# ---- block 1 ----
Block 1, met3 routing:
(4 px per um)
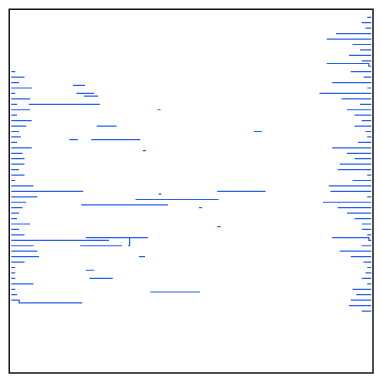

`src/rtl/mem_fill_arbiter.sv`:
```
// Arbitrates one multi-cycle memory between I-fill, D-fill and D-store; fills stream N reads, words return MEM_LATENCY later.
// Requests are level-held and only sampled in IDLE; an active fill always runs to completion.
module mem_fill_arbiter #(
  parameter int WORDS_PER_BLOCK = 8,
  parameter int MEM_LATENCY     = 4,
  parameter int ADDR_W          = 16,
  parameter int DATA_W          = 16,
  localparam int IDX_W          = $clog2(WORDS_PER_BLOCK)
) (
  input  logic              clk,
  input  logic              rst_n,
  input  logic              i_miss,
  input  logic [ADDR_W-1:0] i_miss_addr,
  input  logic              d_miss,
  input  logic [ADDR_W-1:0] d_miss_addr,
  input  logic              d_wr,
  input  logic [ADDR_W-1:0] d_wr_addr,
  input  logic [DATA_W-1:0] d_wr_data,
  output logic              mem_en,
  output logic              mem_wr,
  output logic [ADDR_W-1:0] mem_addr,
  output logic [DATA_W-1:0] mem_wdata,
  input  logic [DATA_W-1:0] mem_rdata,
  output logic [DATA_W-1:0] fill_data,
  output logic [IDX_W-1:0]  fill_idx,
  output logic              i_fill_we,
  output logic              d_fill_we,
  output logic              i_fill_done,
  output logic              d_fill_done,
  output logic              d_wr_ack,
  output logic              busy
);

  localparam int CNT_W = $clog2(WORDS_PER_BLOCK + MEM_LATENCY);
  localparam logic [CNT_W-1:0]  LAST_ISS = CNT_W'(WORDS_PER_BLOCK - 1);
  localparam logic [CNT_W-1:0]  LAST_CYC = CNT_W'(WORDS_PER_BLOCK + MEM_LATENCY - 1);
  localparam logic [ADDR_W-1:0] BLK_MASK = ~ADDR_W'((1 << (IDX_W + 1)) - 1);

  typedef enum logic [1:0] {IDLE, I_FILL, D_FILL, D_WRITE} state_t;

  state_t state;
  logic [CNT_W-1:0] cnt;

  // One stage per cycle of memory latency; the last stage drives the fill outputs directly.
  logic [MEM_LATENCY-1:0]            p_i_we;
  logic [MEM_LATENCY-1:0]            p_d_we;
  logic [MEM_LATENCY-1:0]            p_i_done;
  logic [MEM_LATENCY-1:0]            p_d_done;
  logic [MEM_LATENCY-1:0][IDX_W-1:0] p_idx;

  logic issue_i;
  logic issue_d;
  logic issue_last;

  assign issue_i    = mem_en & ~mem_wr & (state == I_FILL);
  assign issue_d    = mem_en & ~mem_wr & (state == D_FILL);
  assign issue_last = (cnt == LAST_ISS);

  assign i_fill_we   = p_i_we[MEM_LATENCY-1];
  assign d_fill_we   = p_d_we[MEM_LATENCY-1];
  assign i_fill_done = p_i_done[MEM_LATENCY-1];
  assign d_fill_done = p_d_done[MEM_LATENCY-1];
  assign fill_idx    = p_idx[MEM_LATENCY-1];
  assign fill_data   = (i_fill_we | d_fill_we) ? mem_rdata : '0;
  assign busy        = (state != IDLE);

  always_ff @(posedge clk) begin
    if (!rst_n) begin
      state     <= IDLE;
      cnt       <= '0;
      mem_en    <= 1'b0;
      mem_wr    <= 1'b0;
      mem_addr  <= '0;
      mem_wdata <= '0;
      d_wr_ack  <= 1'b0;
      p_i_we    <= '0;
      p_d_we    <= '0;
      p_i_done  <= '0;
      p_d_done  <= '0;
      p_idx     <= '0;
    end else begin
      for (int j = MEM_LATENCY - 1; j > 0; j--) begin
        p_i_we[j]   <= p_i_we[j-1];
        p_d_we[j]   <= p_d_we[j-1];
        p_i_done[j] <= p_i_done[j-1];
        p_d_done[j] <= p_d_done[j-1];
        p_idx[j]    <= p_idx[j-1];
      end
      p_i_we[0]   <= issue_i;
      p_d_we[0]   <= issue_d;
      p_i_done[0] <= issue_i & issue_last;
      p_d_done[0] <= issue_d & issue_last;
      p_idx[0]    <= cnt[IDX_W-1:0];

      d_wr_ack <= 1'b0;

      case (state)
        IDLE: begin
          cnt    <= '0;
          mem_en <= 1'b0;
          mem_wr <= 1'b0;
          if (d_wr) begin
            state     <= D_WRITE;
            mem_en    <= 1'b1;
            mem_wr    <= 1'b1;
            mem_addr  <= d_wr_addr;
            mem_wdata <= d_wr_data;
            d_wr_ack  <= 1'b1;
          end else if (d_miss) begin
            state    <= D_FILL;
            mem_en   <= 1'b1;
            mem_addr <= d_miss_addr & BLK_MASK;
          end else if (i_miss) begin
            state    <= I_FILL;
            mem_en   <= 1'b1;
            mem_addr <= i_miss_addr & BLK_MASK;
          end
        end
        I_FILL, D_FILL: begin
          cnt <= cnt + 1'b1;
          if (cnt < LAST_ISS) begin
            mem_en   <= 1'b1;
            mem_addr <= mem_addr + ADDR_W'(2);
          end else begin
            mem_en   <= 1'b0;
            mem_addr <= '0;
          end
          // Reads cannot be cancelled, so leave only once the last word has returned.
          if (cnt == LAST_CYC) begin
            state <= IDLE;
            cnt   <= '0;
          end
        end
        D_WRITE: begin
          state     <= IDLE;
          mem_en    <= 1'b0;
          mem_wr    <= 1'b0;
          mem_addr  <= '0;
          mem_wdata <= '0;
        end
        default: state <= IDLE;
      endcase
    end
  end

endmodule

```
`config.mk`:
```
export PLATFORM = sky130hd
export DESIGN_NAME = mem_fill_arbiter
export DESIGN_NICKNAME = d
export VERILOG_FILES = /design/src/rtl/mem_fill_arbiter.sv
export SDC_FILE = /design/constraint.sdc
export NUM_CORES = 1
export LEC_CHECK = 0
export CORE_UTILIZATION = 41
export DETAILED_ROUTE_END_ITERATION = 8
export MAX_ROUTING_LAYER = met4
export PLACE_DENSITY = 0.79
export SETUP_SLACK_MARGIN = 0.05
export SYNTH_ARGS = -nofsm -noshare
export SYNTH_HDL_FRONTEND = slang
export SYNTH_SLANG_ARGS = --single-unit
```
`constraint.sdc`:
```
create_clock -name clk -period 3.9 [get_ports clk]
set_input_delay 0.975 -clock clk [delete_from_list [all_inputs] [get_ports clk]]
set_output_delay 0.975 -clock clk [all_outputs]
set_load 0.1 [all_outputs]
```
# ---- block 2 ----
File: src/rtl/instr_fetch_buffer.sv
// Single-line instruction fetch buffer: one 4-word line in front of a slow instruction memory.
// Optional macro IFB_NOP_ON_MISS_EN drives a NOP on INSTRUCTION while the CPU is stalled.
module instr_fetch_buffer (
  input  logic        CLK,
  input  logic        RESET,
  input  logic [31:0] PC,
  output logic [18:0] INSTRUCTION,
  output logic        BUSYWAIT,
  output logic        MEM_READ,
  output logic [29:0] MEM_ADDR,
  input  logic [75:0] MEM_READDATA,
  input  logic        MEM_BUSYWAIT
);

  localparam int unsigned WORD_W = 19;
  localparam int unsigned WORDS  = 4;
  localparam int unsigned TAG_W  = 30;

  typedef enum logic {IDLE, FETCH} state_t;

  state_t                        state;
  state_t                        state_nxt;
  logic                          line_valid;
  logic [TAG_W-1:0]              line_tag;
  logic [WORDS-1:0][WORD_W-1:0]  line_data;
  logic [TAG_W-1:0]              req_addr;
  logic [WORD_W-1:0]             instr_hold;
  logic                          hit_c;
  logic                          fill_c;
  logic [WORD_W-1:0]             hit_word_c;

  assign hit_c      = (state == IDLE) && line_valid && (line_tag == PC[31:2]);
  assign hit_word_c = line_data[PC[1:0]];

  // State register
  always_ff @(posedge CLK) begin
    if (RESET) state <= IDLE;
    else       state <= state_nxt;
  end

  // Next state; fill fires only while a fetch is actually outstanding
  always_comb begin
    state_nxt = state;
    fill_c    = 1'b0;
    case (state)
      IDLE:  if (!hit_c) state_nxt = FETCH;
      FETCH: if (!MEM_BUSYWAIT) begin
        state_nxt = IDLE;
        fill_c    = 1'b1;
      end
      default: state_nxt = IDLE;
    endcase
  end

  // Line storage and request address; reset beats a same-edge fill
  always_ff @(posedge CLK) begin
    if (RESET) begin
      line_valid <= 1'b0;
      line_tag   <= '0;
      line_data  <= '0;
      req_addr   <= '0;
    end else begin
      if (state == IDLE && !hit_c) req_addr <= PC[31:2];
      if (fill_c) begin
        line_data  <= MEM_READDATA;
        line_tag   <= req_addr;
        line_valid <= 1'b1;
      end
    end
  end

  // Last instruction handed out on a hit, replayed while stalled
  always_ff @(posedge CLK) begin
    if (RESET)      instr_hold <= '0;
    else if (hit_c) instr_hold <= hit_word_c;
  end

  assign BUSYWAIT = !hit_c;
  assign MEM_READ = (state == FETCH);
  assign MEM_ADDR = req_addr;

`ifdef IFB_NOP_ON_MISS_EN
  assign INSTRUCTION = hit_c ? hit_word_c : WORD_W'(0);
`else
  assign INSTRUCTION = hit_c ? hit_word_c : instr_hold;
`endif

endmodule

File: config.mk
export PLATFORM = sky130hd
export DESIGN_NAME = instr_fetch_buffer
export DESIGN_NICKNAME = d
export VERILOG_FILES = /design/src/rtl/instr_fetch_buffer.sv
export SDC_FILE = /design/constraint.sdc
export NUM_CORES = 1
export LEC_CHECK = 0
export ABC_AREA = 1
export CORE_MARGIN = 8
export CORE_UTILIZATION = 50
export CTS_CLUSTER_DIAMETER = 100
export CTS_CLUSTER_SIZE = 30
export DETAILED_ROUTE_END_ITERATION = 6
export PLACE_DENSITY_LB_ADDON = 0.25
export SLEW_MARGIN = 40
export SYNTH_ARGS = -nofsm -noshare
export SYNTH_HDL_FRONTEND = slang
export SYNTH_SLANG_ARGS = --single-unit
File: constraint.sdc
create_clock -name CLK -period 2.3 [get_ports CLK]
set_clock_uncertainty 0.2 [all_clocks]
set_input_delay 0.345 -clock CLK [delete_from_list [all_inputs] [get_ports CLK]]
set_output_delay 0.345 -clock CLK [all_outputs]
set_load 0.01 [all_outputs]
# ---- block 3 ----
$ cat config.mk
export PLATFORM = sky130hd
export DESIGN_NAME = glb_core_strm_switch
export DESIGN_NICKNAME = d
export VERILOG_FILES = /design/src/rtl/glb_core_strm_switch.sv
export SDC_FILE = /design/constraint.sdc
export NUM_CORES = 1
export LEC_CHECK = 0
export CELL_PAD_IN_SITES_DETAIL_PLACEMENT = 0
export CELL_PAD_IN_SITES_GLOBAL_PLACEMENT = 2
export CORE_AREA = 2 2 218 220
export CTS_CLUSTER_SIZE = 25
export DETAILED_ROUTE_END_ITERATION = 6
export DIE_AREA = 0 0 220 222
export PLACE_DENSITY = 0.88
export SYNTH_ARGS = -nofsm -noshare
export SYNTH_HDL_FRONTEND = slang
export SYNTH_SLANG_ARGS = --single-unit
$ cat constraint.sdc
create_clock -name clk -period 14.4 [get_ports clk]
set_input_delay 1.44 -clock clk [delete_from_list [all_inputs] [get_ports clk]]
set_output_delay 1.44 -clock clk [all_outputs]
set_load 0.05 [all_outputs]
$ cat src/rtl/glb_core_strm_switch.sv
// Global-buffer stream switch: routes local DMA and router requests to the
// local bank or onward to the strm router, and steers bank read data back to
// whichever side issued the read.
// Optional feature macro: GLB_STRM_SWITCH_PERF_CNT_EN adds perf_conflict_cnt.
module glb_core_strm_switch #(
    parameter int ADDR_WIDTH          = 22,
    parameter int TILE_SEL_ADDR_WIDTH = 5,
    parameter int DATA_WIDTH          = 64,
    parameter int RD_LATENCY          = 2
) (
    input  logic                               clk,
    input  logic                               reset,
    input  logic                               clk_en,
    input  logic [TILE_SEL_ADDR_WIDTH-1:0]     glb_tile_id,
    input  logic [2+ADDR_WIDTH+DATA_WIDTH-1:0] dma_req,
    output logic                               dma_req_ready,
    input  logic [2+ADDR_WIDTH+DATA_WIDTH-1:0] rtr_req,
    output logic [2+ADDR_WIDTH+DATA_WIDTH-1:0] fwd_req,
    output logic [2+ADDR_WIDTH+DATA_WIDTH-1:0] bank_req,
    input  logic [DATA_WIDTH-1:0]              bank_rd_data,
    output logic [DATA_WIDTH:0]                dma_rsp,
`ifdef GLB_STRM_SWITCH_PERF_CNT_EN
    output logic [DATA_WIDTH:0]                rtr_rsp,
    output logic [31:0]                        perf_conflict_cnt
`else
    output logic [DATA_WIDTH:0]                rtr_rsp
`endif
);

    localparam int REQ_W   = 2 + ADDR_WIDTH + DATA_WIDTH;
    localparam int VLD_BIT = REQ_W - 1;
    localparam int WR_BIT  = REQ_W - 2;
    localparam int TILE_HI = DATA_WIDTH + ADDR_WIDTH - 1;

    logic dma_vld;
    logic dma_hit;
    logic rtr_hit_vld;
    logic dma_acc;

    // Source of the request currently on bank_req: 0 = DMA, 1 = router.
    logic                  bank_src_p0;
    // Read-tag pipe aligned with the bank's read latency.
    logic [RD_LATENCY-1:0] tag_vld_p;
    logic [RD_LATENCY-1:0] tag_src_p;

    // Hit detection and DMA handshake; the router always wins the bank.
    always_comb begin
        dma_vld       = dma_req[VLD_BIT];
        dma_hit       = (dma_req[TILE_HI -: TILE_SEL_ADDR_WIDTH] == glb_tile_id);
        rtr_hit_vld   = rtr_req[VLD_BIT] &
                        (rtr_req[TILE_HI -: TILE_SEL_ADDR_WIDTH] == glb_tile_id);
        dma_req_ready = clk_en & ~reset & ~(rtr_hit_vld & dma_hit);
        dma_acc       = dma_vld & dma_req_ready;
    end

    // Register the forwarded miss and the winning bank access.
    always_ff @(posedge clk or posedge reset) begin
        if (reset) begin
            fwd_req     <= '0;
            bank_req    <= '0;
            bank_src_p0 <= 1'b0;
        end else if (clk_en) begin
            fwd_req <= (dma_acc & ~dma_hit) ? dma_req : '0;
            if (rtr_hit_vld) begin
                bank_req    <= rtr_req;
                bank_src_p0 <= 1'b1;
            end else if (dma_acc & dma_hit) begin
                bank_req    <= dma_req;
                bank_src_p0 <= 1'b0;
            end else begin
                bank_req    <= '0;
                bank_src_p0 <= 1'b0;
            end
        end
    end

    // Shift read tags so the tail lines up with bank_rd_data; writes push no tag.
    always_ff @(posedge clk or posedge reset) begin
        if (reset) begin
            tag_vld_p <= '0;
            tag_src_p <= '0;
        end else if (clk_en) begin
            tag_vld_p[0] <= bank_req[VLD_BIT] & ~bank_req[WR_BIT];
            tag_src_p[0] <= bank_src_p0;
            for (int i = 1; i < RD_LATENCY; i++) begin
                tag_vld_p[i] <= tag_vld_p[i-1];
                tag_src_p[i] <= tag_src_p[i-1];
            end
        end
    end

    // Steer returning bank data to the requester named by the tail tag.
    always_ff @(posedge clk or posedge reset) begin
        if (reset) begin
            dma_rsp <= '0;
            rtr_rsp <= '0;
        end else if (clk_en) begin
            dma_rsp <= (tag_vld_p[RD_LATENCY-1] & ~tag_src_p[RD_LATENCY-1])
                       ? {1'b1, bank_rd_data} : '0;
            rtr_rsp <= (tag_vld_p[RD_LATENCY-1] &  tag_src_p[RD_LATENCY-1])
                       ? {1'b1, bank_rd_data} : '0;
        end
    end

`ifdef GLB_STRM_SWITCH_PERF_CNT_EN
    // Count cycles where a valid DMA hit loses the bank to the router; saturates.
    always_ff @(posedge clk or posedge reset) begin
        if (reset) begin
            perf_conflict_cnt <= '0;
        end else if (clk_en & dma_vld & dma_hit & rtr_hit_vld) begin
            if (perf_conflict_cnt != 32'hFFFF_FFFF) begin
                perf_conflict_cnt <= perf_conflict_cnt + 32'd1;
            end
        end
    end
`endif

endmodule
# ---- block 4 ----
--- src/rtl/fifo_sync_core.sv ---
// fifo_sync_core: single-clock first-word-fall-through FIFO with
// full / almost-full / empty / almost-empty status flags.
module fifo_sync_core #(
  parameter int unsigned DSIZE = 32,
  parameter int unsigned ASIZE = 4
) (
  input  logic             wclk,
  input  logic             wrst_n,
  input  logic             winc,
  input  logic [DSIZE-1:0] wdata,
  output logic             wfull,
  output logic             awfull,
  input  logic             rinc,
  output logic [DSIZE-1:0] rdata,
  output logic             rempty,
  output logic             arempty
);

  localparam int unsigned DEPTH = 1 << ASIZE;
  localparam int unsigned PW    = ASIZE + 1;

  logic [DSIZE-1:0] mem [DEPTH];
  logic [PW-1:0]    wptr;
  logic [PW-1:0]    rptr;
  logic [PW-1:0]    wptr_nxt;
  logic [PW-1:0]    rptr_nxt;
  logic [PW-1:0]    cnt_nxt;
  logic             we;
  logic             re;

  // Accept qualification and next-state pointers; flags are derived from these.
  always_comb begin
    we       = winc & ~wfull;
    re       = rinc & ~rempty;
    wptr_nxt = wptr + PW'(we);
    rptr_nxt = rptr + PW'(re);
    cnt_nxt  = wptr_nxt - rptr_nxt;
  end

  // Pointer and status flag registers.
  always_ff @(posedge wclk or negedge wrst_n) begin
    if (!wrst_n) begin
      wptr    <= '0;
      rptr    <= '0;
      wfull   <= 1'b0;
      awfull  <= 1'b0;
      rempty  <= 1'b1;
      arempty <= 1'b1;
    end else begin
      wptr    <= wptr_nxt;
      rptr    <= rptr_nxt;
      wfull   <= (wptr_nxt[ASIZE] != rptr_nxt[ASIZE]) &&
                 (wptr_nxt[ASIZE-1:0] == rptr_nxt[ASIZE-1:0]);
      awfull  <= (cnt_nxt >= PW'(DEPTH - 1));
      arempty <= (cnt_nxt <= PW'(1));
      rempty  <= (cnt_nxt == '0);
    end
  end

  // Storage array; cleared on reset so the head reads zero when empty.
  always_ff @(posedge wclk or negedge wrst_n) begin
    if (!wrst_n) begin
      for (int unsigned i = 0; i < DEPTH; i++) begin
        mem[i] <= '0;
      end
    end else if (we) begin
      mem[wptr[ASIZE-1:0]] <= wdata;
    end
  end

  // Head of queue falls through to the read port.
  assign rdata = mem[rptr[ASIZE-1:0]];

endmodule

--- config.mk ---
export PLATFORM = sky130hd
export DESIGN_NAME = fifo_sync_core
export DESIGN_NICKNAME = d
export VERILOG_FILES = /design/src/rtl/fifo_sync_core.sv
export SDC_FILE = /design/constraint.sdc
export NUM_CORES = 1
export LEC_CHECK = 0
export CAP_MARGIN = 5
export CORE_ASPECT_RATIO = 0.5
export CORE_MARGIN = 2
export CORE_UTILIZATION = 55
export DETAILED_ROUTE_END_ITERATION = 8
export PLACE_DENSITY = 0.75
export SYNTH_ARGS = -nofsm -noshare
export SYNTH_HDL_FRONTEND = slang
export SYNTH_SLANG_ARGS = --single-unit
--- constraint.sdc ---
create_clock -name wclk -period 2.7 [get_ports wclk]
set_input_delay 0.27 -clock wclk [delete_from_list [all_inputs] [get_ports wclk]]
set_output_delay 0.27 -clock wclk [all_outputs]
set_load 0.05 [all_outputs]
# ---- block 5 ----
<file path="src/rtl/bsa_pkg.sv">
// rtl/bsa_pkg.sv - shared types and constants for the bit-serial adder controller
package bsa_pkg;

  typedef enum logic [1:0] {
    IDLE = 2'd0,
    RUN  = 2'd1,
    DONE = 2'd2
  } bsa_state_e;

  localparam int BSA_DEFAULT_WIDTH = 8;

  // Counter must address bits 0..WIDTH-1; a 1-bit operand still needs a 1-bit counter.
  function automatic int bsa_cnt_width(input int width);
    return (width > 1) ? $clog2(width) : 1;
  endfunction

endpackage

</file>
<file path="src/rtl/full_adder.sv">
// rtl/full_adder.sv - single-bit combinational sum/carry cell
module full_adder (
  input  logic a,
  input  logic b,
  input  logic cin,
  output logic s,
  output logic cout
);

  assign s    = a ^ b ^ cin;
  assign cout = (a & b) | (a & cin) | (b & cin);

endmodule

</file>
<file path="src/rtl/bit_serial_adder_ctrl.sv">
// rtl/bit_serial_adder_ctrl.sv - LSB-first bit-serial adder with valid/ready request and result handshakes
module bit_serial_adder_ctrl
  import bsa_pkg::*;
#(
  parameter int WIDTH = BSA_DEFAULT_WIDTH
) (
  input  logic             clk,
  input  logic             rst_n,
  input  logic             in_valid,
  output logic             in_ready,
  input  logic [WIDTH-1:0] a,
  input  logic [WIDTH-1:0] b,
  input  logic             cin,
  output logic             out_valid,
  input  logic             out_ready,
  output logic [WIDTH-1:0] sum,
  output logic             cout,
  output logic             busy
);

  localparam int             CW   = bsa_cnt_width(WIDTH);
  localparam logic [CW-1:0]  LAST = CW'(WIDTH - 1);

  bsa_state_e       state_q, state_d;
  logic [CW-1:0]    cnt_q;
  logic [WIDTH-1:0] a_q, b_q, res_q;
  logic             carry_q;

  logic fa_a, fa_b, fa_s, fa_cout;

  assign fa_a = a_q[cnt_q];
  assign fa_b = b_q[cnt_q];

  full_adder u_cell (
    .a    (fa_a),
    .b    (fa_b),
    .cin  (carry_q),
    .s    (fa_s),
    .cout (fa_cout)
  );

  always_ff @(posedge clk or negedge rst_n) begin
    if (!rst_n) begin
      state_q <= IDLE;
    end else begin
      state_q <= state_d;
    end
  end

  always_comb begin
    state_d   = state_q;
    in_ready  = 1'b0;
    out_valid = 1'b0;
    busy      = 1'b1;
    case (state_q)
      IDLE: begin
        in_ready = 1'b1;
        busy     = 1'b0;
        if (in_valid) state_d = RUN;
      end
      RUN: begin
        if (cnt_q == LAST) state_d = DONE;
      end
      DONE: begin
        out_valid = 1'b1;
        if (out_ready) state_d = IDLE;
      end
      default: begin
        state_d = IDLE;
        busy    = 1'b0;
      end
    endcase
  end

  // The counter holds at LAST on the final RUN edge so it never wraps.
  always_ff @(posedge clk or negedge rst_n) begin
    if (!rst_n) begin
      cnt_q   <= '0;
      a_q     <= '0;
      b_q     <= '0;
      res_q   <= '0;
      carry_q <= 1'b0;
    end else begin
      case (state_q)
        IDLE: begin
          if (in_valid) begin
            a_q     <= a;
            b_q     <= b;
            carry_q <= cin;
            cnt_q   <= '0;
            res_q   <= '0;
          end
        end
        RUN: begin
          res_q[cnt_q] <= fa_s;
          carry_q      <= fa_cout;
          if (cnt_q != LAST) cnt_q <= cnt_q + CW'(1);
        end
        default: ;
      endcase
    end
  end

  assign sum  = (state_q == DONE) ? res_q : '0;
  assign cout = (state_q == DONE) ? carry_q : 1'b0;

endmodule

</file>
<file path="config.mk">
export PLATFORM = sky130hd
export DESIGN_NAME = bit_serial_adder_ctrl
export DESIGN_NICKNAME = d
export VERILOG_FILES = /design/src/rtl/bsa_pkg.sv /design/src/rtl/full_adder.sv /design/src/rtl/bit_serial_adder_ctrl.sv
export SDC_FILE = /design/constraint.sdc
export NUM_CORES = 1
export LEC_CHECK = 0
export CAP_MARGIN = 25
export CORE_AREA = 2 2 60 62
export CTS_BUF_LIST = sky130_fd_sc_hd__clkbuf_2
export CTS_CLUSTER_DIAMETER = 40
export CTS_CLUSTER_SIZE = 28
export DETAILED_ROUTE_END_ITERATION = 12
export DIE_AREA = 0 0 62 64
export DONT_BUFFER_PORTS = 1
export PLACE_DENSITY = 0.77
export SETUP_SLACK_MARGIN = 0.02
export SLEW_MARGIN = 10
export SYNTH_ARGS = -nofsm -noshare
export SYNTH_HDL_FRONTEND = slang
export SYNTH_SLANG_ARGS = --single-unit
</file>
<file path="constraint.sdc">
create_clock -name clk -period 3.1 [get_ports clk]
set_clock_uncertainty 0.15 [all_clocks]
set_input_delay 0.93 -clock clk [delete_from_list [all_inputs] [get_ports clk]]
set_output_delay 0.93 -clock clk [all_outputs]
set_load 0.05 [all_outputs]
</file>
Block 2, selected gate families:
(3 px per um)
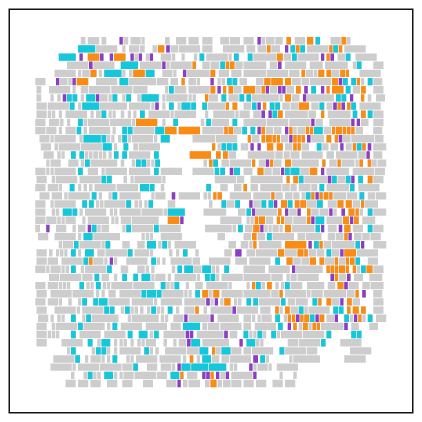
Key: NAND gates = orange [cells 183, most used nand2_1]; inverters = purple [cells 109, most used inv_1]; inverting AOI/OAI gates = cyan [cells 227, most used o21ai_0, where all over the die]
Cell Count, Final, Fillers Out: 1484
Top cell excl fill/tap: nor2_1
combinational share of cell area: 34.0%

==> results_slide.txt, block 2 <==
Flow Results at a Glance

Synth
  • Compound-gate portion of the synthesized area: 17.4%
  • Yosys Chip Area: 0.00696 mm^2

Outcome
  • Status: finished, violations left
  • Failing checks: design-rule violations, negative setup slack

Final timing
  • Hold Violations, Final: 0
  • Final worst-path setup slack: -0.483 ns
  • Final setup fails: 20

Floorplan
  • I/O Pins: 162

Cells and area
  • Inverters, non-clock: 109
  • Layout clock area frac: 5.18%

Pwr
  • P_leak: 5.08 nW
  • Pwr dens: 641 mW/mm^2
  • Total chip power: 0.00685 W

Route
  • DRC errors left: 4

Worst setup path
  • RR Startpoint: line_tag[19]
  • Reg-to-reg slack, setup: 0.03 ns
  • Number of stages on the worst setup path: 14
  • Crit-path slowest cell: dfxtp_2

CTS
  • Clock Tree Root: clkbuf_16

Hold path
  • Min-delay worst type: input port to register
==> block 2: per-layer routing <==
metal  track usage, %  vias up  part of all wire (%)
met1             29.8     3693                    39
met4             12.7        2                   4.8
met3             6.81      109                   8.5
met2             42.7      392                    48
met5                0        -                 0.045
li1                 -     3811                     -
==> block 2: worst min-delay path, stage by stage <==
cell and delay, ns:
dlymetal6s2s_1 0.14, inv_1 0.09, nand3_1 0.07, nand2_1 0.06, nor2_1 0.03
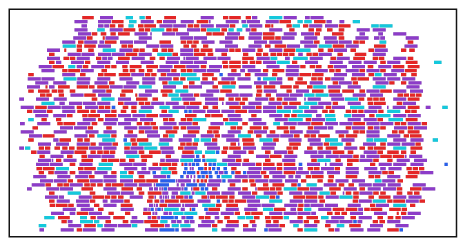
Block 4: cell sizes after repair
(1.5 px per um)
Key: drive 3 to 4 = blue [cells 62, share 4.1%, most used buf_4]; drive 2 = red [cells 682, share 45%, most used mux2_2]; drive 6 and up = cyan [cells 136, share 9.0%, most used clkbuf_16]; drive 1 or less = purple [cells 636, share 42%, most used dfrtp_1]
non-clock buffer count: 162
Design Area, Final: 0.0275 mm^2

==> results_slide.txt, block 4 <==
Flow Results at a Glance

Global route
  • Initial antenna violation count: 0
  • Grt ovf: 0

Floorplan
  • Tapcells: 577
  • Die extent in x: 297 um

Final timing
  • Final setup fails: 32
  • Final worst-path setup slack: -0.234 ns

Job
  • Tool warnings: 28

Outcome
  • Status: finished, violations left
  • Failing checks: negative setup slack

Synth
  • Synth Flop Type: dfrtp_1
  • Mapped cell area: 0.0236 mm^2
  • Synth warnings: 0

Worst setup path
  • Reg2Reg Depth: 9
  • CP Launch Type: register
  • Reg-to-reg slack, setup: 0.02 ns
  • RR Startpoint: rptr[0]

Cells and area
  • Proportion of layout cells with a drive suffix above 1: 58.0%
  • Top cell excl fill/tap: dfrtp_1
  • Flop count: 526
  • Max reg flops: 512

Pwr
  • Comb power: 0.0189 W

Route
  • Vias: 12883
  • Initial DRT Pass Iterations: 5
  • Met3 WL: 2150 um

Place
  • Dpl ws: -0.195 ns

CTS
  • CTS clk-pin slew, worst paths: 0.06 ns
  • Clock Tree Root: clkbuf_16
## block 4: metrics by stage
stage | total power, W | area, um^2 | util (%) | TNS (ns) | cells
3_3_place_gp | 0.0297 | 25200 | 59.8 | -0.404 | 1981
5_1_grt | 0.0411 | 27500 | 65.2 | -8.17 | 2093
6_report | 0.0393 | 27500 | 65.2 | -6.15 | 2093
4_1_cts | 0.0391 | 27400 | 65.0 | -7.84 | 2088
2_1_floorplan | 0.0260 | 23700 | - | 0 | 1389
3_5_place_dp | 0.0307 | 25200 | 59.8 | -0.556 | 1981
Block 5, cell sizes after repair:
(6 px per um)
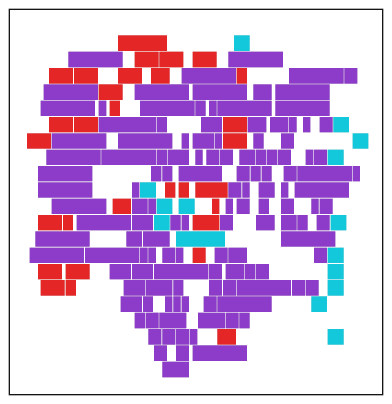
Key: drive 3 to 4 = cyan [cells 15, share 8.6%, most used buf_4]; drive 2 = red [cells 30, share 17%, most used mux2_2]; drive 1 or less = purple [cells 129, share 74%, most used dfrtp_1]
area grow syn2layout: 6.19%
non-clock buffer count: 13
final worst-path setup slack: 0.369 ns
Design Area, Final: 0.00189 mm^2

==> results_slide.txt, block 5 <==
Flow Results at a Glance

Outcome
  • Status: finished clean

Pwr
  • P_leak: 0.817 nW
  • Comb power: 0.00101 W
  • Clock network power share: 9.9%
  • Pwr dens: 990 mW/mm^2
  • P_clk: 0.000185 W

Floorplan
  • Chip area: 0.00397 mm^2

Synth
  • Yosys Chip Area: 0.00178 mm^2
  • Post-Syn Instances: 164
  • Top post-synthesis cells by area: dfrtp_1 (42%), mux2_2 (10%), and2_1 (3.5%)

Route
  • WL final: 3590 um
  • DR WL met2: 1870 um
  • Initial DRT Pass Iterations: 4
  • DR top layer: met4

CTS
  • Total CTS buffers: 5
  • Post-CTS setup buffers: 0
  • CTS Buffer Depth: 2

Cells and area
  • Fraction of area in registers: 39.8%
  • Post-layout nets: 200

Global route
  • First-pass GRT wire length: 6090 um

Final timing
  • Final Max Tran Viols: 0
  • Post-layout period usage: 88.1%
block 5: synth_stat cells (2+ instances only):
cell type,count
a21oi_1,8
a221o_1,2
a31oi_1,6
and2_1,10
and4b_1,2
buf_2,3
buf_4,5
buf_6,3
dfrtp_1,30
ha_1,5
inv_1,14
mux2_2,16
mux2i_1,4
nand2_1,5
nand2b_1,3
nand3_1,3
nand3b_1,4
nand4_1,4
nor2_1,3
nor2b_1,3
nor4_1,2
o21ai_0,7
o221ai_1,2
o22ai_1,4
or3b_1,2
or3b_2,2
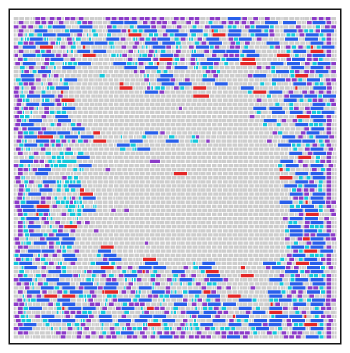
Block 3: cell classes on the final placement
(1.5 px per um) Fill, decap, tap and diode cells in gray.
Key: flip-flops = blue [cells 311, share of their area 42%]; clock drivers and dummy loads = red [cells 63, share of their area 6.2%]; all other logic = cyan [cells 529, share of their area 21%]; other buffers and delay cells = purple [cells 565, share of their area 30%]
core area: 0.0463 mm^2
Final Core Density: 41.7%
Design Area, Final: 0.0193 mm^2
row cnt: 79

==> results_slide.txt, block 3 <==
Flow Results at a Glance

CTS
  • Clock Tree Root: clkbuf_16

Cells and area
  • Inverters, non-clock: 2
  • Top cell excl fill/tap: clkdlybuf4s50_1
  • Fillers: 4395
  • Multi-input gates: 527
  • Fraction of area in registers: 40.4%

Worst setup path
  • Crit path to: dma_req_ready
  • Reg-to-reg slack, setup: 12.77 ns
  • CP cell instances: clkdlybuf4s50_1 > xor2_2 > or4_4 > nor2_1 > a311oi_1 > clkdlybuf4s50_1
  • CP peak stage delay: 0.93 ns

Final timing
  • Slew @ Worst Pin: 1.12 ns
  • Fmax achieved: 184 MHz
  • Final Max Tran Viols: 0

Floorplan
  • Tapcells: 607
  • Starting Density: 26.2%
  • I/O Pins: 555

Pwr
  • Comb power: 0.000427 W

Global route
  • Largest net degree at the start of global routing: 172
  • GRT Total Usage: 17.9%
  • Grt ovf: 0

Synth
  • Count leader, synth: dfrtp_1
  • Yosys top cell by area: dfrtp_1
  • Cell Type Count: 36
  • Post-Syn Instances: 936

Outcome
  • Status: finished clean

Hold path
  • Worst hold stages: 1
[block 3: metal layers]
metal	global-route usage (%)	vias to the layer above	part of all wire, %
met5	0	-	0
met4	6.62	0	3.3
met3	6.68	71	10
met2	27.7	519	46
met1	22.7	5247	41
li1	-	4631	-
[block 3: stage by stage]
step	setup WS, ns	hold slack, ns
floorplan	4.36	0.474
global placement	8.85	0.464
detailed placement	8.84	0.478
CTS	8.81	0.490
global route	8.76	0.496
finish	8.97	0.490
Block 1, cell classes on the final placement:
(4 px per um) Fill, decap, tap and diode cells in gray.
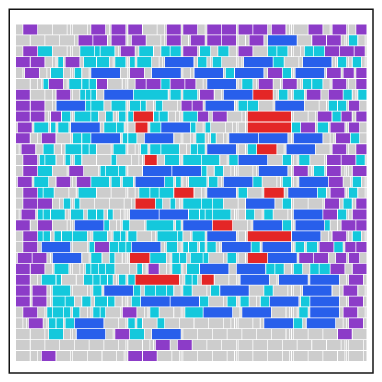
Key: other buffers and delay cells = purple [cells 142, share of their area 29%]; flip-flops = blue [cells 69, share of their area 29%]; all other logic = cyan [cells 258, share of their area 36%]; clock drivers and dummy loads = red [cells 16, share of their area 5.7%]
row cnt: 31
Design Area, Final: 0.00484 mm^2
fraction of area in registers: 28.5%
core area: 0.00741 mm^2
Final Core Density: 65.4%

Notes on 'met3 routing' of block 1 above:
The wires run mostly horizontal. 112 nets have wire on it.
WL final: 8120 um
met3 Track Usage GR: 4.55%

==> results_slide.txt, block 1 <==
Flow Results at a Glance

Pwr
  • Pwr dens: 663 mW/mm^2
  • Flop pwr share: 28.3%
  • P_leak: 1.91 nW

CTS
  • CTS clk-pin slew, worst paths: 0.08 ns
  • CTS tree: done

Final timing
  • Relative slew margins: 33.3%

Outcome
  • Status: finished clean

Global route
  • First-pass GRT wire length: 13100 um
  • Grt ovf: 0

Place
  • Placed cells: 568
  • Post-DP HPWL: 5940 um
  • RePlAce Congestion: 0.884

Hold path
  • Hold path start: p_d_we[2]

Synth
  • Top post-synthesis cells by area: dfxtp_1 (43%), nor2b_1 (7.4%), and2_1 (5.4%)
  • Yosys top cell by area: dfxtp_1
  • Synth warnings: 0

Worst setup path
  • Critical path launch point: mem_addr[3]

Floorplan
  • Chip height: 90.6 um

Cells and area
  • Multi-input gates: 252
  • Inverters, non-clock: 6
  • Layout clock area frac: 5.58%
-- block 1: sequential cells by signal, summed over array words and instances (netlist names) --
name and count:
mem_wr 1, mem_addr 16, fill_idx 3, p_idx 9, state 2, p_i_done 4, d_wr_ack 1, p_i_we 4
cnt 4, mem_wdata 16, mem_en 1, p_d_we 4, p_d_done 4
-- block 1: cells by family after synthesis --
family	after synthesis	synth area share [%]
xor gates and xnor gates	2	0.545
AOI/OAI and AO/OA	80	17.2
DFF	69	43.0
and+or+nand+nor	147	26.9
adders and majority gates	8	3.11
buffers and inverters	30	4.63
muxes	15	4.67

# ---- block 6 ----
Block 6, met3 routing:
(4 px per um)
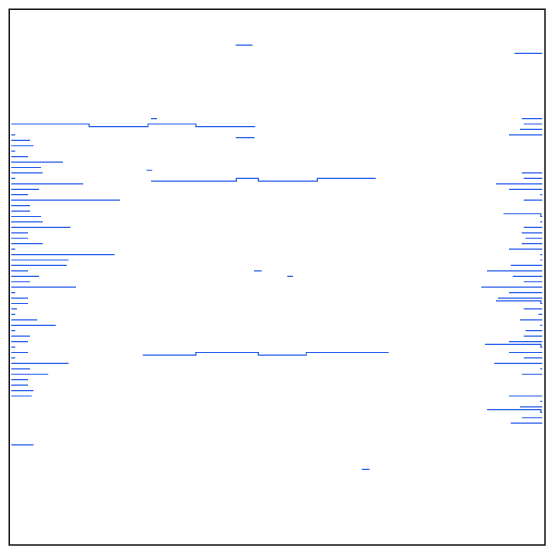

**config.mk**
```make
export PLATFORM = sky130hd
export DESIGN_NAME = pc_fetch_unit_flat
export DESIGN_NICKNAME = d
export VERILOG_FILES = /design/src/rtl/pc_fetch_if.sv /design/src/rtl/pc_fetch_unit.sv /design/src/flat_wrapper.sv
export SDC_FILE = /design/constraint.sdc
export NUM_CORES = 1
export LEC_CHECK = 0
export CAP_MARGIN = 20
export CORE_MARGIN = 4
export CORE_UTILIZATION = 30
export DETAILED_ROUTE_END_ITERATION = 8
export GPL_TIMING_DRIVEN = 0
export PLACE_DENSITY = 0.64
export SYNTH_ARGS = -nofsm -noshare
export SYNTH_HDL_FRONTEND = slang
export SYNTH_SLANG_ARGS = --single-unit
```
**constraint.sdc**
```tcl
create_clock -name clk -period 2.3 [get_ports clk]
set_input_delay 0.46 -clock clk [delete_from_list [all_inputs] [get_ports clk]]
set_output_delay 0.46 -clock clk [all_outputs]
set_load 0.03 [all_outputs]
```
**src/rtl/pc_fetch_if.sv**
```systemverilog
// Signal bundle between the fetch unit, the core controller, the next-PC stage and instruction memory.
// The fetch unit connects through the slave modport; the controller/memory side uses master.
interface pc_fetch_if;
    logic        fetch_go;
    logic        pc_we;
    logic [31:0] npc;
    logic [31:0] pc;
    logic        imem_req;
    logic [31:0] imem_addr;
    logic        imem_ack;
    logic [31:0] imem_rdata;
    logic [31:0] ir;
    logic        work_IF;
    logic        fetch_busy;
    logic        fetch_err;

    modport master (
        output fetch_go, pc_we, npc, imem_ack, imem_rdata,
        input  pc, imem_req, imem_addr, ir, work_IF, fetch_busy, fetch_err
    );

    modport slave (
        input  fetch_go, pc_we, npc, imem_ack, imem_rdata,
        output pc, imem_req, imem_addr, ir, work_IF, fetch_busy, fetch_err
    );
endinterface

```
**src/rtl/pc_fetch_unit.sv**
```systemverilog
// PC register and req/ack instruction-fetch sequencer for the multi-cycle MIPS core.
// Optional build macro PCF_ALIGN_CHK_EN: error on misaligned fetch instead of forcing pc[1:0]=0.
module pc_fetch_unit #(
    parameter logic [31:0] RESET_PC    = 32'h0000_3000,
    parameter int unsigned TIMEOUT_CYC = 16,
    parameter logic [31:0] NOP_INSTR   = 32'h0000_0000
) (
    input logic       clk,
    input logic       rstn,
    pc_fetch_if.slave bus
);
    localparam int unsigned CNT_W = $clog2(TIMEOUT_CYC);

    typedef enum logic [1:0] {S_IDLE, S_REQ, S_DONE, S_ERR} state_t;

    state_t           state, state_nxt;
    logic [31:0]      pc_q, ir_q, pend_pc;
    logic             pend_pc_vld, pend_go;
    logic [CNT_W-1:0] wait_cnt;
    logic             start, launch, misaligned, timeout;

    function automatic logic [31:0] load_val(input logic [31:0] v);
`ifdef PCF_ALIGN_CHK_EN
        return v;
`else
        return v & 32'hFFFF_FFFC;
`endif
    endfunction

`ifdef PCF_ALIGN_CHK_EN
    assign misaligned = (pc_q[1:0] != 2'b00);
`else
    assign misaligned = 1'b0;
`endif

    // A same-cycle pc_we defers the fetch by one cycle so it uses the freshly loaded pc.
    assign start   = (state == S_IDLE) && (bus.fetch_go || pend_go);
    assign launch  = start && !bus.pc_we;
    assign timeout = (state == S_REQ) && !bus.imem_ack
                     && (wait_cnt == CNT_W'(TIMEOUT_CYC - 1));

    // NOTE: sequential state uses non-blocking assignments so every register samples pre-edge values.
    always_ff @(posedge clk or negedge rstn) begin
        if (!rstn) state <= S_IDLE;
        else       state <= state_nxt;
    end

    // NOTE: every always_comb output gets a default first so no path can infer a latch.
    always_comb begin
        state_nxt = state;
        case (state)
            S_IDLE:  if (launch) state_nxt = misaligned ? S_ERR : S_REQ;
            S_REQ:   if (bus.imem_ack) state_nxt = S_DONE;
                     else if (timeout) state_nxt = S_ERR;
            S_DONE:  state_nxt = S_IDLE;
            S_ERR:   state_nxt = S_ERR;
            default: state_nxt = S_IDLE;
        endcase
    end

    always_comb begin
        bus.imem_req   = 1'b0;
        bus.work_IF    = 1'b0;
        bus.fetch_busy = 1'b0;
        bus.fetch_err  = 1'b0;
        case (state)
            S_REQ:   begin bus.imem_req = 1'b1; bus.fetch_busy = 1'b1; end
            S_DONE:  begin bus.work_IF  = 1'b1; bus.fetch_busy = 1'b1; end
            S_ERR:   bus.fetch_err = 1'b1;
            default: ;
        endcase
    end

    assign bus.pc        = pc_q;
    assign bus.ir        = ir_q;
    assign bus.imem_addr = {pc_q[31:2], 2'b00};

    always_ff @(posedge clk or negedge rstn) begin
        if (!rstn) begin
            pc_q        <= load_val(RESET_PC);
            ir_q        <= NOP_INSTR;
            pend_pc     <= '0;
            pend_pc_vld <= 1'b0;
            pend_go     <= 1'b0;
            wait_cnt    <= '0;
        end else begin
            case (state)
                S_IDLE: begin
                    wait_cnt <= '0;
                    if (bus.pc_we) begin
                        pc_q    <= load_val(bus.npc);
                        pend_go <= start;
                    end else begin
                        pend_go <= 1'b0;
                    end
                    if (launch && misaligned) ir_q <= NOP_INSTR;
                end
                S_REQ: begin
                    if (bus.imem_ack)  ir_q <= bus.imem_rdata;
                    else if (timeout)  ir_q <= NOP_INSTR;
                    else               wait_cnt <= wait_cnt + CNT_W'(1);
                    if (bus.pc_we) begin
                        pend_pc     <= bus.npc;
                        pend_pc_vld <= 1'b1;
                    end
                end
                S_DONE: begin
                    // A pc_we in this last busy cycle is the newest value and wins.
                    if (bus.pc_we)        pc_q <= load_val(bus.npc);
                    else if (pend_pc_vld) pc_q <= load_val(pend_pc);
                    pend_pc_vld <= 1'b0;
                end
                default: ;
            endcase
        end
    end
endmodule

```
**src/flat_wrapper.sv**
```systemverilog
// flat-port wrapper written by rule: the top's interface ports become plain ports
module pc_fetch_unit_flat 
#(
    parameter logic [31:0] RESET_PC    = 32'h0000_3000,
    parameter int unsigned TIMEOUT_CYC = 16,
    parameter logic [31:0] NOP_INSTR   = 32'h0000_0000
)
  (clk, rstn, bus_fetch_go, bus_pc_we, bus_npc, bus_imem_ack, bus_imem_rdata, bus_pc, bus_imem_req, bus_imem_addr, bus_ir, bus_work_IF, bus_fetch_busy, bus_fetch_err);
  pc_fetch_if bus_i ();
  input logic clk;
  input logic rstn;
  input wire logic [$bits(bus_i.fetch_go)-1:0] bus_fetch_go;
  input wire logic [$bits(bus_i.pc_we)-1:0] bus_pc_we;
  input wire logic [$bits(bus_i.npc)-1:0] bus_npc;
  input wire logic [$bits(bus_i.imem_ack)-1:0] bus_imem_ack;
  input wire logic [$bits(bus_i.imem_rdata)-1:0] bus_imem_rdata;
  output wire logic [$bits(bus_i.pc)-1:0] bus_pc;
  output wire logic [$bits(bus_i.imem_req)-1:0] bus_imem_req;
  output wire logic [$bits(bus_i.imem_addr)-1:0] bus_imem_addr;
  output wire logic [$bits(bus_i.ir)-1:0] bus_ir;
  output wire logic [$bits(bus_i.work_IF)-1:0] bus_work_IF;
  output wire logic [$bits(bus_i.fetch_busy)-1:0] bus_fetch_busy;
  output wire logic [$bits(bus_i.fetch_err)-1:0] bus_fetch_err;
  assign bus_i.fetch_go = bus_fetch_go;
  assign bus_i.pc_we = bus_pc_we;
  assign bus_i.npc = bus_npc;
  assign bus_i.imem_ack = bus_imem_ack;
  assign bus_i.imem_rdata = bus_imem_rdata;
  assign bus_pc = bus_i.pc;
  assign bus_imem_req = bus_i.imem_req;
  assign bus_imem_addr = bus_i.imem_addr;
  assign bus_ir = bus_i.ir;
  assign bus_work_IF = bus_i.work_IF;
  assign bus_fetch_busy = bus_i.fetch_busy;
  assign bus_fetch_err = bus_i.fetch_err;
  pc_fetch_unit #(.RESET_PC(RESET_PC), .TIMEOUT_CYC(TIMEOUT_CYC), .NOP_INSTR(NOP_INSTR)) u_core (.clk(clk), .rstn(rstn), .bus(bus_i));
endmodule
```
# ---- block 7 ----
==> src/rtl/core.sv <==
// Shared core definitions for the register-file write-port arbiter:
// datapath widths, load-queue/starvation defaults, the queued write request
// record and the starvation FSM state type.
package core;

  localparam int REG_WIDTH     = 32;
  localparam int RF_ADDR_WIDTH = 5;
  localparam int LQ_DEPTH      = 4;
  localparam int STARVE_LIMIT  = 8;

  // One pending register-file write; valid=0 means the write must be dropped.
  typedef struct packed {
    logic                     valid;
    logic [RF_ADDR_WIDTH-1:0] addr;
    logic [REG_WIDTH-1:0]     val;
  } RfWrReq;

  typedef enum logic {
    RUN   = 1'b0,
    STALL = 1'b1
  } starve_state_e;

endpackage

==> src/rtl/rf_wr_ldq.sv <==
// Load-return queue: circular buffer of RfWrReq entries with extended
// pointers (MSB distinguishes full from empty) and a parallel address-match
// kill that clears the valid bit of every occupied entry, and of an entry
// being pushed in the same cycle, that targets the killed register.
module rf_wr_ldq
  import core::*;
#(
  parameter int DEPTH = LQ_DEPTH,
  localparam int KCW  = $clog2(DEPTH + 2)
) (
  input  logic                     clk,
  input  logic                     rst,
  input  logic                     push_en,
  input  RfWrReq                   push_req,
  input  logic                     pop_en,
  input  logic                     kill_en,
  input  logic [RF_ADDR_WIDTH-1:0] kill_addr,
  output RfWrReq                   head,
  output logic                     full,
  output logic                     empty,
  output logic [KCW-1:0]           kill_cnt
);

  localparam int IW = $clog2(DEPTH);
  localparam int PW = IW + 1;

  RfWrReq          entries_q [DEPTH];
  RfWrReq          entries_d [DEPTH];
  logic [PW-1:0]   wr_ptr_q, wr_ptr_d;
  logic [PW-1:0]   rd_ptr_q, rd_ptr_d;
  logic [PW-1:0]   count;
  logic [IW-1:0]   offset;
  logic            occupied;
  logic            do_push;
  logic            do_pop;
  RfWrReq          push_entry;

  assign count   = wr_ptr_q - rd_ptr_q;
  assign empty   = (wr_ptr_q == rd_ptr_q);
  assign full    = (wr_ptr_q[PW-1] != rd_ptr_q[PW-1]) &&
                   (wr_ptr_q[IW-1:0] == rd_ptr_q[IW-1:0]);
  assign head    = entries_q[rd_ptr_q[IW-1:0]];
  assign do_push = push_en && !full;
  assign do_pop  = pop_en && !empty;

  // Next queue contents: kill matching entries, then push and pop.
  always_comb begin
    entries_d  = entries_q;
    wr_ptr_d   = wr_ptr_q;
    rd_ptr_d   = rd_ptr_q;
    kill_cnt   = '0;
    offset     = '0;
    occupied   = 1'b0;
    push_entry = push_req;
    for (int i = 0; i < DEPTH; i++) begin
      offset   = IW'(i) - rd_ptr_q[IW-1:0];
      occupied = ({1'b0, offset} < count);
      if (kill_en && occupied && entries_q[i].valid &&
          (entries_q[i].addr == kill_addr)) begin
        entries_d[i].valid = 1'b0;
        kill_cnt           = kill_cnt + KCW'(1);
      end
    end
    if (do_push) begin
      if (kill_en && push_req.valid && (push_req.addr == kill_addr)) begin
        push_entry.valid = 1'b0;
        kill_cnt         = kill_cnt + KCW'(1);
      end
      entries_d[wr_ptr_q[IW-1:0]] = push_entry;
      wr_ptr_d = wr_ptr_q + PW'(1);
    end
    if (do_pop) begin
      rd_ptr_d = rd_ptr_q + PW'(1);
    end
  end

  // Queue state registers; reset empties the queue and clears every entry.
  always_ff @(posedge clk or posedge rst) begin
    if (rst) begin
      wr_ptr_q <= '0;
      rd_ptr_q <= '0;
      for (int i = 0; i < DEPTH; i++) begin
        entries_q[i] <= '0;
      end
    end else begin
      wr_ptr_q <= wr_ptr_d;
      rd_ptr_q <= rd_ptr_d;
      for (int i = 0; i < DEPTH; i++) begin
        entries_q[i] <= entries_d[i];
      end
    end
  end

endmodule

==> src/rtl/rf_wr_port_arbiter.sv <==
// Register-file write-port arbiter. Writeback always owns the port; load
// returns queue up in rf_wr_ldq and drain into cycles Writeback leaves idle.
// A RUN/STALL FSM raises stall_req after STARVE_LIMIT blocked cycles.
// Optional macro RF_WR_ARB_STATS_EN adds saturating conflict/kill counters.
// The queued RfWrReq record is sized by the core package widths, so
// REG_WIDTH/RF_ADDR_WIDTH should stay at their package defaults.
module rf_wr_port_arbiter
  import core::*;
#(
  parameter int REG_WIDTH     = core::REG_WIDTH,
  parameter int RF_ADDR_WIDTH = core::RF_ADDR_WIDTH,
  parameter int LQ_DEPTH      = core::LQ_DEPTH,
  parameter int STARVE_LIMIT  = core::STARVE_LIMIT
) (
  input  logic                     clk,
  input  logic                     rst,
  input  logic                     wb_wr_en,
  input  logic [RF_ADDR_WIDTH-1:0] wb_wr_addr,
  input  logic [REG_WIDTH-1:0]     wb_wr_val,
  input  logic                     ld_valid,
  output logic                     ld_ready,
  input  logic [RF_ADDR_WIDTH-1:0] ld_addr,
  input  logic [REG_WIDTH-1:0]     ld_val,
  output logic                     rf_wr_en,
  output logic [RF_ADDR_WIDTH-1:0] rf_wr_addr,
  output logic [REG_WIDTH-1:0]     rf_wr_val,
  output logic                     stall_req
`ifdef RF_WR_ARB_STATS_EN
  ,
  output logic [31:0]              stat_conflicts,
  output logic [31:0]              stat_kills
`endif
);

  localparam int KCW = $clog2(LQ_DEPTH + 2);
  localparam int CW  = $clog2(STARVE_LIMIT + 1);

  RfWrReq                   push_req;
  RfWrReq                   head;
  logic                     ld_full;
  logic                     ld_empty;
  logic                     push_en;
  logic                     pop_en;
  logic [KCW-1:0]           kill_cnt;

  logic                     rf_wr_en_q, rf_wr_en_d;
  logic [RF_ADDR_WIDTH-1:0] rf_wr_addr_q, rf_wr_addr_d;
  logic [REG_WIDTH-1:0]     rf_wr_val_q, rf_wr_val_d;
  logic                     stall_req_q, stall_req_d;
  starve_state_e            state_q, state_d;
  logic [CW-1:0]            starve_cnt_q, starve_cnt_d;

  assign ld_ready       = !ld_full && !rst;
  assign push_en        = ld_valid && ld_ready;
  assign pop_en         = !wb_wr_en && !ld_empty;
  assign push_req.valid = (ld_addr != '0);
  assign push_req.addr  = ld_addr;
  assign push_req.val   = ld_val;

  rf_wr_ldq #(
    .DEPTH(LQ_DEPTH)
  ) u_ldq (
    .clk      (clk),
    .rst      (rst),
    .push_en  (push_en),
    .push_req (push_req),
    .pop_en   (pop_en),
    .kill_en  (wb_wr_en),
    .kill_addr(wb_wr_addr),
    .head     (head),
    .full     (ld_full),
    .empty    (ld_empty),
    .kill_cnt (kill_cnt)
  );

  // Port arbitration: Writeback first, else the queue head, else hold.
  always_comb begin
    rf_wr_en_d   = 1'b0;
    rf_wr_addr_d = rf_wr_addr_q;
    rf_wr_val_d  = rf_wr_val_q;
    if (wb_wr_en) begin
      rf_wr_en_d   = (wb_wr_addr != '0);
      rf_wr_addr_d = wb_wr_addr;
      rf_wr_val_d  = wb_wr_val;
    end else if (pop_en) begin
      rf_wr_en_d   = head.valid;
      rf_wr_addr_d = head.addr;
      rf_wr_val_d  = head.val;
    end
  end

  // Starvation FSM: count blocked cycles in RUN, hold STALL until drained.
  always_comb begin
    state_d      = state_q;
    starve_cnt_d = starve_cnt_q;
    case (state_q)
      RUN: begin
        if (pop_en || ld_empty) begin
          starve_cnt_d = '0;
        end else if (wb_wr_en && (starve_cnt_q < CW'(STARVE_LIMIT))) begin
          starve_cnt_d = starve_cnt_q + CW'(1);
        end
        if (starve_cnt_q >= CW'(STARVE_LIMIT)) begin
          state_d      = STALL;
          starve_cnt_d = '0;
        end
      end
      STALL: begin
        starve_cnt_d = '0;
        if (ld_empty) begin
          state_d = RUN;
        end
      end
      default: begin
        state_d      = RUN;
        starve_cnt_d = '0;
      end
    endcase
    stall_req_d = (state_d == STALL);
  end

  // Output and FSM registers.
  always_ff @(posedge clk or posedge rst) begin
    if (rst) begin
      rf_wr_en_q   <= 1'b0;
      rf_wr_addr_q <= '0;
      rf_wr_val_q  <= '0;
      stall_req_q  <= 1'b0;
      state_q      <= RUN;
      starve_cnt_q <= '0;
    end else begin
      rf_wr_en_q   <= rf_wr_en_d;
      rf_wr_addr_q <= rf_wr_addr_d;
      rf_wr_val_q  <= rf_wr_val_d;
      stall_req_q  <= stall_req_d;
      state_q      <= state_d;
      starve_cnt_q <= starve_cnt_d;
    end
  end

  assign rf_wr_en   = rf_wr_en_q;
  assign rf_wr_addr = rf_wr_addr_q;
  assign rf_wr_val  = rf_wr_val_q;
  assign stall_req  = stall_req_q;

`ifdef RF_WR_ARB_STATS_EN
  logic [31:0] stat_conflicts_q, stat_conflicts_d;
  logic [31:0] stat_kills_q, stat_kills_d;
  logic [32:0] kills_sum;

  // Saturating counters for port conflicts and killed queue entries.
  always_comb begin
    stat_conflicts_d = stat_conflicts_q;
    if (wb_wr_en && !ld_empty && (stat_conflicts_q != '1)) begin
      stat_conflicts_d = stat_conflicts_q + 32'd1;
    end
    kills_sum    = {1'b0, stat_kills_q} + 33'(kill_cnt);
    stat_kills_d = kills_sum[32] ? '1 : kills_sum[31:0];
  end

  // Statistics registers.
  always_ff @(posedge clk or posedge rst) begin
    if (rst) begin
      stat_conflicts_q <= '0;
      stat_kills_q     <= '0;
    end else begin
      stat_conflicts_q <= stat_conflicts_d;
      stat_kills_q     <= stat_kills_d;
    end
  end

  assign stat_conflicts = stat_conflicts_q;
  assign stat_kills     = stat_kills_q;
`else
  logic unused_kill_cnt;
  assign unused_kill_cnt = ^kill_cnt;
`endif

endmodule

==> config.mk <==
export PLATFORM = sky130hd
export DESIGN_NAME = rf_wr_port_arbiter
export DESIGN_NICKNAME = d
export VERILOG_FILES = /design/src/rtl/core.sv /design/src/rtl/rf_wr_ldq.sv /design/src/rtl/rf_wr_port_arbiter.sv
export SDC_FILE = /design/constraint.sdc
export NUM_CORES = 1
export LEC_CHECK = 0
export CAP_MARGIN = 0
export CORE_ASPECT_RATIO = 1.75
export CORE_MARGIN = 2
export CORE_UTILIZATION = 55
export CTS_BUF_LIST = sky130_fd_sc_hd__clkbuf_8
export DETAILED_ROUTE_END_ITERATION = 10
export PLACE_DENSITY = 0.79
export SETUP_SLACK_MARGIN = 0.02
export SLEW_MARGIN = 20
export SYNTH_ARGS = -nofsm -noshare
export SYNTH_HDL_FRONTEND = slang
export SYNTH_SLANG_ARGS = --single-unit
==> constraint.sdc <==
create_clock -name clk -period 9.25 [get_ports clk]
set_clock_uncertainty 0.05 [all_clocks]
set_input_delay 1.85 -clock clk [delete_from_list [all_inputs] [get_ports clk]]
set_output_delay 1.85 -clock clk [all_outputs]
set_load 0.01 [all_outputs]
# ---- block 8 ----
## src/rtl/cpu_pkg.sv

```systemverilog
// rtl/cpu_pkg.sv - shared widths, opcode and stage-state types for the execute/writeback stage
package cpu_pkg;

  localparam int DATA_W    = 8;
  localparam int NUM_REGS  = 4;
  localparam int REG_IDX_W = $clog2(NUM_REGS);
  localparam int SHAMT_W   = $clog2(DATA_W);

  typedef enum logic [2:0] {
    OP_MOV = 3'd0,
    OP_ADD = 3'd1,
    OP_SUB = 3'd2,
    OP_AND = 3'd3,
    OP_OR  = 3'd4,
    OP_XOR = 3'd5,
    OP_SHL = 3'd6,
    OP_MUL = 3'd7
  } alu_op_t;

  typedef enum logic [1:0] {
    ST_IDLE = 2'd0,
    ST_EXEC = 2'd1,
    ST_MUL  = 2'd2,
    ST_WB   = 2'd3
  } ewb_state_t;

endpackage

```

## src/rtl/alu_writeback_if.sv

```systemverilog
// rtl/alu_writeback_if.sv - decoded-instruction handshake bus into the execute/writeback stage
interface alu_writeback_if;
  import cpu_pkg::*;

  logic                 instr_valid;
  logic                 instr_ready;
  alu_op_t              instr_op;
  logic [REG_IDX_W-1:0] instr_dst;
  logic [REG_IDX_W-1:0] instr_src_a;
  logic [REG_IDX_W-1:0] instr_src_b;
  logic                 instr_use_imm;
  logic [DATA_W-1:0]    instr_imm;

  modport master (
    output instr_valid, instr_op, instr_dst, instr_src_a, instr_src_b,
           instr_use_imm, instr_imm,
    input  instr_ready
  );

  modport slave (
    input  instr_valid, instr_op, instr_dst, instr_src_a, instr_src_b,
           instr_use_imm, instr_imm,
    output instr_ready
  );

endinterface

```

## src/rtl/shift_add_mul8.sv

```systemverilog
// rtl/shift_add_mul8.sv - 8-cycle iterative shift-add 8x8->16 multiplier
module shift_add_mul8
  import cpu_pkg::*;
(
  input  logic                clk,
  input  logic                rst_n,
  input  logic                start,
  input  logic [DATA_W-1:0]   a,
  input  logic [DATA_W-1:0]   b,
  output logic                busy,
  output logic                done,
  output logic [2*DATA_W-1:0] product
);

  logic [2*DATA_W-1:0] mcand_q;
  logic [DATA_W-1:0]   mplier_q;
  logic [2*DATA_W-1:0] acc_q;
  logic [SHAMT_W-1:0]  cnt_q;
  logic                busy_q;

  // product is the accumulator plus this cycle's partial term, so it is final while done is high
  always_comb begin
    product = acc_q + (mplier_q[0] ? mcand_q : '0);
    done    = busy_q && (cnt_q == SHAMT_W'(DATA_W - 1));
    busy    = busy_q;
  end

  // load operands on start, then add one shifted partial product per cycle
  always_ff @(posedge clk) begin
    if (!rst_n) begin
      mcand_q  <= '0;
      mplier_q <= '0;
      acc_q    <= '0;
      cnt_q    <= '0;
      busy_q   <= 1'b0;
    end else if (start && !busy_q) begin
      mcand_q  <= {{DATA_W{1'b0}}, a};
      mplier_q <= b;
      acc_q    <= '0;
      cnt_q    <= '0;
      busy_q   <= 1'b1;
    end else if (busy_q) begin
      acc_q    <= product;
      mcand_q  <= mcand_q << 1;
      mplier_q <= mplier_q >> 1;
      cnt_q    <= cnt_q + 1'b1;
      if (done) busy_q <= 1'b0;
    end
  end

endmodule

```

## src/rtl/alu_writeback.sv

```systemverilog
// rtl/alu_writeback.sv - execute/writeback stage: operand latch, ALU, multiplier, flags, one-hot write
module alu_writeback
  import cpu_pkg::*;
(
  input  logic                             clk,
  input  logic                             rst_n,
  alu_writeback_if.slave                   instr,
  input  logic [NUM_REGS-1:0][DATA_W-1:0]  regs_rd,
  output logic [NUM_REGS-1:0][DATA_W-1:0]  regs_wr,
  output logic [NUM_REGS-1:0]              write_en,
  output logic                             flag_z,
  output logic                             flag_c
);

  ewb_state_t           state_q, state_d;
  alu_op_t              op_q;
  logic [REG_IDX_W-1:0] dst_q;
  logic [DATA_W-1:0]    a_q, b_q;

  logic                 ready_c, accept, load_result, mul_start;
  logic [DATA_W-1:0]    operand_a, operand_b;
  logic                 mul_busy, mul_done;
  logic [2*DATA_W-1:0]  mul_product;
  logic [DATA_W:0]      sum, diff;
  logic [2*DATA_W-1:0]  shl_full;
  logic [DATA_W-1:0]    res_r;
  logic                 res_c;

  assign instr.instr_ready = ready_c;
  assign accept    = instr.instr_valid && ready_c;
  assign operand_a = regs_rd[instr.instr_src_a];
  assign operand_b = instr.instr_use_imm ? instr.instr_imm : regs_rd[instr.instr_src_b];

  shift_add_mul8 u_mul (
    .clk     (clk),
    .rst_n   (rst_n),
    .start   (mul_start),
    .a       (operand_a),
    .b       (operand_b),
    .busy    (mul_busy),
    .done    (mul_done),
    .product (mul_product)
  );

  // stage sequencing: accept in IDLE, one EXEC or eight MUL cycles, then a single WB cycle
  always_comb begin
    state_d     = state_q;
    ready_c     = 1'b0;
    write_en    = '0;
    load_result = 1'b0;
    mul_start   = 1'b0;
    case (state_q)
      ST_IDLE: begin
        ready_c = rst_n;
        if (accept) begin
          if (instr.instr_op == OP_MUL) begin
            mul_start = !mul_busy;
            state_d   = ST_MUL;
          end else begin
            state_d   = ST_EXEC;
          end
        end
      end
      ST_EXEC: begin
        load_result = 1'b1;
        state_d     = ST_WB;
      end
      ST_MUL: begin
        if (mul_done) begin
          load_result = 1'b1;
          state_d     = ST_WB;
        end
      end
      ST_WB: begin
        write_en = NUM_REGS'(1) << dst_q;
        state_d  = ST_IDLE;
      end
      default: state_d = ST_IDLE;
    endcase
  end

  // result and carry for the latched instruction; the shift's carry is the bit that lands just above the byte
  always_comb begin
    sum      = {1'b0, a_q} + {1'b0, b_q};
    diff     = {1'b0, a_q} - {1'b0, b_q};
    shl_full = {{DATA_W{1'b0}}, a_q} << b_q[SHAMT_W-1:0];
    res_r    = '0;
    res_c    = 1'b0;
    case (op_q)
      OP_MOV: res_r = b_q;
      OP_ADD: begin res_r = sum[DATA_W-1:0];  res_c = sum[DATA_W];  end
      OP_SUB: begin res_r = diff[DATA_W-1:0]; res_c = diff[DATA_W]; end
      OP_AND: res_r = a_q & b_q;
      OP_OR:  res_r = a_q | b_q;
      OP_XOR: res_r = a_q ^ b_q;
      OP_SHL: begin
        res_r = shl_full[DATA_W-1:0];
        res_c = (b_q[SHAMT_W-1:0] != '0) && shl_full[DATA_W];
      end
      OP_MUL: begin
        res_r = mul_product[DATA_W-1:0];
        res_c = |mul_product[2*DATA_W-1:DATA_W];
      end
      default: res_r = '0;
    endcase
  end

  // state register
  always_ff @(posedge clk) begin
    if (!rst_n) state_q <= ST_IDLE;
    else        state_q <= state_d;
  end

  // operand latch: fields only need to be valid on the accept edge
  always_ff @(posedge clk) begin
    if (!rst_n) begin
      op_q  <= OP_MOV;
      dst_q <= '0;
      a_q   <= '0;
      b_q   <= '0;
    end else if (accept) begin
      op_q  <= instr.instr_op;
      dst_q <= instr.instr_dst;
      a_q   <= operand_a;
      b_q   <= operand_b;
    end
  end

  // result lanes and flags update on entry to WB and hold until the next result
  always_ff @(posedge clk) begin
    if (!rst_n) begin
      regs_wr <= '0;
      flag_z  <= 1'b0;
      flag_c  <= 1'b0;
    end else if (load_result) begin
      regs_wr <= {NUM_REGS{res_r}};
      flag_z  <= (res_r == '0);
      flag_c  <= res_c;
    end
  end

endmodule

```

## src/flat_wrapper.sv

```systemverilog
// flat-port wrapper written by rule: the top's interface ports become plain ports
module alu_writeback_flat import cpu_pkg::*;
  (clk, rst_n, regs_rd, regs_wr, write_en, flag_z, flag_c, instr_instr_valid, instr_instr_op, instr_instr_dst, instr_instr_src_a, instr_instr_src_b, instr_instr_use_imm, instr_instr_imm, instr_instr_ready);
  alu_writeback_if instr_i ();
  input  logic clk;
  input  logic rst_n;
  input  logic [NUM_REGS-1:0][DATA_W-1:0] regs_rd;
  output logic [NUM_REGS-1:0][DATA_W-1:0] regs_wr;
  output logic [NUM_REGS-1:0] write_en;
  output logic flag_z;
  output logic flag_c;
  input wire logic [$bits(instr_i.instr_valid)-1:0] instr_instr_valid;
  input wire logic [$bits(instr_i.instr_op)-1:0] instr_instr_op;
  input wire logic [$bits(instr_i.instr_dst)-1:0] instr_instr_dst;
  input wire logic [$bits(instr_i.instr_src_a)-1:0] instr_instr_src_a;
  input wire logic [$bits(instr_i.instr_src_b)-1:0] instr_instr_src_b;
  input wire logic [$bits(instr_i.instr_use_imm)-1:0] instr_instr_use_imm;
  input wire logic [$bits(instr_i.instr_imm)-1:0] instr_instr_imm;
  output wire logic [$bits(instr_i.instr_ready)-1:0] instr_instr_ready;
  assign instr_i.instr_valid = instr_instr_valid;
  assign instr_i.instr_op = instr_instr_op;
  assign instr_i.instr_dst = instr_instr_dst;
  assign instr_i.instr_src_a = instr_instr_src_a;
  assign instr_i.instr_src_b = instr_instr_src_b;
  assign instr_i.instr_use_imm = instr_instr_use_imm;
  assign instr_i.instr_imm = instr_instr_imm;
  assign instr_instr_ready = instr_i.instr_ready;
  alu_writeback u_core (.clk(clk), .rst_n(rst_n), .instr(instr_i), .regs_rd(regs_rd), .regs_wr(regs_wr), .write_en(write_en), .flag_z(flag_z), .flag_c(flag_c));
endmodule
```

## config.mk

```make
export PLATFORM = sky130hd
export DESIGN_NAME = alu_writeback_flat
export DESIGN_NICKNAME = d
export VERILOG_FILES = /design/src/rtl/cpu_pkg.sv /design/src/rtl/alu_writeback_if.sv /design/src/rtl/shift_add_mul8.sv /design/src/rtl/alu_writeback.sv /design/src/flat_wrapper.sv
export SDC_FILE = /design/constraint.sdc
export NUM_CORES = 1
export LEC_CHECK = 0
export ABC_CLOCK_PERIOD_IN_PS = 2650
export CAP_MARGIN = 20
export CORE_MARGIN = 1
export CORE_UTILIZATION = 52
export CTS_BUF_LIST = sky130_fd_sc_hd__clkbuf_8
export CTS_CLUSTER_SIZE = 28
export DETAILED_ROUTE_END_ITERATION = 8
export PLACE_DENSITY_LB_ADDON = 0.15
export SKIP_LAST_GASP = 1
export SLEW_MARGIN = 25
export SYNTH_ARGS = -nofsm -noshare
export SYNTH_HDL_FRONTEND = slang
export SYNTH_SLANG_ARGS = --single-unit
```

## constraint.sdc

```tcl
create_clock -name clk -period 2.65 [get_ports clk]
set_input_delay 0.53 -clock clk [delete_from_list [all_inputs] [get_ports clk]]
set_output_delay 0.53 -clock clk [all_outputs]
set_load 0.03 [all_outputs]
```

Block 6, cell sizes after repair:
(3 px per um)
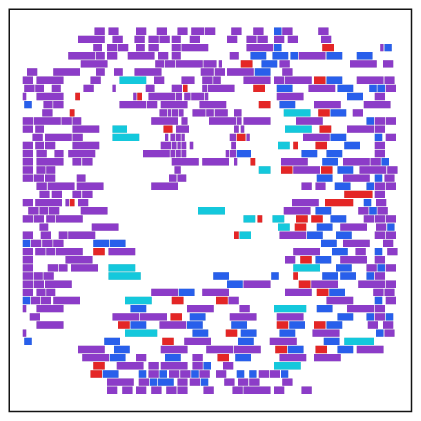
Key: drive 3 to 4 = blue [cells 96, share 19%, most used mux2_4]; drive 1 or less = purple [cells 343, share 68%, most used clkdlybuf4s50_1]; drive 2 = red [cells 44, share 8.7%, most used mux2_2]; drive 6 and up = cyan [cells 20, share 4.0%, most used clkbuf_16]
area grow syn2layout: 47.9%
Design Area, Final: 0.00699 mm^2
non-clock buffer count: 214
final worst-path setup slack: 0.196 ns

About 'met3 routing' of block 6:
The longest straight run is 26.9 um. The wires run mostly horizontal.
Vias: 3103
WL final: 10500 um
met3 Track Usage GR: 4.46%

==> results_slide.txt, block 6 <==
Flow Results at a Glance

Synth
  • Count leader, synth: dfrtp_1
  • Post-synth seq share: 53.0%
  • Synth warnings: 0
  • Post-Syn Instances: 322

Global route
  • Routing usage on met1: 14.6%
  • Busiest grt layer: met2
  • Initial antenna violation count: 0

Route
  • DRC errors left: 0
  • First-iteration detailed-routing DRC count: 58
  • Met3 WL: 815 um

CTS
  • Htree depth: 3

Cells and area
  • Combinational share of cell area: 26.4%
  • Clkbuf count: 10

Worst setup path
  • WP data arrival: 1.64 ns
  • Worst r2r dst: u_core.bus.pc[10]
  • Crit-path slowest cell: clkdlybuf4s50_1
  • WS Path Type: register to output pin
  • Number of stages on the worst setup path: 2
  • RR Startpoint: u_core.state[0]
  • CP cell instances: buf_4 > clkdlybuf4s50_1
  • Reg2Reg Depth: 6
  • Kind of cell adding the most delay to the critical path: buffers and inverters
  • CP Launch Type: register

Final timing
  • Relative slew margins: 59.2%
  • Setup tns final: 0 ns
  • RSZ-0062 raised after global routing: no

Pwr
  • Clock network power share: 15.2%
  • Pint: 0.00708 W

Outcome
  • Status: finished clean

Floorplan
  • Core area: 0.0153 mm^2
block 6: sequential cells by signal, indices dropped and copies added, names as in the netlist:
signal	count
u_core.bus.ir	32
u_core.bus.pc	30
u_core.pend_pc	30
u_core.wait_cnt	4
u_core.state	2
u_core.pend_go	1
u_core.pend_pc_vld	1
block 6: through the flow:
stage                     setup WS [ns]  utilization [%]  cell area (um^2)
final                             0.196             45.7              6990
after global routing              0.126             45.7              6990
after CTS                      0.000841             45.6              6990
after detailed placement          0.140             43.4              6650
after global placement            -3.03             43.3              6630
after floorplan                   0.461                -              4740
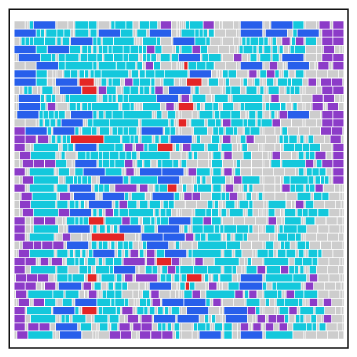
Block 8: cell classes on the final placement
(3 px per um) Fill, decap, tap and diode cells in gray.
Key: clock drivers and dummy loads = red [cells 16, share of their area 2.7%]; all other logic = cyan [cells 627, share of their area 59%]; other buffers and delay cells = purple [cells 177, share of their area 20%]; flip-flops = blue [cells 77, share of their area 19%]
row cnt: 39
Design Area, Final: 0.00829 mm^2
fraction of area in registers: 18.7%
Final Core Density: 71.1%

Block 8, selected gate families:
(3 px per um)
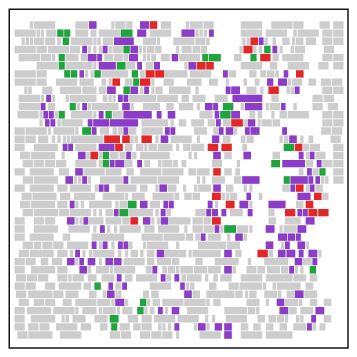
Key: AND and OR gates = green [cells 39, most used and2_1, where all over the die]; inverting AOI/OAI gates = purple [cells 175, most used a21oi_1, where all over the die]; AND-OR and OR-AND gates = red [cells 33, most used a21o_1]
combinational share of cell area: 55.7%
Cell Count, Final, Fillers Out: 1040

==> results_slide.txt, block 8 <==
Flow Results at a Glance

Route
  • Met3 WL: 1370 um
  • DRC errors left: 0
  • DR WL met2: 9380 um
  • Post-DRT Antenna Nets: 0

Worst setup path
  • Critical path launch point: u_core.u_mul.mplier_q[0]
  • WS Path Type: register to register

Global route
  • Grt met2 use: 53.7%
  • Vias in the first global route: 6382

Floorplan
  • Core area: 0.0117 mm^2

CTS
  • Clock Sinks: 77
  • CTS clk-pin slew, worst paths: 0.09 ns
  • Total CTS buffers: 9

Outcome
  • Failing checks: negative setup slack
  • Status: finished, violations left

Synth
  • Post-synth seq share: 24.3%
  • Synth Flop Type: dfxtp_1
  • Top post-synthesis cells by area: dfxtp_1 (24%), ha_1 (9.3%), mux2i_1 (6.2%)

Final timing
  • Final setup fails: 1
  • Final worst-path setup slack: -0.0679 ns

Cells and area
  • Biggest regs: u_core.u_mul.acc_q: 16 flops, u_core.u_mul.mcand_q: 16 flops
## block 8: through the flow
stage / instances / hold slack (ns) / setup slack, ns / utilization, % / TNS, ns
floorplan: 775 / 0.443 / 0.00865 / - / 0
global placement: 1016 / 0.461 / -0.161 / 65.8 / -0.228
detailed placement: 1016 / 0.475 / -0.235 / 65.8 / -0.472
CTS: 1032 / 0.490 / 0.00506 / 68.7 / 0
global route: 1040 / 0.514 / -0.212 / 71.1 / -0.455
finish: 1040 / 0.502 / -0.0679 / 71.1 / -0.0679
Block 7, track usage over the die:
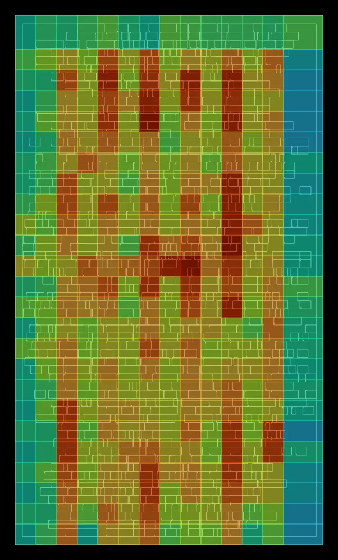
Final Core Density: 67.3%
drt wl/cell: 19.8 um
met3 Track Usage GR: 2.96%

==> results_slide.txt, block 7 <==
Flow Results at a Glance

Route
  • Initial DRT Pass Iterations: 6

Pwr
  • P_leak: 4.87 nW
  • Sequential power: 0.00162 W

Cells and area
  • ANT cells: 0

Global route
  • Largest net degree at the start of global routing: 114
  • GRT Total Usage: 23.9%

Synth
  • Top post-synthesis cells by area: dfrtp_1 (54%), mux2_2 (18%), mux4_2 (9.1%)
  • Synth Flop Type: dfrtp_1
  • Compound-gate portion of the synthesized area: 5.52%
  • Cell Type Count: 30

Final timing
  • Final worst-path setup slack: 3.91 ns
  • Fmax achieved: 187 MHz

Outcome
  • Status: finished clean

Worst setup path
  • Worst-path fanout max: 41
  • Bufs and invs on worst path: 2
-- block 7: layout make-up --
type / count / area, um^2 / area share (%)
flip-flops and latches: 201 / 5030 / 44.3
clock inverters: 12 / 73.8 / 0.650
multi-input cells: 435 / 4170 / 36.7
repair buffers: 125 / 1250 / 11.0
inverters: 13 / 56.3 / 0.496
well taps: 227 / 284 / 2.50
clock buffers: 36 / 495 / 4.36

# ---- block 9 ----
Block 9, met3 routing:
(6 px per um)
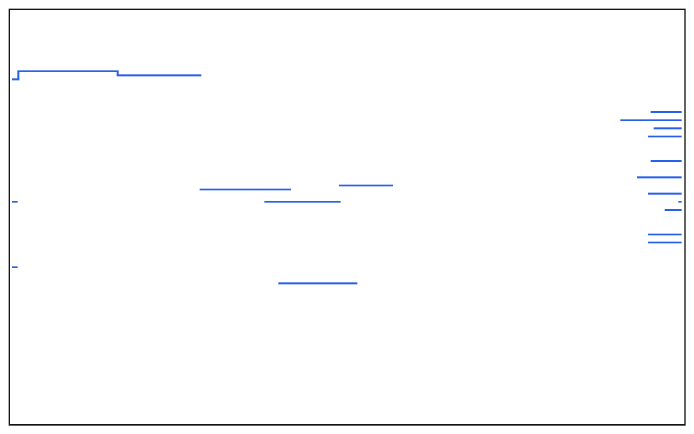

`config.mk`:
```
export PLATFORM = sky130hd
export DESIGN_NAME = pll_rst_seq
export DESIGN_NICKNAME = d
export VERILOG_FILES = /design/src/rtl/eth_clk_pkg.sv /design/src/rtl/cdc_sync_2ff.sv /design/src/rtl/pll_rst_seq.sv
export SDC_FILE = /design/constraint.sdc
export NUM_CORES = 1
export LEC_CHECK = 0
export ABC_AREA = 1
export CAP_MARGIN = 20
export CELL_PAD_IN_SITES_DETAIL_PLACEMENT = 1
export CELL_PAD_IN_SITES_GLOBAL_PLACEMENT = 2
export CORE_ASPECT_RATIO = 0.6
export CORE_MARGIN = 2
export CORE_UTILIZATION = 37
export CTS_CLUSTER_DIAMETER = 50
export DETAILED_ROUTE_END_ITERATION = 16
export PLACE_DENSITY = 0.81
export SLEW_MARGIN = 20
export SYNTH_ARGS = -nofsm -noshare
export SYNTH_HDL_FRONTEND = slang
export SYNTH_HIERARCHICAL = 1
export SYNTH_SLANG_ARGS = --single-unit
```
`constraint.sdc`:
```
create_clock -name clk_in -period 2.5 [get_ports clk_in]
set_input_delay 0.375 -clock clk_in [delete_from_list [all_inputs] [get_ports clk_in]]
set_output_delay 0.375 -clock clk_in [all_outputs]
set_load 0.02 [all_outputs]
```
`src/rtl/eth_clk_pkg.sv`:
```
// rtl/eth_clk_pkg.sv - shared types for the PLL/system-reset sequencer
package eth_clk_pkg;

    typedef enum logic [2:0] {
        RESET_PLL = 3'd0,
        WAIT_LOCK = 3'd1,
        STABLE    = 3'd2,
        RUN       = 3'd3,
        FAILED    = 3'd4
    } pll_seq_st_t;

    localparam int LOCK_LOSS_CNT_W = 8;

endpackage

```
`src/rtl/cdc_sync_2ff.sv`:
```
// rtl/cdc_sync_2ff.sv - two-flop single-bit synchronizer with async reset
module cdc_sync_2ff #(
    parameter logic RST_VAL = 1'b0
) (
    input  logic clk,
    input  logic rst,
    input  logic d,
    output logic q
);

    logic meta;

    always_ff @(posedge clk or posedge rst) begin
        if (rst) begin
            meta <= RST_VAL;
            q    <= RST_VAL;
        end else begin
            meta <= d;
            q    <= meta;
        end
    end

endmodule

```
`src/rtl/pll_rst_seq.sv`:
```
// rtl/pll_rst_seq.sv - PLL reset/lock sequencer driving the system reset
module pll_rst_seq
    import eth_clk_pkg::*;
#(
    parameter int PLL_RST_CYCLES      = 16,
    parameter int LOCK_STABLE_CYCLES  = 1024,
    parameter int LOCK_TIMEOUT_CYCLES = 65536,
    parameter int MAX_RETRIES         = 3
) (
    input  logic                               clk_in,
    input  logic                               rst_in,
    input  logic                               clk_locked_i,
    input  logic                               soft_rst_req_i,
    output logic                               pll_rst_o,
    output logic                               sys_rst_o,
    output logic                               ready_o,
    output logic                               fail_o,
    output logic [$clog2(MAX_RETRIES+1)-1:0]   retry_cnt_o,
    output logic [LOCK_LOSS_CNT_W-1:0]         lock_loss_cnt_o,
    output logic [2:0]                         state_o
);

    localparam int PH_W = $clog2(PLL_RST_CYCLES) + 1;
    localparam int SB_W = $clog2(LOCK_STABLE_CYCLES) + 1;
    localparam int TO_W = $clog2(LOCK_TIMEOUT_CYCLES) + 1;
    localparam int RT_W = $clog2(MAX_RETRIES + 1);

    localparam logic [PH_W-1:0] PH_LAST = PH_W'(PLL_RST_CYCLES - 1);
    localparam logic [SB_W-1:0] SB_LAST = SB_W'(LOCK_STABLE_CYCLES - 1);
    localparam logic [TO_W-1:0] TO_LAST = TO_W'(LOCK_TIMEOUT_CYCLES - 1);
    localparam logic [RT_W-1:0] RT_MAX  = RT_W'(MAX_RETRIES);

    logic              lock_s;
    pll_seq_st_t       st;
    pll_seq_st_t       nxt;
    logic [PH_W-1:0]   phase_cnt;
    logic [SB_W-1:0]   stab_cnt;
    logic [TO_W-1:0]   tmo_cnt;
    logic [RT_W-1:0]   retry_inc;
    logic              locking;
    logic              tmo_hit;
    logic              timeout_evt;
    logic              loss_evt;

    cdc_sync_2ff #(.RST_VAL(1'b0)) u_lock_sync (
        .clk (clk_in),
        .rst (rst_in),
        .d   (clk_locked_i),
        .q   (lock_s)
    );

    // The timeout window spans WAIT_LOCK and STABLE together, so a flapping
    // lock cannot hold the sequencer in those states forever.
    assign locking     = (st == WAIT_LOCK) || (st == STABLE);
    assign tmo_hit     = locking && (tmo_cnt == TO_LAST);
    assign retry_inc   = retry_cnt_o + 1'b1;
    assign timeout_evt = !soft_rst_req_i && tmo_hit;
    assign loss_evt    = !soft_rst_req_i && (st == RUN) && !lock_s;

    always_comb begin
        nxt = st;
        if (soft_rst_req_i) begin
            nxt = RESET_PLL;
        end else begin
            case (st)
                RESET_PLL: if (phase_cnt == PH_LAST) nxt = WAIT_LOCK;
                WAIT_LOCK: begin
                    if (tmo_hit)     nxt = (retry_inc == RT_MAX) ? FAILED : RESET_PLL;
                    else if (lock_s) nxt = STABLE;
                end
                STABLE: begin
                    if (tmo_hit)                nxt = (retry_inc == RT_MAX) ? FAILED : RESET_PLL;
                    else if (!lock_s)           nxt = WAIT_LOCK;
                    else if (stab_cnt == SB_LAST) nxt = RUN;
                end
                RUN:     if (!lock_s) nxt = RESET_PLL;
                FAILED:  nxt = FAILED;
                default: nxt = RESET_PLL;
            endcase
        end
    end

    // Outputs decode the next state so they change together with the state register.
    always_ff @(posedge clk_in or posedge rst_in) begin
        if (rst_in) begin
            st              <= RESET_PLL;
            phase_cnt       <= '0;
            stab_cnt        <= '0;
            tmo_cnt         <= '0;
            retry_cnt_o     <= '0;
            lock_loss_cnt_o <= '0;
            pll_rst_o       <= 1'b1;
            sys_rst_o       <= 1'b1;
            ready_o         <= 1'b0;
            fail_o          <= 1'b0;
            state_o         <= RESET_PLL;
        end else begin
            st        <= nxt;
            phase_cnt <= (st == RESET_PLL && nxt == RESET_PLL && !soft_rst_req_i)
                         ? phase_cnt + 1'b1 : '0;
            tmo_cnt   <= (locking && (nxt == WAIT_LOCK || nxt == STABLE))
                         ? tmo_cnt + 1'b1 : '0;
            stab_cnt  <= (st == STABLE && nxt == STABLE) ? stab_cnt + 1'b1 : '0;

            if (soft_rst_req_i)   retry_cnt_o <= '0;
            else if (timeout_evt) retry_cnt_o <= retry_inc;

            if (loss_evt && lock_loss_cnt_o != '1)
                lock_loss_cnt_o <= lock_loss_cnt_o + 1'b1;

            pll_rst_o <= (nxt == RESET_PLL) || (nxt == FAILED);
            sys_rst_o <= (nxt != RUN);
            ready_o   <= (nxt == RUN);
            fail_o    <= (nxt == FAILED);
            state_o   <= nxt;
        end
    end

endmodule
```
# ---- block 10 ----
$ cat src/rtl/led_pattern_gen.sv
// led_pattern_gen: shared tick prescaler plus per-channel OFF/ON/BLINK/BURST LED sequencers
module led_pattern_gen #(
  parameter int CHANNELS   = 2,
  parameter int PRESCALE   = 50000,
  parameter int PERIOD_W   = 16,
  parameter int GAP_HALVES = 4,
  localparam int CH_W      = CHANNELS > 1 ? $clog2(CHANNELS) : 1,
  localparam int PCNT_W    = PRESCALE > 1 ? $clog2(PRESCALE) : 1
) (
  input  logic                clk50,
  input  logic                rst_n,
  input  logic                cfg_we,
  input  logic [CH_W-1:0]     cfg_ch,
  input  logic [1:0]          cfg_mode,
  input  logic [PERIOD_W-1:0] cfg_half,
  input  logic [3:0]          cfg_burst,
  output logic [CHANNELS-1:0] led,
  output logic                tick
);
  localparam logic [1:0] M_OFF = 2'd0, M_ON = 2'd1, M_BLINK = 2'd2, M_BURST = 2'd3;
  logic [PCNT_W-1:0] pcnt_q, pcnt_d;
  logic tick_q, tick_d;
  logic [CHANNELS-1:0] led_q, led_d;
  logic [CHANNELS-1:0][1:0] mode_q, mode_d;
  logic [CHANNELS-1:0][PERIOD_W-1:0] half_q, half_d, phase_q, phase_d, h_eff;
  logic [CHANNELS-1:0][3:0] burst_q, burst_d, pcount_q, pcount_d, pc_inc;
  logic [CHANNELS-1:0] level_q, level_d, in_gap_q, in_gap_d, end_ph;
  always_comb begin
    pcnt_d = pcnt_q == PCNT_W'(PRESCALE - 1) ? '0 : pcnt_q + 1'b1;
    tick_d = pcnt_q == PCNT_W'(PRESCALE - 1);
    mode_d = mode_q;
    half_d = half_q;
    burst_d = burst_q;
    phase_d = phase_q;
    level_d = level_q;
    pcount_d = pcount_q;
    in_gap_d = in_gap_q;
    h_eff = '0;
    pc_inc = '0;
    end_ph = '0;
    led_d = '0;
    for (int i = 0; i < CHANNELS; i++) begin
      h_eff[i] = half_q[i] == '0 ? PERIOD_W'(1) : half_q[i];
      end_ph[i] = phase_q[i] == h_eff[i] - PERIOD_W'(1);
      pc_inc[i] = pcount_q[i] + 4'd1;
      if (cfg_we && cfg_ch == CH_W'(i)) begin
        mode_d[i] = cfg_mode;
        half_d[i] = cfg_half;
        burst_d[i] = cfg_burst;
        phase_d[i] = '0;
        pcount_d[i] = '0;
        in_gap_d[i] = 1'b0;
        level_d[i] = 1'b1;
      end else if (tick_q && mode_q[i][1]) begin
        phase_d[i] = end_ph[i] ? '0 : phase_q[i] + PERIOD_W'(1);
        if (end_ph[i]) begin
          if (mode_q[i] == M_BLINK) begin
            level_d[i] = ~level_q[i];
          end else if (in_gap_q[i]) begin
            // the gap is measured in half-periods, reusing the pulse counter
            in_gap_d[i] = pc_inc[i] != 4'(GAP_HALVES);
            level_d[i] = pc_inc[i] == 4'(GAP_HALVES);
            pcount_d[i] = pc_inc[i] == 4'(GAP_HALVES) ? 4'd0 : pc_inc[i];
          end else if (level_q[i]) begin
            in_gap_d[i] = pc_inc[i] == burst_q[i];
            level_d[i] = 1'b0;
            pcount_d[i] = pc_inc[i] == burst_q[i] ? 4'd0 : pc_inc[i];
          end else begin
            level_d[i] = 1'b1;
          end
        end
      end
      led_d[i] = mode_q[i] == M_ON || (mode_q[i] == M_BLINK && level_q[i]) ||
                 (mode_q[i] == M_BURST && level_q[i] && burst_q[i] != 4'd0);
    end
  end
  always_ff @(posedge clk50 or negedge rst_n) begin
    if (!rst_n) begin
      pcnt_q <= '0;
      tick_q <= 1'b0;
      led_q <= '0;
      mode_q <= {CHANNELS{M_OFF}};
      half_q <= '0;
      burst_q <= '0;
      phase_q <= '0;
      level_q <= '0;
      pcount_q <= '0;
      in_gap_q <= '0;
    end else begin
      pcnt_q <= pcnt_d;
      tick_q <= tick_d;
      led_q <= led_d;
      mode_q <= mode_d;
      half_q <= half_d;
      burst_q <= burst_d;
      phase_q <= phase_d;
      level_q <= level_d;
      pcount_q <= pcount_d;
      in_gap_q <= in_gap_d;
    end
  end
  assign led = led_q;
  assign tick = tick_q;
endmodule

$ cat config.mk
export PLATFORM = sky130hd
export DESIGN_NAME = led_pattern_gen
export DESIGN_NICKNAME = d
export VERILOG_FILES = /design/src/rtl/led_pattern_gen.sv
export SDC_FILE = /design/constraint.sdc
export NUM_CORES = 1
export LEC_CHECK = 0
export CORE_AREA = 2 2 115 106
export CTS_CLUSTER_SIZE = 20
export DETAILED_ROUTE_END_ITERATION = 8
export DIE_AREA = 0 0 117 108
export PLACE_DENSITY = 0.73
export RECOVER_POWER = 25
export SYNTH_ARGS = -nofsm -noshare
export SYNTH_HDL_FRONTEND = slang
export SYNTH_SLANG_ARGS = --single-unit
$ cat constraint.sdc
create_clock -name clk50 -period 4.59 [get_ports clk50]
set_input_delay 0.918 -clock clk50 [delete_from_list [all_inputs] [get_ports clk50]]
set_output_delay 0.918 -clock clk50 [all_outputs]
set_load 0.02 [all_outputs]
# ---- block 11 ----
==> src/rtl/gt_compare_sequencer_if.sv <==
// Start/done handshake bundle between the ALU control and the comparator.
// master: start, signed_mode, a, b; slave: busy, done, gt, eq, lt, cycles.
interface gt_compare_sequencer_if #(
    parameter int WIDTH = 32,
    parameter int SLICE = 4
);
    localparam int NSLICE = WIDTH / SLICE;
    localparam int CW     = $clog2(NSLICE) + 1;

    logic             start;
    logic             signed_mode;
    logic [WIDTH-1:0] a;
    logic [WIDTH-1:0] b;
    logic             busy;
    logic             done;
    logic             gt;
    logic             eq;
    logic             lt;
    logic [CW-1:0]    cycles;

    modport master (
        output start, signed_mode, a, b,
        input  busy, done, gt, eq, lt, cycles
    );

    modport slave (
        input  start, signed_mode, a, b,
        output busy, done, gt, eq, lt, cycles
    );
endinterface

==> src/rtl/gt_compare_sequencer.sv <==
// Multi-cycle magnitude comparator: walks SLICE-bit slices MSB-first.
// Ports: clk, rst (async high), bus (slave: start/operands in, result out).
module gt_compare_sequencer #(
    parameter int WIDTH = 32,
    parameter int SLICE = 4
) (
    input logic                   clk,
    input logic                   rst,
    gt_compare_sequencer_if.slave bus
);
    localparam int NSLICE = WIDTH / SLICE;
    localparam int CW     = $clog2(NSLICE) + 1;
    localparam int IW     = (NSLICE > 1) ? $clog2(NSLICE) : 1;
    localparam logic [IW-1:0] TOP = IW'(NSLICE - 1);

    typedef enum logic [1:0] {
        IDLE,
        COMPARE,
        DONE
    } state_t;

    state_t state;

    logic [NSLICE-1:0][SLICE-1:0] a_q;
    logic [NSLICE-1:0][SLICE-1:0] b_q;
    logic                         sm_q;
    logic [IW-1:0]                idx;
    logic [CW-1:0]                cyc_q;
    logic                         busy_q;
    logic                         done_q;
    logic                         gt_q;
    logic                         eq_q;
    logic                         lt_q;

    logic [SLICE-1:0] sa;
    logic [SLICE-1:0] sb;

    // Flipping the sign bit of the top slice maps two's-complement
    // ordering onto unsigned ordering for that slice only.
    always_comb begin
        sa = a_q[idx];
        sb = b_q[idx];
        if (sm_q && (idx == TOP)) begin
            sa[SLICE-1] = ~sa[SLICE-1];
            sb[SLICE-1] = ~sb[SLICE-1];
        end
    end

    always_ff @(posedge clk or posedge rst) begin
        if (rst) begin
            state  <= IDLE;
            a_q    <= '0;
            b_q    <= '0;
            sm_q   <= 1'b0;
            idx    <= '0;
            cyc_q  <= '0;
            busy_q <= 1'b0;
            done_q <= 1'b0;
            gt_q   <= 1'b0;
            eq_q   <= 1'b0;
            lt_q   <= 1'b0;
        end else begin
            unique case (state)
                IDLE: begin
                    done_q <= 1'b0;
                    if (bus.start) begin
                        a_q    <= bus.a;
                        b_q    <= bus.b;
                        sm_q   <= bus.signed_mode;
                        idx    <= TOP;
                        cyc_q  <= '0;
                        gt_q   <= 1'b0;
                        eq_q   <= 1'b0;
                        lt_q   <= 1'b0;
                        busy_q <= 1'b1;
                        state  <= COMPARE;
                    end
                end
                COMPARE: begin
                    cyc_q <= cyc_q + CW'(1);
                    if (sa != sb) begin
                        gt_q   <= (sa > sb);
                        lt_q   <= (sa < sb);
                        eq_q   <= 1'b0;
                        done_q <= 1'b1;
                        state  <= DONE;
                    end else if (idx == '0) begin
                        gt_q   <= 1'b0;
                        lt_q   <= 1'b0;
                        eq_q   <= 1'b1;
                        done_q <= 1'b1;
                        state  <= DONE;
                    end else begin
                        idx <= idx - IW'(1);
                    end
                end
                DONE: begin
                    done_q <= 1'b0;
                    busy_q <= 1'b0;
                    state  <= IDLE;
                end
                default: begin
                    done_q <= 1'b0;
                    busy_q <= 1'b0;
                    state  <= IDLE;
                end
            endcase
        end
    end

    assign bus.busy   = busy_q;
    assign bus.done   = done_q;
    assign bus.gt     = gt_q;
    assign bus.eq     = eq_q;
    assign bus.lt     = lt_q;
    assign bus.cycles = cyc_q;
endmodule

==> src/flat_wrapper.sv <==
// flat-port wrapper written by rule: the top's interface ports become plain ports
module gt_compare_sequencer_flat 
#(
    parameter int WIDTH = 32,
    parameter int SLICE = 4
)
  (clk, rst, bus_start, bus_signed_mode, bus_a, bus_b, bus_busy, bus_done, bus_gt, bus_eq, bus_lt, bus_cycles);
  gt_compare_sequencer_if #(.WIDTH(WIDTH), .SLICE(SLICE)) bus_i ();
  input logic clk;
  input logic rst;
  input wire logic [$bits(bus_i.start)-1:0] bus_start;
  input wire logic [$bits(bus_i.signed_mode)-1:0] bus_signed_mode;
  input wire logic [$bits(bus_i.a)-1:0] bus_a;
  input wire logic [$bits(bus_i.b)-1:0] bus_b;
  output wire logic [$bits(bus_i.busy)-1:0] bus_busy;
  output wire logic [$bits(bus_i.done)-1:0] bus_done;
  output wire logic [$bits(bus_i.gt)-1:0] bus_gt;
  output wire logic [$bits(bus_i.eq)-1:0] bus_eq;
  output wire logic [$bits(bus_i.lt)-1:0] bus_lt;
  output wire logic [$bits(bus_i.cycles)-1:0] bus_cycles;
  assign bus_i.start = bus_start;
  assign bus_i.signed_mode = bus_signed_mode;
  assign bus_i.a = bus_a;
  assign bus_i.b = bus_b;
  assign bus_busy = bus_i.busy;
  assign bus_done = bus_i.done;
  assign bus_gt = bus_i.gt;
  assign bus_eq = bus_i.eq;
  assign bus_lt = bus_i.lt;
  assign bus_cycles = bus_i.cycles;
  gt_compare_sequencer #(.WIDTH(WIDTH), .SLICE(SLICE)) u_core (.clk(clk), .rst(rst), .bus(bus_i));
endmodule
==> config.mk <==
export PLATFORM = sky130hd
export DESIGN_NAME = gt_compare_sequencer_flat
export DESIGN_NICKNAME = d
export VERILOG_FILES = /design/src/rtl/gt_compare_sequencer_if.sv /design/src/rtl/gt_compare_sequencer.sv /design/src/flat_wrapper.sv
export SDC_FILE = /design/constraint.sdc
export NUM_CORES = 1
export LEC_CHECK = 0
export CELL_PAD_IN_SITES_DETAIL_PLACEMENT = 1
export CELL_PAD_IN_SITES_GLOBAL_PLACEMENT = 2
export CORE_ASPECT_RATIO = 1.25
export CORE_MARGIN = 3
export CORE_UTILIZATION = 31
export DETAILED_ROUTE_END_ITERATION = 10
export GPL_ROUTABILITY_DRIVEN = 0
export PLACE_DENSITY = 0.78
export SLEW_MARGIN = 20
export SYNTH_ARGS = -nofsm -noshare
export SYNTH_HDL_FRONTEND = slang
export SYNTH_SLANG_ARGS = --single-unit
==> constraint.sdc <==
create_clock -name clk -period 3.3 [get_ports clk]
set_input_delay 0.66 -clock clk [delete_from_list [all_inputs] [get_ports clk]]
set_output_delay 0.66 -clock clk [all_outputs]
set_load 0.05 [all_outputs]
Block 11, cell sizes after repair:
(3 px per um)
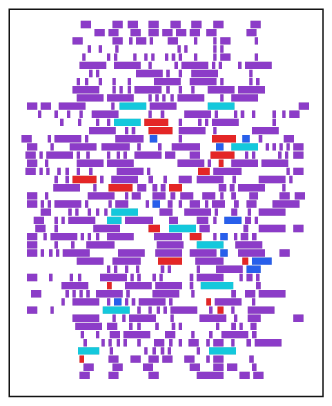
Key: drive 1 or less = purple [cells 423, share 92%, most used nand2_1]; drive 2 = red [cells 17, share 3.7%, most used mux4_2]; drive 6 and up = cyan [cells 12, share 2.6%, most used clkbuf_16]; drive 3 to 4 = blue [cells 10, share 2.2%, most used buf_4]
final worst-path setup slack: 0.386 ns
Design Area, Final: 0.00494 mm^2

==> results_slide.txt, block 11 <==
Flow Results at a Glance

Final timing
  • RSZ-0062 raised after global routing: no
  • Hold_ws: 0.466 ns
  • Fmax achieved: 343 MHz

Cells and area
  • Fraction of area in registers: 40.0%

Hold path
  • Min-delay worst type: register to register
  • Hold path start: u_core.a_q[27]
  • Worst hold stages: 2

Synth
  • Yosys cell count: 382
  • Mapped cell area: 0.00373 mm^2
  • Synthesized net count: 458
  • Top post-synthesis cells by area: dfrtp_1 (53%), nand2_1 (21%), mux4_1 (6.3%)

Worst setup path
  • Reg-to-reg slack, setup: 0.39 ns
  • CP endpoint kind: register
  • Number of stages on the worst setup path: 10
  • Critical Path RT: 3.51 ns

Pwr
  • P_clk: 0.000974 W
  • Flop pwr share: 39.3%

Floorplan
  • I/O Pins: 77

Outcome
  • Status: finished clean
[block 11: routing by layer]
layer	vias up	track usage [%]	routed length, um
met2	42	25.5	4840
met5	-	0	0
met3	11	2.61	288
met1	1394	17.3	3860
li1	1383	-	-
met4	0	6.34	191
[block 11: cell families after synthesis]
logic type,Yosys count,share of synthesized area (%)
adders and majority gates,8,2.69
buffers and inverters,26,3.69
DFF,79,53.0
AOI/OAI and AO/OA,18,2.79
muxes,24,12.9
and+or+nand+nor,225,24.5
xor gates and xnor gates,2,0.470
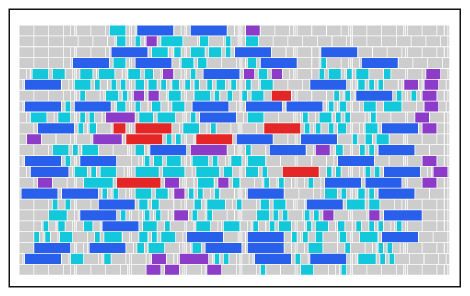
Block 9: cell classes on the final placement
(4 px per um) Fill, decap, tap and diode cells in gray.
Key: clock drivers and dummy loads = red [cells 8, share of their area 5.6%]; other buffers and delay cells = purple [cells 34, share of their area 11%]; flip-flops = blue [cells 52, share of their area 41%]; all other logic = cyan [cells 213, share of their area 42%]
Design Area, Final: 0.00329 mm^2
Final Core Density: 48.9%
core area: 0.00673 mm^2

Notes on 'met3 routing' of block 9 above:
16 nets have wire on it. The wires run mostly horizontal. The layer carries 139 um of wire.
Vias: 1833
WL final: 5380 um
met3 Track Usage GR: 2.99%

==> results_slide.txt, block 9 <==
Flow Results at a Glance

Cells and area
  • Logic area: 0.00120 mm^2
  • Layout clock area frac: 5.39%
  • Top cells excl fill/tap: dfrtp_1 (50), nand2_1 (41), inv_1 (28), nor2_1 (28)
  • Combinational share of cell area: 36.5%
  • Reg area: 0.00130 mm^2
  • Non-clock buffer count: 34

Synth
  • Synthesized net count: 278
  • Post-synth seq share: 50.0%
  • Yosys cell count: 267

Final timing
  • Hold Violations, Final: 0
  • Slew @ Worst Pin: 0.654 ns
  • Final worst-path setup slack: 0.107 ns
  • Worst Skew: 0.00713 ns

Floorplan
  • Tapcells: 87
  • I/O Pins: 21

Route
  • Initial DRT Pass Iterations: 4
  • DRC errors left: 0

Global route
  • Largest net degree at the start of global routing: 31
  • Grt met2 use: 21.8%
  • Initial antenna violation count: 0
  • Busiest grt layer: met1

CTS
  • Clock Tree Root: clkbuf_16
  • Hold Buf Count CTS: 0

Outcome
  • Status: finished clean

Worst setup path
  • Crit-path slowest cell: dfrtp_1
  • Critical Path RT: 2.72 ns

Pwr
  • Pwr dens: 515 mW/mm^2
  • Total chip power: 0.00170 W

Place
  • Port buffer count: 20
block 9: registers in the layout, summed over array words and instances, names as in the netlist, 2 cells and up:
| register | count |
|---|---|
| tmo_cnt | 17 |
| stab_cnt | 11 |
| lock_loss_cnt_o | 8 |
| phase_cnt | 5 |
| st | 3 |
| retry_cnt_o | 2 |
block 9: metal layers:
metal	wire [um]	up-vias
met5	0	-
met4	19	0
met3	138	2
met2	2320	20
met1	2900	903
li1	-	908
Block 10, cell classes on the final placement:
(3 px per um) Fill, decap, tap and diode cells in gray.
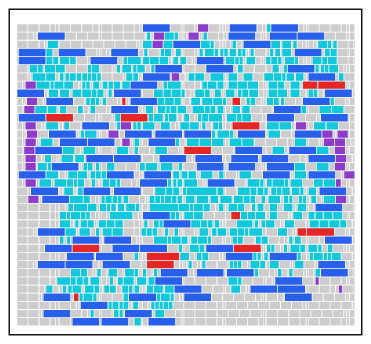
Key: all other logic = cyan [cells 517, share of their area 51%]; flip-flops = blue [cells 107, share of their area 40%]; clock drivers and dummy loads = red [cells 16, share of their area 4.5%]; other buffers and delay cells = purple [cells 32, share of their area 4.4%]
Design Area, Final: 0.00695 mm^2
core area: 0.0113 mm^2
fraction of area in registers: 38.5%

==> results_slide.txt, block 10 <==
Flow Results at a Glance

CTS
  • Htree depth: 3
  • Clock Latency Late Sink: 0.35 ns

Pwr
  • P_leak: 2.86 nW

Outcome
  • Status: finished, violations left
  • Failing checks: max-capacitance violations, max-slew violations

Job
  • Max-cap violations: 2

Cells and area
  • Flop count: 107
  • Non-clock buffer count: 32

Final timing
  • Final Max Tran Viols: 103
  • Fmax achieved: 258 MHz

Worst setup path
  • Worst-path fanout max: 8
  • CP Launch Type: register

Route
  • Vias: 4753

Global route
  • GRT Total Usage: 22.0%

Floorplan
  • Chip area: 0.0126 mm^2
-- block 10: cell families (layout without fill, tap and decap cells) --
group | count (synthesis) | after routing
AND/OR/NAND/NOR | 288 | 288
flip-flops | 107 | 107
XOR/XNOR | 80 | 80
AND-OR/OR-AND | 79 | 79
multiplexers | 45 | 45
buffers and inverters | 42 | 64
adder cells (fa/ha/maj) | 9 | 9
-- block 10: flip-flops by register name, summed over array words and instances (netlist names) --
register and count:
phase_q 32, pcnt_q 16, burst_q 8, mode_q 4, half_q 32, pcount_q 8, tick 1, led 2
level_q 2, in_gap_q 2

## Gallery

Track usage over the die.
panel A
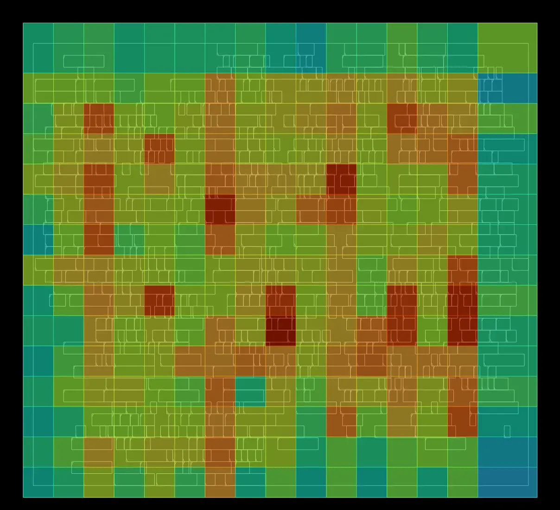
panel B
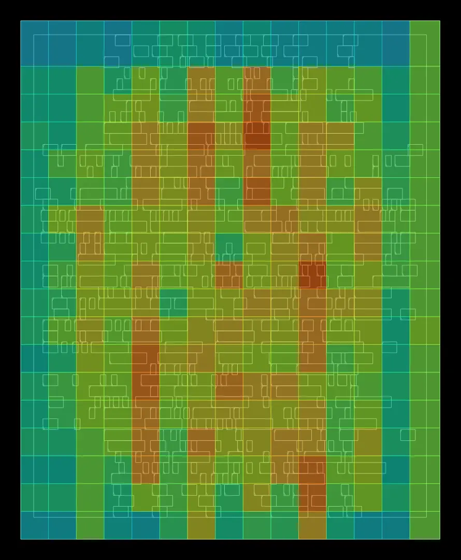
panel C
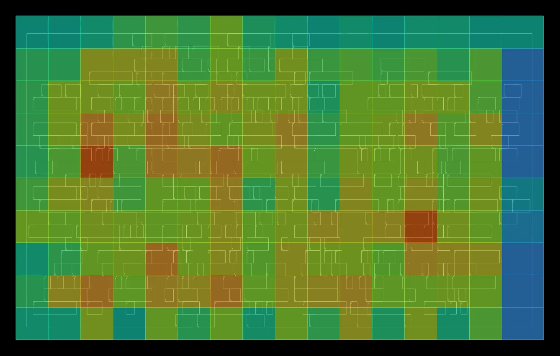
- lowest utilization: panel B
- block 10 = panel A
- block 11 = panel B
- block 9 = panel C


# ---- block 12 ----
Block 12, track usage over the die:
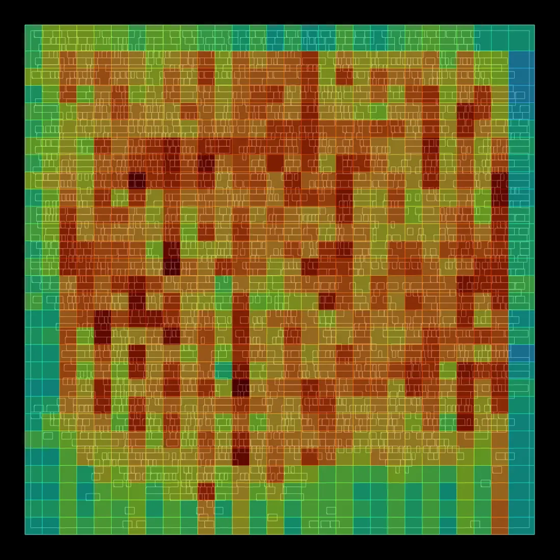

$ cat config.mk
export PLATFORM = sky130hd
export DESIGN_NAME = mips_muldiv_unit
export DESIGN_NICKNAME = d
export VERILOG_FILES = /design/src/rtl/mips_muldiv_unit.sv
export SDC_FILE = /design/constraint.sdc
export NUM_CORES = 1
export LEC_CHECK = 0
export CORE_MARGIN = 2
export CORE_UTILIZATION = 45
export CTS_BUF_LIST = sky130_fd_sc_hd__clkbuf_16
export CTS_CLUSTER_DIAMETER = 30
export CTS_CLUSTER_SIZE = 40
export DETAILED_ROUTE_END_ITERATION = 6
export PLACE_DENSITY = 0.73
export SYNTH_ARGS = -nofsm -noshare
export SYNTH_HDL_FRONTEND = slang
export SYNTH_SLANG_ARGS = --single-unit
$ cat constraint.sdc
create_clock -name i_clk -period 4.06 [get_ports i_clk]
set_input_delay 1.015 -clock i_clk [delete_from_list [all_inputs] [get_ports i_clk]]
set_output_delay 1.015 -clock i_clk [all_outputs]
set_load 0.005 [all_outputs]
$ cat src/rtl/mips_muldiv_unit.sv
// Iterative multiply/divide unit with HI/LO registers for the MIPS EX stage.
// Shift-add multiply and restoring divide, one bit per cycle, sign fix-up at the end.
//
// state  | meaning
// IDLE   | waiting for start; MTHI/MTLO writes accepted
// RUN    | one multiplier/quotient bit per cycle, NBits cycles
// FIX    | sign correction, HI/LO write, done pulse
module mips_muldiv_unit #(
  parameter int NBits          = 32,
  parameter bit SIGNED_SUPPORT = 1'b1
) (
  input  logic             i_clk,
  input  logic             i_rst_n,
  input  logic             i_start,
  input  logic [1:0]       i_op,
  input  logic [NBits-1:0] i_opa,
  input  logic [NBits-1:0] i_opb,
  input  logic             i_hi_we,
  input  logic             i_lo_we,
  input  logic [NBits-1:0] i_wdata,
  output logic             o_busy,
  output logic             o_done,
  output logic             o_div_by_zero,
  output logic [NBits-1:0] o_hi,
  output logic [NBits-1:0] o_lo
);

  localparam int CW = $clog2(NBits + 1);
  localparam logic [CW-1:0]        CNT_LOAD = CW'(NBits);
  localparam logic [CW-1:0]        CNT_ONE  = CW'(1);
  localparam logic [NBits-1:0]     ONE_N    = {{(NBits-1){1'b0}}, 1'b1};
  localparam logic [2*NBits-1:0]   ONE_2N   = {{(2*NBits-1){1'b0}}, 1'b1};

  typedef enum logic [1:0] {S_IDLE, S_RUN, S_FIX} state_t;

  state_t             r_state;
  logic [CW-1:0]      r_cnt;
  logic               r_is_div;
  logic               r_neg_a;
  logic               r_neg_b;
  logic [NBits-1:0]   r_orig_a;
  logic [NBits-1:0]   r_a;
  logic [NBits-1:0]   r_b;
  logic [2*NBits-1:0] r_acc;
  logic [NBits-1:0]   r_hi;
  logic [NBits-1:0]   r_lo;
  logic               r_busy;
  logic               r_done;
  logic               r_dbz;

  logic               w_signed_op;
  logic               w_neg_a;
  logic               w_neg_b;
  logic [NBits-1:0]   w_mag_a;
  logic [NBits-1:0]   w_mag_b;
  logic [2*NBits-1:0] w_acc_init;
  logic [NBits:0]     w_mul_add;
  logic [NBits:0]     w_mul_sum;
  logic [2*NBits-1:0] w_mul_next;
  logic [NBits:0]     w_trial;
  logic               w_ge;
  logic [NBits-1:0]   w_diff;
  logic [2*NBits-1:0] w_div_next;
  logic               w_neg_q;
  logic [2*NBits-1:0] w_prod_neg;
  logic [NBits-1:0]   w_quo_neg;
  logic [NBits-1:0]   w_rem_neg;

  assign w_signed_op = SIGNED_SUPPORT && !i_op[0];
  assign w_neg_a     = w_signed_op & i_opa[NBits-1];
  assign w_neg_b     = w_signed_op & i_opb[NBits-1];
  assign w_mag_a     = w_neg_a ? (~i_opa) + ONE_N : i_opa;
  assign w_mag_b     = w_neg_b ? (~i_opb) + ONE_N : i_opb;
  // Multiply shifts the multiplier out of the low half; divide shifts the dividend out.
  assign w_acc_init  = i_op[1] ? {{NBits{1'b0}}, w_mag_a} : {{NBits{1'b0}}, w_mag_b};

  assign w_mul_add  = r_acc[0] ? {1'b0, r_a} : '0;
  assign w_mul_sum  = {1'b0, r_acc[2*NBits-1:NBits]} + w_mul_add;
  assign w_mul_next = {w_mul_sum, r_acc[NBits-1:1]};

  // Partial remainder stays below the divisor, so the difference fits in NBits.
  assign w_trial    = {r_acc[2*NBits-1:NBits], r_acc[NBits-1]};
  assign w_ge       = w_trial >= {1'b0, r_b};
  assign w_diff     = w_trial[NBits-1:0] - r_b;
  assign w_div_next = w_ge ? {w_diff, r_acc[NBits-2:0], 1'b1}
                           : {w_trial[NBits-1:0], r_acc[NBits-2:0], 1'b0};

  assign w_neg_q    = r_neg_a ^ r_neg_b;
  assign w_prod_neg = (~r_acc) + ONE_2N;
  assign w_quo_neg  = (~r_acc[NBits-1:0]) + ONE_N;
  assign w_rem_neg  = (~r_acc[2*NBits-1:NBits]) + ONE_N;

  always_ff @(posedge i_clk or negedge i_rst_n) begin
    if (!i_rst_n) begin
      r_state  <= S_IDLE;
      r_cnt    <= '0;
      r_is_div <= 1'b0;
      r_neg_a  <= 1'b0;
      r_neg_b  <= 1'b0;
      r_orig_a <= '0;
      r_a      <= '0;
      r_b      <= '0;
      r_acc    <= '0;
      r_hi     <= '0;
      r_lo     <= '0;
      r_busy   <= 1'b0;
      r_done   <= 1'b0;
      r_dbz    <= 1'b0;
    end else begin
      r_done <= 1'b0;
      r_dbz  <= 1'b0;
      case (r_state)
        S_IDLE: begin
          if (i_hi_we) r_hi <= i_wdata;
          if (i_lo_we) r_lo <= i_wdata;
          if (i_start) begin
            r_state  <= S_RUN;
            r_busy   <= 1'b1;
            r_cnt    <= CNT_LOAD;
            r_is_div <= i_op[1];
            r_neg_a  <= w_neg_a;
            r_neg_b  <= w_neg_b;
            r_orig_a <= i_opa;
            r_a      <= w_mag_a;
            r_b      <= w_mag_b;
            r_acc    <= w_acc_init;
          end
        end
        S_RUN: begin
          r_acc <= r_is_div ? w_div_next : w_mul_next;
          r_cnt <= r_cnt - CNT_ONE;
          if (r_cnt == CNT_ONE) r_state <= S_FIX;
        end
        S_FIX: begin
          r_state <= S_IDLE;
          r_busy  <= 1'b0;
          r_done  <= 1'b1;
          if (!r_is_div) begin
            {r_hi, r_lo} <= w_neg_q ? w_prod_neg : r_acc;
          end else if (r_b == '0) begin
            r_hi  <= r_orig_a;
            r_lo  <= '1;
            r_dbz <= 1'b1;
          end else begin
            r_lo <= w_neg_q ? w_quo_neg : r_acc[NBits-1:0];
            r_hi <= r_neg_a ? w_rem_neg : r_acc[2*NBits-1:NBits];
          end
        end
        default: r_state <= S_IDLE;
      endcase
    end
  end

  assign o_busy        = r_busy;
  assign o_done        = r_done;
  assign o_div_by_zero = r_dbz;
  assign o_hi          = r_hi;
  assign o_lo          = r_lo;

endmodule

# ---- block 13 ----
==> src/rtl/alu_pkg.sv <==
// rtl/alu_pkg.sv - shared ALU control encodings for the control decoder and execute unit
// Contents:
//   ALU_* : 3-bit ALU control codes consumed by alu_exec_unit
//   ALUOP_* : 2-bit ALUOp encodings driven by the main decoder
//   mul_state_e : state of the iterative multiplier
package alu_pkg;

  localparam logic [2:0] ALU_ADD = 3'b000;
  localparam logic [2:0] ALU_SUB = 3'b001;
  localparam logic [2:0] ALU_AND = 3'b010;
  localparam logic [2:0] ALU_OR  = 3'b011;
  localparam logic [2:0] ALU_MUL = 3'b100;

  localparam logic [1:0] ALUOP_LDST  = 2'b00;
  localparam logic [1:0] ALUOP_RTYPE = 2'b11;

  typedef enum logic {
    MUL_IDLE = 1'b0,
    MUL_RUN  = 1'b1
  } mul_state_e;

endpackage

==> src/rtl/alu_mul_seq.sv <==
// rtl/alu_mul_seq.sv - iterative shift-add multiplier, fixed WIDTH-cycle latency
// Ports:
//   clk, rst : clock and synchronous active-high reset
//   start    : load a/b and begin (only honoured while idle)
//   a, b     : multiplicand, multiplier
//   flush    : abandon the running multiply without producing a result
//   done     : combinational, high in the cycle of the final iteration
//   busy     : multiply in progress
//   product  : low WIDTH bits of a*b, valid while done is high
module alu_mul_seq
  import alu_pkg::*;
#(
  parameter int WIDTH = 32,
  parameter int CNT_W = $clog2(WIDTH) + 1
) (
  input  logic             clk,
  input  logic             rst,
  input  logic             start,
  input  logic [WIDTH-1:0] a,
  input  logic [WIDTH-1:0] b,
  input  logic             flush,
  output logic             done,
  output logic             busy,
  output logic [WIDTH-1:0] product
);

  mul_state_e       state_q, state_d;
  logic [CNT_W-1:0] cnt_q;
  logic [WIDTH-1:0] mcand_q, mplier_q, acc_q, acc_next;
  logic             last_iter;

  assign last_iter = (cnt_q == CNT_W'(WIDTH - 1));
  assign acc_next  = acc_q + (mplier_q[0] ? mcand_q : '0);
  // The final iteration's sum is handed out directly so the result lands
  // in the output register on the same edge the FSM returns to idle.
  assign product   = acc_next;
  assign busy      = (state_q == MUL_RUN);

  always_comb begin
    state_d = state_q;
    done    = 1'b0;
    case (state_q)
      MUL_IDLE: if (start) state_d = MUL_RUN;
      MUL_RUN: begin
        if (flush) begin
          state_d = MUL_IDLE;
        end else if (last_iter) begin
          state_d = MUL_IDLE;
          done    = 1'b1;
        end
      end
      default: state_d = MUL_IDLE;
    endcase
  end

  always_ff @(posedge clk) begin
    if (rst) begin
      state_q  <= MUL_IDLE;
      cnt_q    <= '0;
      mcand_q  <= '0;
      mplier_q <= '0;
      acc_q    <= '0;
    end else begin
      state_q <= state_d;
      if (state_q == MUL_IDLE && start) begin
        cnt_q    <= '0;
        mcand_q  <= a;
        mplier_q <= b;
        acc_q    <= '0;
      end else if (state_q == MUL_RUN && !flush) begin
        // No early exit on a zero multiplier: latency stays fixed.
        cnt_q    <= cnt_q + 1'b1;
        mcand_q  <= mcand_q << 1;
        mplier_q <= mplier_q >> 1;
        acc_q    <= acc_next;
      end
    end
  end

endmodule

==> src/rtl/alu_exec_unit.sv <==
// rtl/alu_exec_unit.sv - execute-stage ALU: 1-cycle ADD/SUB/AND/OR, WIDTH+1-cycle MUL
// Ports:
//   clk_i, rst_i      : clock and synchronous active-high reset
//   flush_i           : drop the request / abort a running multiply
//   valid_i           : operation request
//   ALUCtrl_i         : 3-bit ALU control code (see alu_pkg)
//   data1_i, data2_i  : operands A and B
//   busy_o            : multiply running, requests ignored
//   valid_o           : one-cycle pulse when data_o/zero_o are new
//   data_o, zero_o    : registered result and result==0 flag
module alu_exec_unit
  import alu_pkg::*;
#(
  parameter int WIDTH = 32,
  parameter int CNT_W = $clog2(WIDTH) + 1
) (
  input  logic             clk_i,
  input  logic             rst_i,
  input  logic             flush_i,
  input  logic             valid_i,
  input  logic [2:0]       ALUCtrl_i,
  input  logic [WIDTH-1:0] data1_i,
  input  logic [WIDTH-1:0] data2_i,
  output logic             busy_o,
  output logic             valid_o,
  output logic [WIDTH-1:0] data_o,
  output logic             zero_o
);

  logic             accept, start_mul, single_op;
  logic             mul_done, mul_busy;
  logic [WIDTH-1:0] mul_product, alu_res;

  assign accept    = valid_i & ~mul_busy & ~flush_i;
  assign start_mul = accept & (ALUCtrl_i == ALU_MUL);
  assign single_op = accept & (ALUCtrl_i != ALU_MUL);
  assign busy_o    = mul_busy;

  always_comb begin
    alu_res = '0;
    case (ALUCtrl_i)
      ALU_ADD: alu_res = data1_i + data2_i;
      ALU_SUB: alu_res = data1_i - data2_i;
      ALU_AND: alu_res = data1_i & data2_i;
      ALU_OR:  alu_res = data1_i | data2_i;
      default: alu_res = '0;  // unused codes yield zero with zero flag set
    endcase
  end

  alu_mul_seq #(
    .WIDTH (WIDTH),
    .CNT_W (CNT_W)
  ) u_mul (
    .clk     (clk_i),
    .rst     (rst_i),
    .start   (start_mul),
    .a       (data1_i),
    .b       (data2_i),
    .flush   (flush_i),
    .done    (mul_done),
    .busy    (mul_busy),
    .product (mul_product)
  );

  // single_op and mul_done are exclusive: done implies busy, which blocks accept.
  always_ff @(posedge clk_i) begin
    if (rst_i) begin
      valid_o <= 1'b0;
      data_o  <= '0;
      zero_o  <= 1'b0;
    end else begin
      valid_o <= single_op | mul_done;
      if (single_op) begin
        data_o <= alu_res;
        zero_o <= (alu_res == '0);
      end else if (mul_done) begin
        data_o <= mul_product;
        zero_o <= (mul_product == '0);
      end
    end
  end

endmodule
==> config.mk <==
export PLATFORM = sky130hd
export DESIGN_NAME = alu_exec_unit
export DESIGN_NICKNAME = d
export VERILOG_FILES = /design/src/rtl/alu_pkg.sv /design/src/rtl/alu_mul_seq.sv /design/src/rtl/alu_exec_unit.sv
export SDC_FILE = /design/constraint.sdc
export NUM_CORES = 1
export LEC_CHECK = 0
export CORE_ASPECT_RATIO = 0.75
export CORE_MARGIN = 2
export CORE_UTILIZATION = 40
export CTS_BUF_LIST = sky130_fd_sc_hd__clkbuf_4 sky130_fd_sc_hd__clkbuf_8 sky130_fd_sc_hd__clkbuf_16
export CTS_CLUSTER_SIZE = 25
export DETAILED_ROUTE_END_ITERATION = 8
export PLACE_DENSITY_LB_ADDON = 0.3
export SYNTH_ARGS = -nofsm -noshare
export SYNTH_HDL_FRONTEND = slang
export SYNTH_SLANG_ARGS = --single-unit
==> constraint.sdc <==
create_clock -name clk_i -period 8.9 [get_ports clk_i]
set_input_delay 2.225 -clock clk_i [delete_from_list [all_inputs] [get_ports clk_i]]
set_output_delay 2.225 -clock clk_i [all_outputs]
set_load 0.005 [all_outputs]
Block 12, cell classes on the final placement:
(2 px per um) Fill, decap, tap and diode cells in gray.
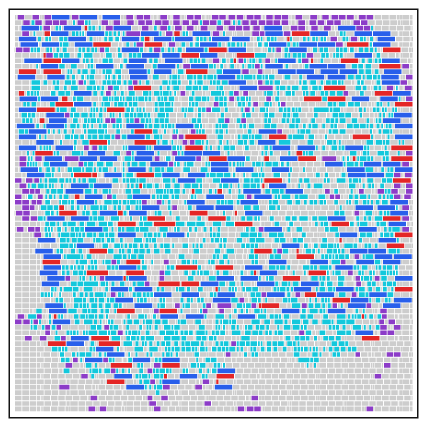
Key: clock drivers and dummy loads = red [cells 110, share of their area 9.8%]; all other logic = cyan [cells 1865, share of their area 52%]; flip-flops = blue [cells 237, share of their area 27%]; other buffers and delay cells = purple [cells 286, share of their area 12%]
Final Core Density: 57.7%
core area: 0.0395 mm^2
Design Area, Final: 0.0228 mm^2

Notes on 'track usage over the die' of block 12 above:
grt met2 use: 52.0%
GRT Total Usage: 32.3%
busiest grt layer: met2
routing usage on met1: 42.6%

==> results_slide.txt, block 12 <==
Flow Results at a Glance

Pwr
  • Comb power: 0.0122 W
  • Total chip power: 0.0222 W
  • Sequential power: 0.00483 W
  • Max VDD drop: 0.495 mV

Cells and area
  • ANT cells: 0
  • Combinational share of cell area: 48.9%
  • Proportion of layout cells with a drive suffix above 1: 10.6%
  • Fraction of area in registers: 26.0%
  • Post-layout nets: 2626
  • Max reg flops: 64
  • Multi-input gates: 1796
  • Area grow syn2layout: 27.4%

CTS
  • Hold Buf Count CTS: 0
  • CTS Buffer Depth: 3
  • Clock Latency Late Sink: 0.63 ns
  • Cts repair resizes: 0
  • Htree depth: 2

Synth
  • Yosys cell count: 2261
  • Synth Flop Type: dfrtp_1
  • Cell Type Count: 76
  • Post-Syn Area per Cell: 7.93 um^2
  • Post-synth ARST share: 100%
  • Synth warnings: 0
  • Synthesized net count: 2436

Place
  • Placed cells: 2913

Outcome
  • Status: finished clean

Final timing
  • Final worst-path setup slack: 0.279 ns
  • RSZ-0062 raised after global routing: no

Floorplan
  • I/O Pins: 170

Job
  • Max-cap violations: 0
-- block 12: logic make-up (layout without fill, tap and decap cells) --
group / after synthesis / in the layout / synth area share (%)
muxes: 60 / 60 / 3.46
and+or+nand+nor: 763 / 763 / 20.1
buffers and inverters: 228 / 465 / 4.87
AOI/OAI and AO/OA: 710 / 710 / 24.0
xor gates and xnor gates: 191 / 191 / 9.34
adders and majority gates: 72 / 72 / 5.11
DFF: 237 / 237 / 33.1
Block 13, cell classes on the final placement:
(2 px per um) Fill, decap, tap and diode cells in gray.
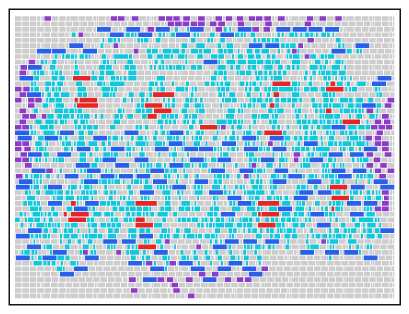
Key: flip-flops = blue [cells 137, share of their area 22%]; all other logic = cyan [cells 1255, share of their area 63%]; other buffers and delay cells = purple [cells 122, share of their area 9.5%]; clock drivers and dummy loads = red [cells 32, share of their area 5.1%]
Design Area, Final: 0.0128 mm^2
fraction of area in registers: 21.5%

==> results_slide.txt, block 13 <==
Flow Results at a Glance

Cells and area
  • Proportion of layout cells with a drive suffix above 1: 5.82%

Pwr
  • Pwr top: clock
  • P_sw: 0.000560 W
  • Max VDD drop: 0.154 mV

Synth
  • Synth warnings: 0
  • Post-Syn Instances: 1494
  • Yosys top cell by area: dfxtp_1
  • Post-Syn Area per Cell: 7.30 um^2

Outcome
  • Status: finished clean

Final timing
  • Worst Skew: 0.00613 ns
  • RSZ-0062 raised after global routing: no

Worst setup path
  • Critical path launch point: data2_i[0]
  • Reg-to-reg slack, setup: 4.36 ns

CTS
  • Post-CTS setup buffers: 0
  • Cts repair resizes: 0
  • Clock Latency Late Sink: 0.44 ns

Hold path
  • Min-delay worst type: register to register
==> block 13: logic make-up after synthesis <==
kind of cell / count (synthesis) / share of synthesized area [%]
and+or+nand+nor: 582 / 25.1
AOI/OAI and AO/OA: 467 / 28.1
DFF: 137 / 25.1
buffers and inverters: 135 / 4.87
adders and majority gates: 85 / 9.50
xor gates and xnor gates: 80 / 6.49
muxes: 8 / 0.745
==> block 13: through the flow <==
step                      cell area [um^2]  hold WS (ns)
after global placement               12100         0.441
after global routing                 12800         0.470
final                                12800         0.452
after floorplan                      10900         0.436
after CTS                            12800         0.455
after detailed placement             12100         0.447


==> gallery <==
Cell classes on the final placement.
picture 1
(3 px per um) Fill, decap, tap and diode cells in gray.
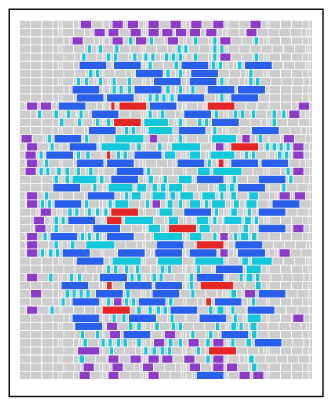
picture 2
(1.5 px per um) Fill, decap, tap and diode cells in gray.
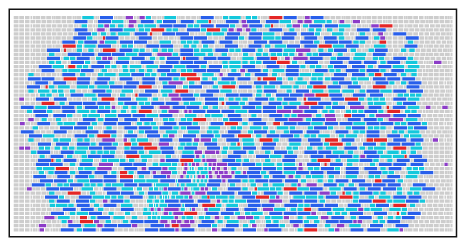
picture 3
(3 px per um) Fill, decap, tap and diode cells in gray.
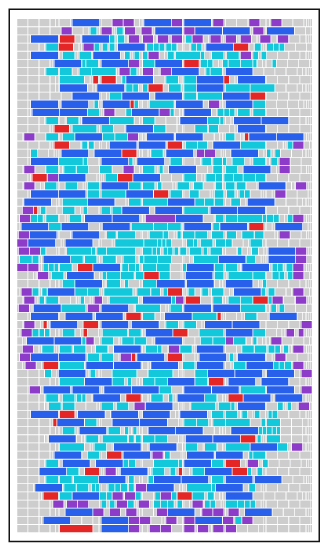
picture 4
(6 px per um) Fill, decap, tap and diode cells in gray.
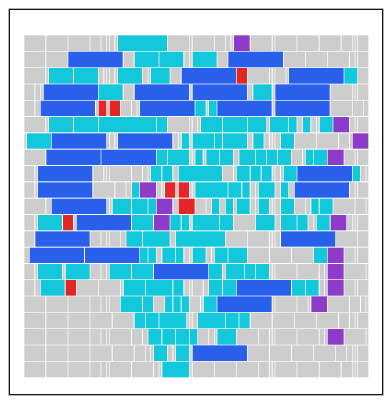
picture 5
(3 px per um) Fill, decap, tap and diode cells in gray.
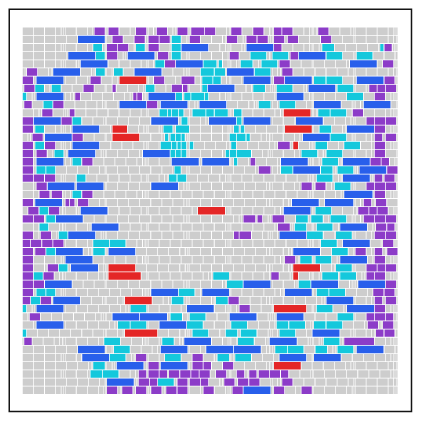
picture 6
(3 px per um) Fill, decap, tap and diode cells in gray.
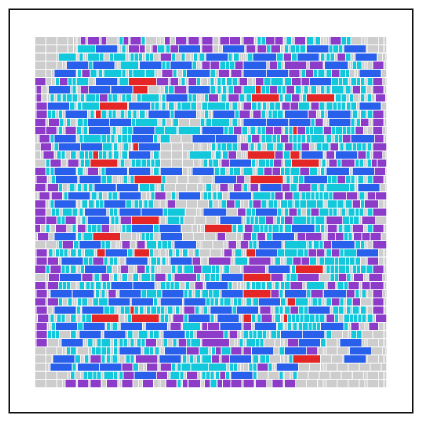
| from | picture |
|---|---|
| block 6 | picture 5 |
| block 2 | picture 6 |
| block 11 | picture 1 |
| block 4 | picture 2 |
| block 7 | picture 3 |
| block 5 | picture 4 |

Key to picture 4:
Key: other buffers and delay cells = purple [cells 13, share of their area 5.3%]; flip-flops = blue [cells 30, share of their area 41%]; all other logic = cyan [cells 123, share of their area 51%]; clock drivers and dummy loads = red [cells 8, share of their area 2.3%]


==> gallery <==
Cell sizes after repair.
image #1
(1.5 px per um)
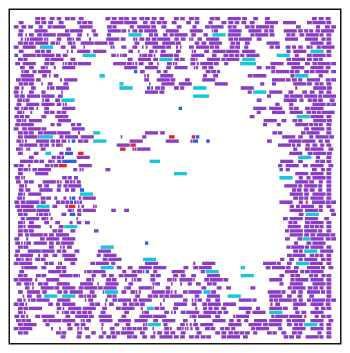
image #2
(2 px per um)
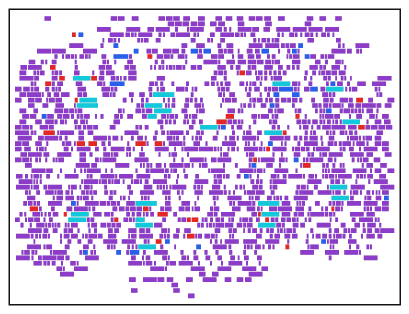
image #3
(4 px per um)
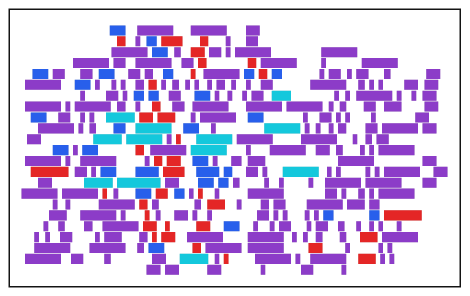
image #4
(3 px per um)
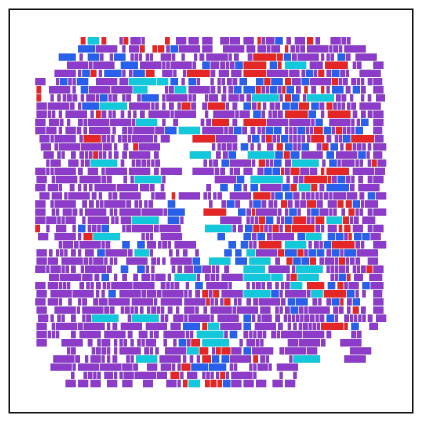
image #5
(3 px per um)
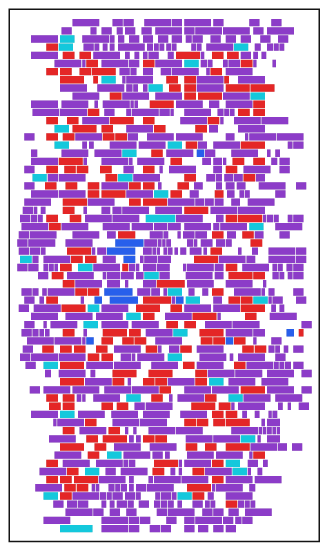
image #6
(4 px per um)
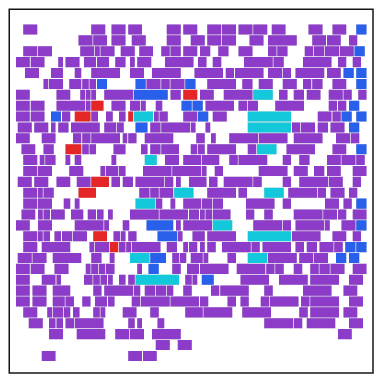
- largest die: image #1
- fewest cells: image #3
- block 7 = image #5
- block 9 = image #3
- block 13 = image #2
- block 2 = image #4
- block 3 = image #1
- block 1 = image #6

Key to image #3:
Key: drive 2 = red [cells 35, share 11%]; drive 6 and up = cyan [cells 12, share 3.9%, most used clkbuf_16]; drive 3 to 4 = blue [cells 31, share 10%, most used nor2_4]; drive 1 or less = purple [cells 229, share 75%, most used dfrtp_1]

Power figures rest on the tool's default switching activity, not on a simulated workload.
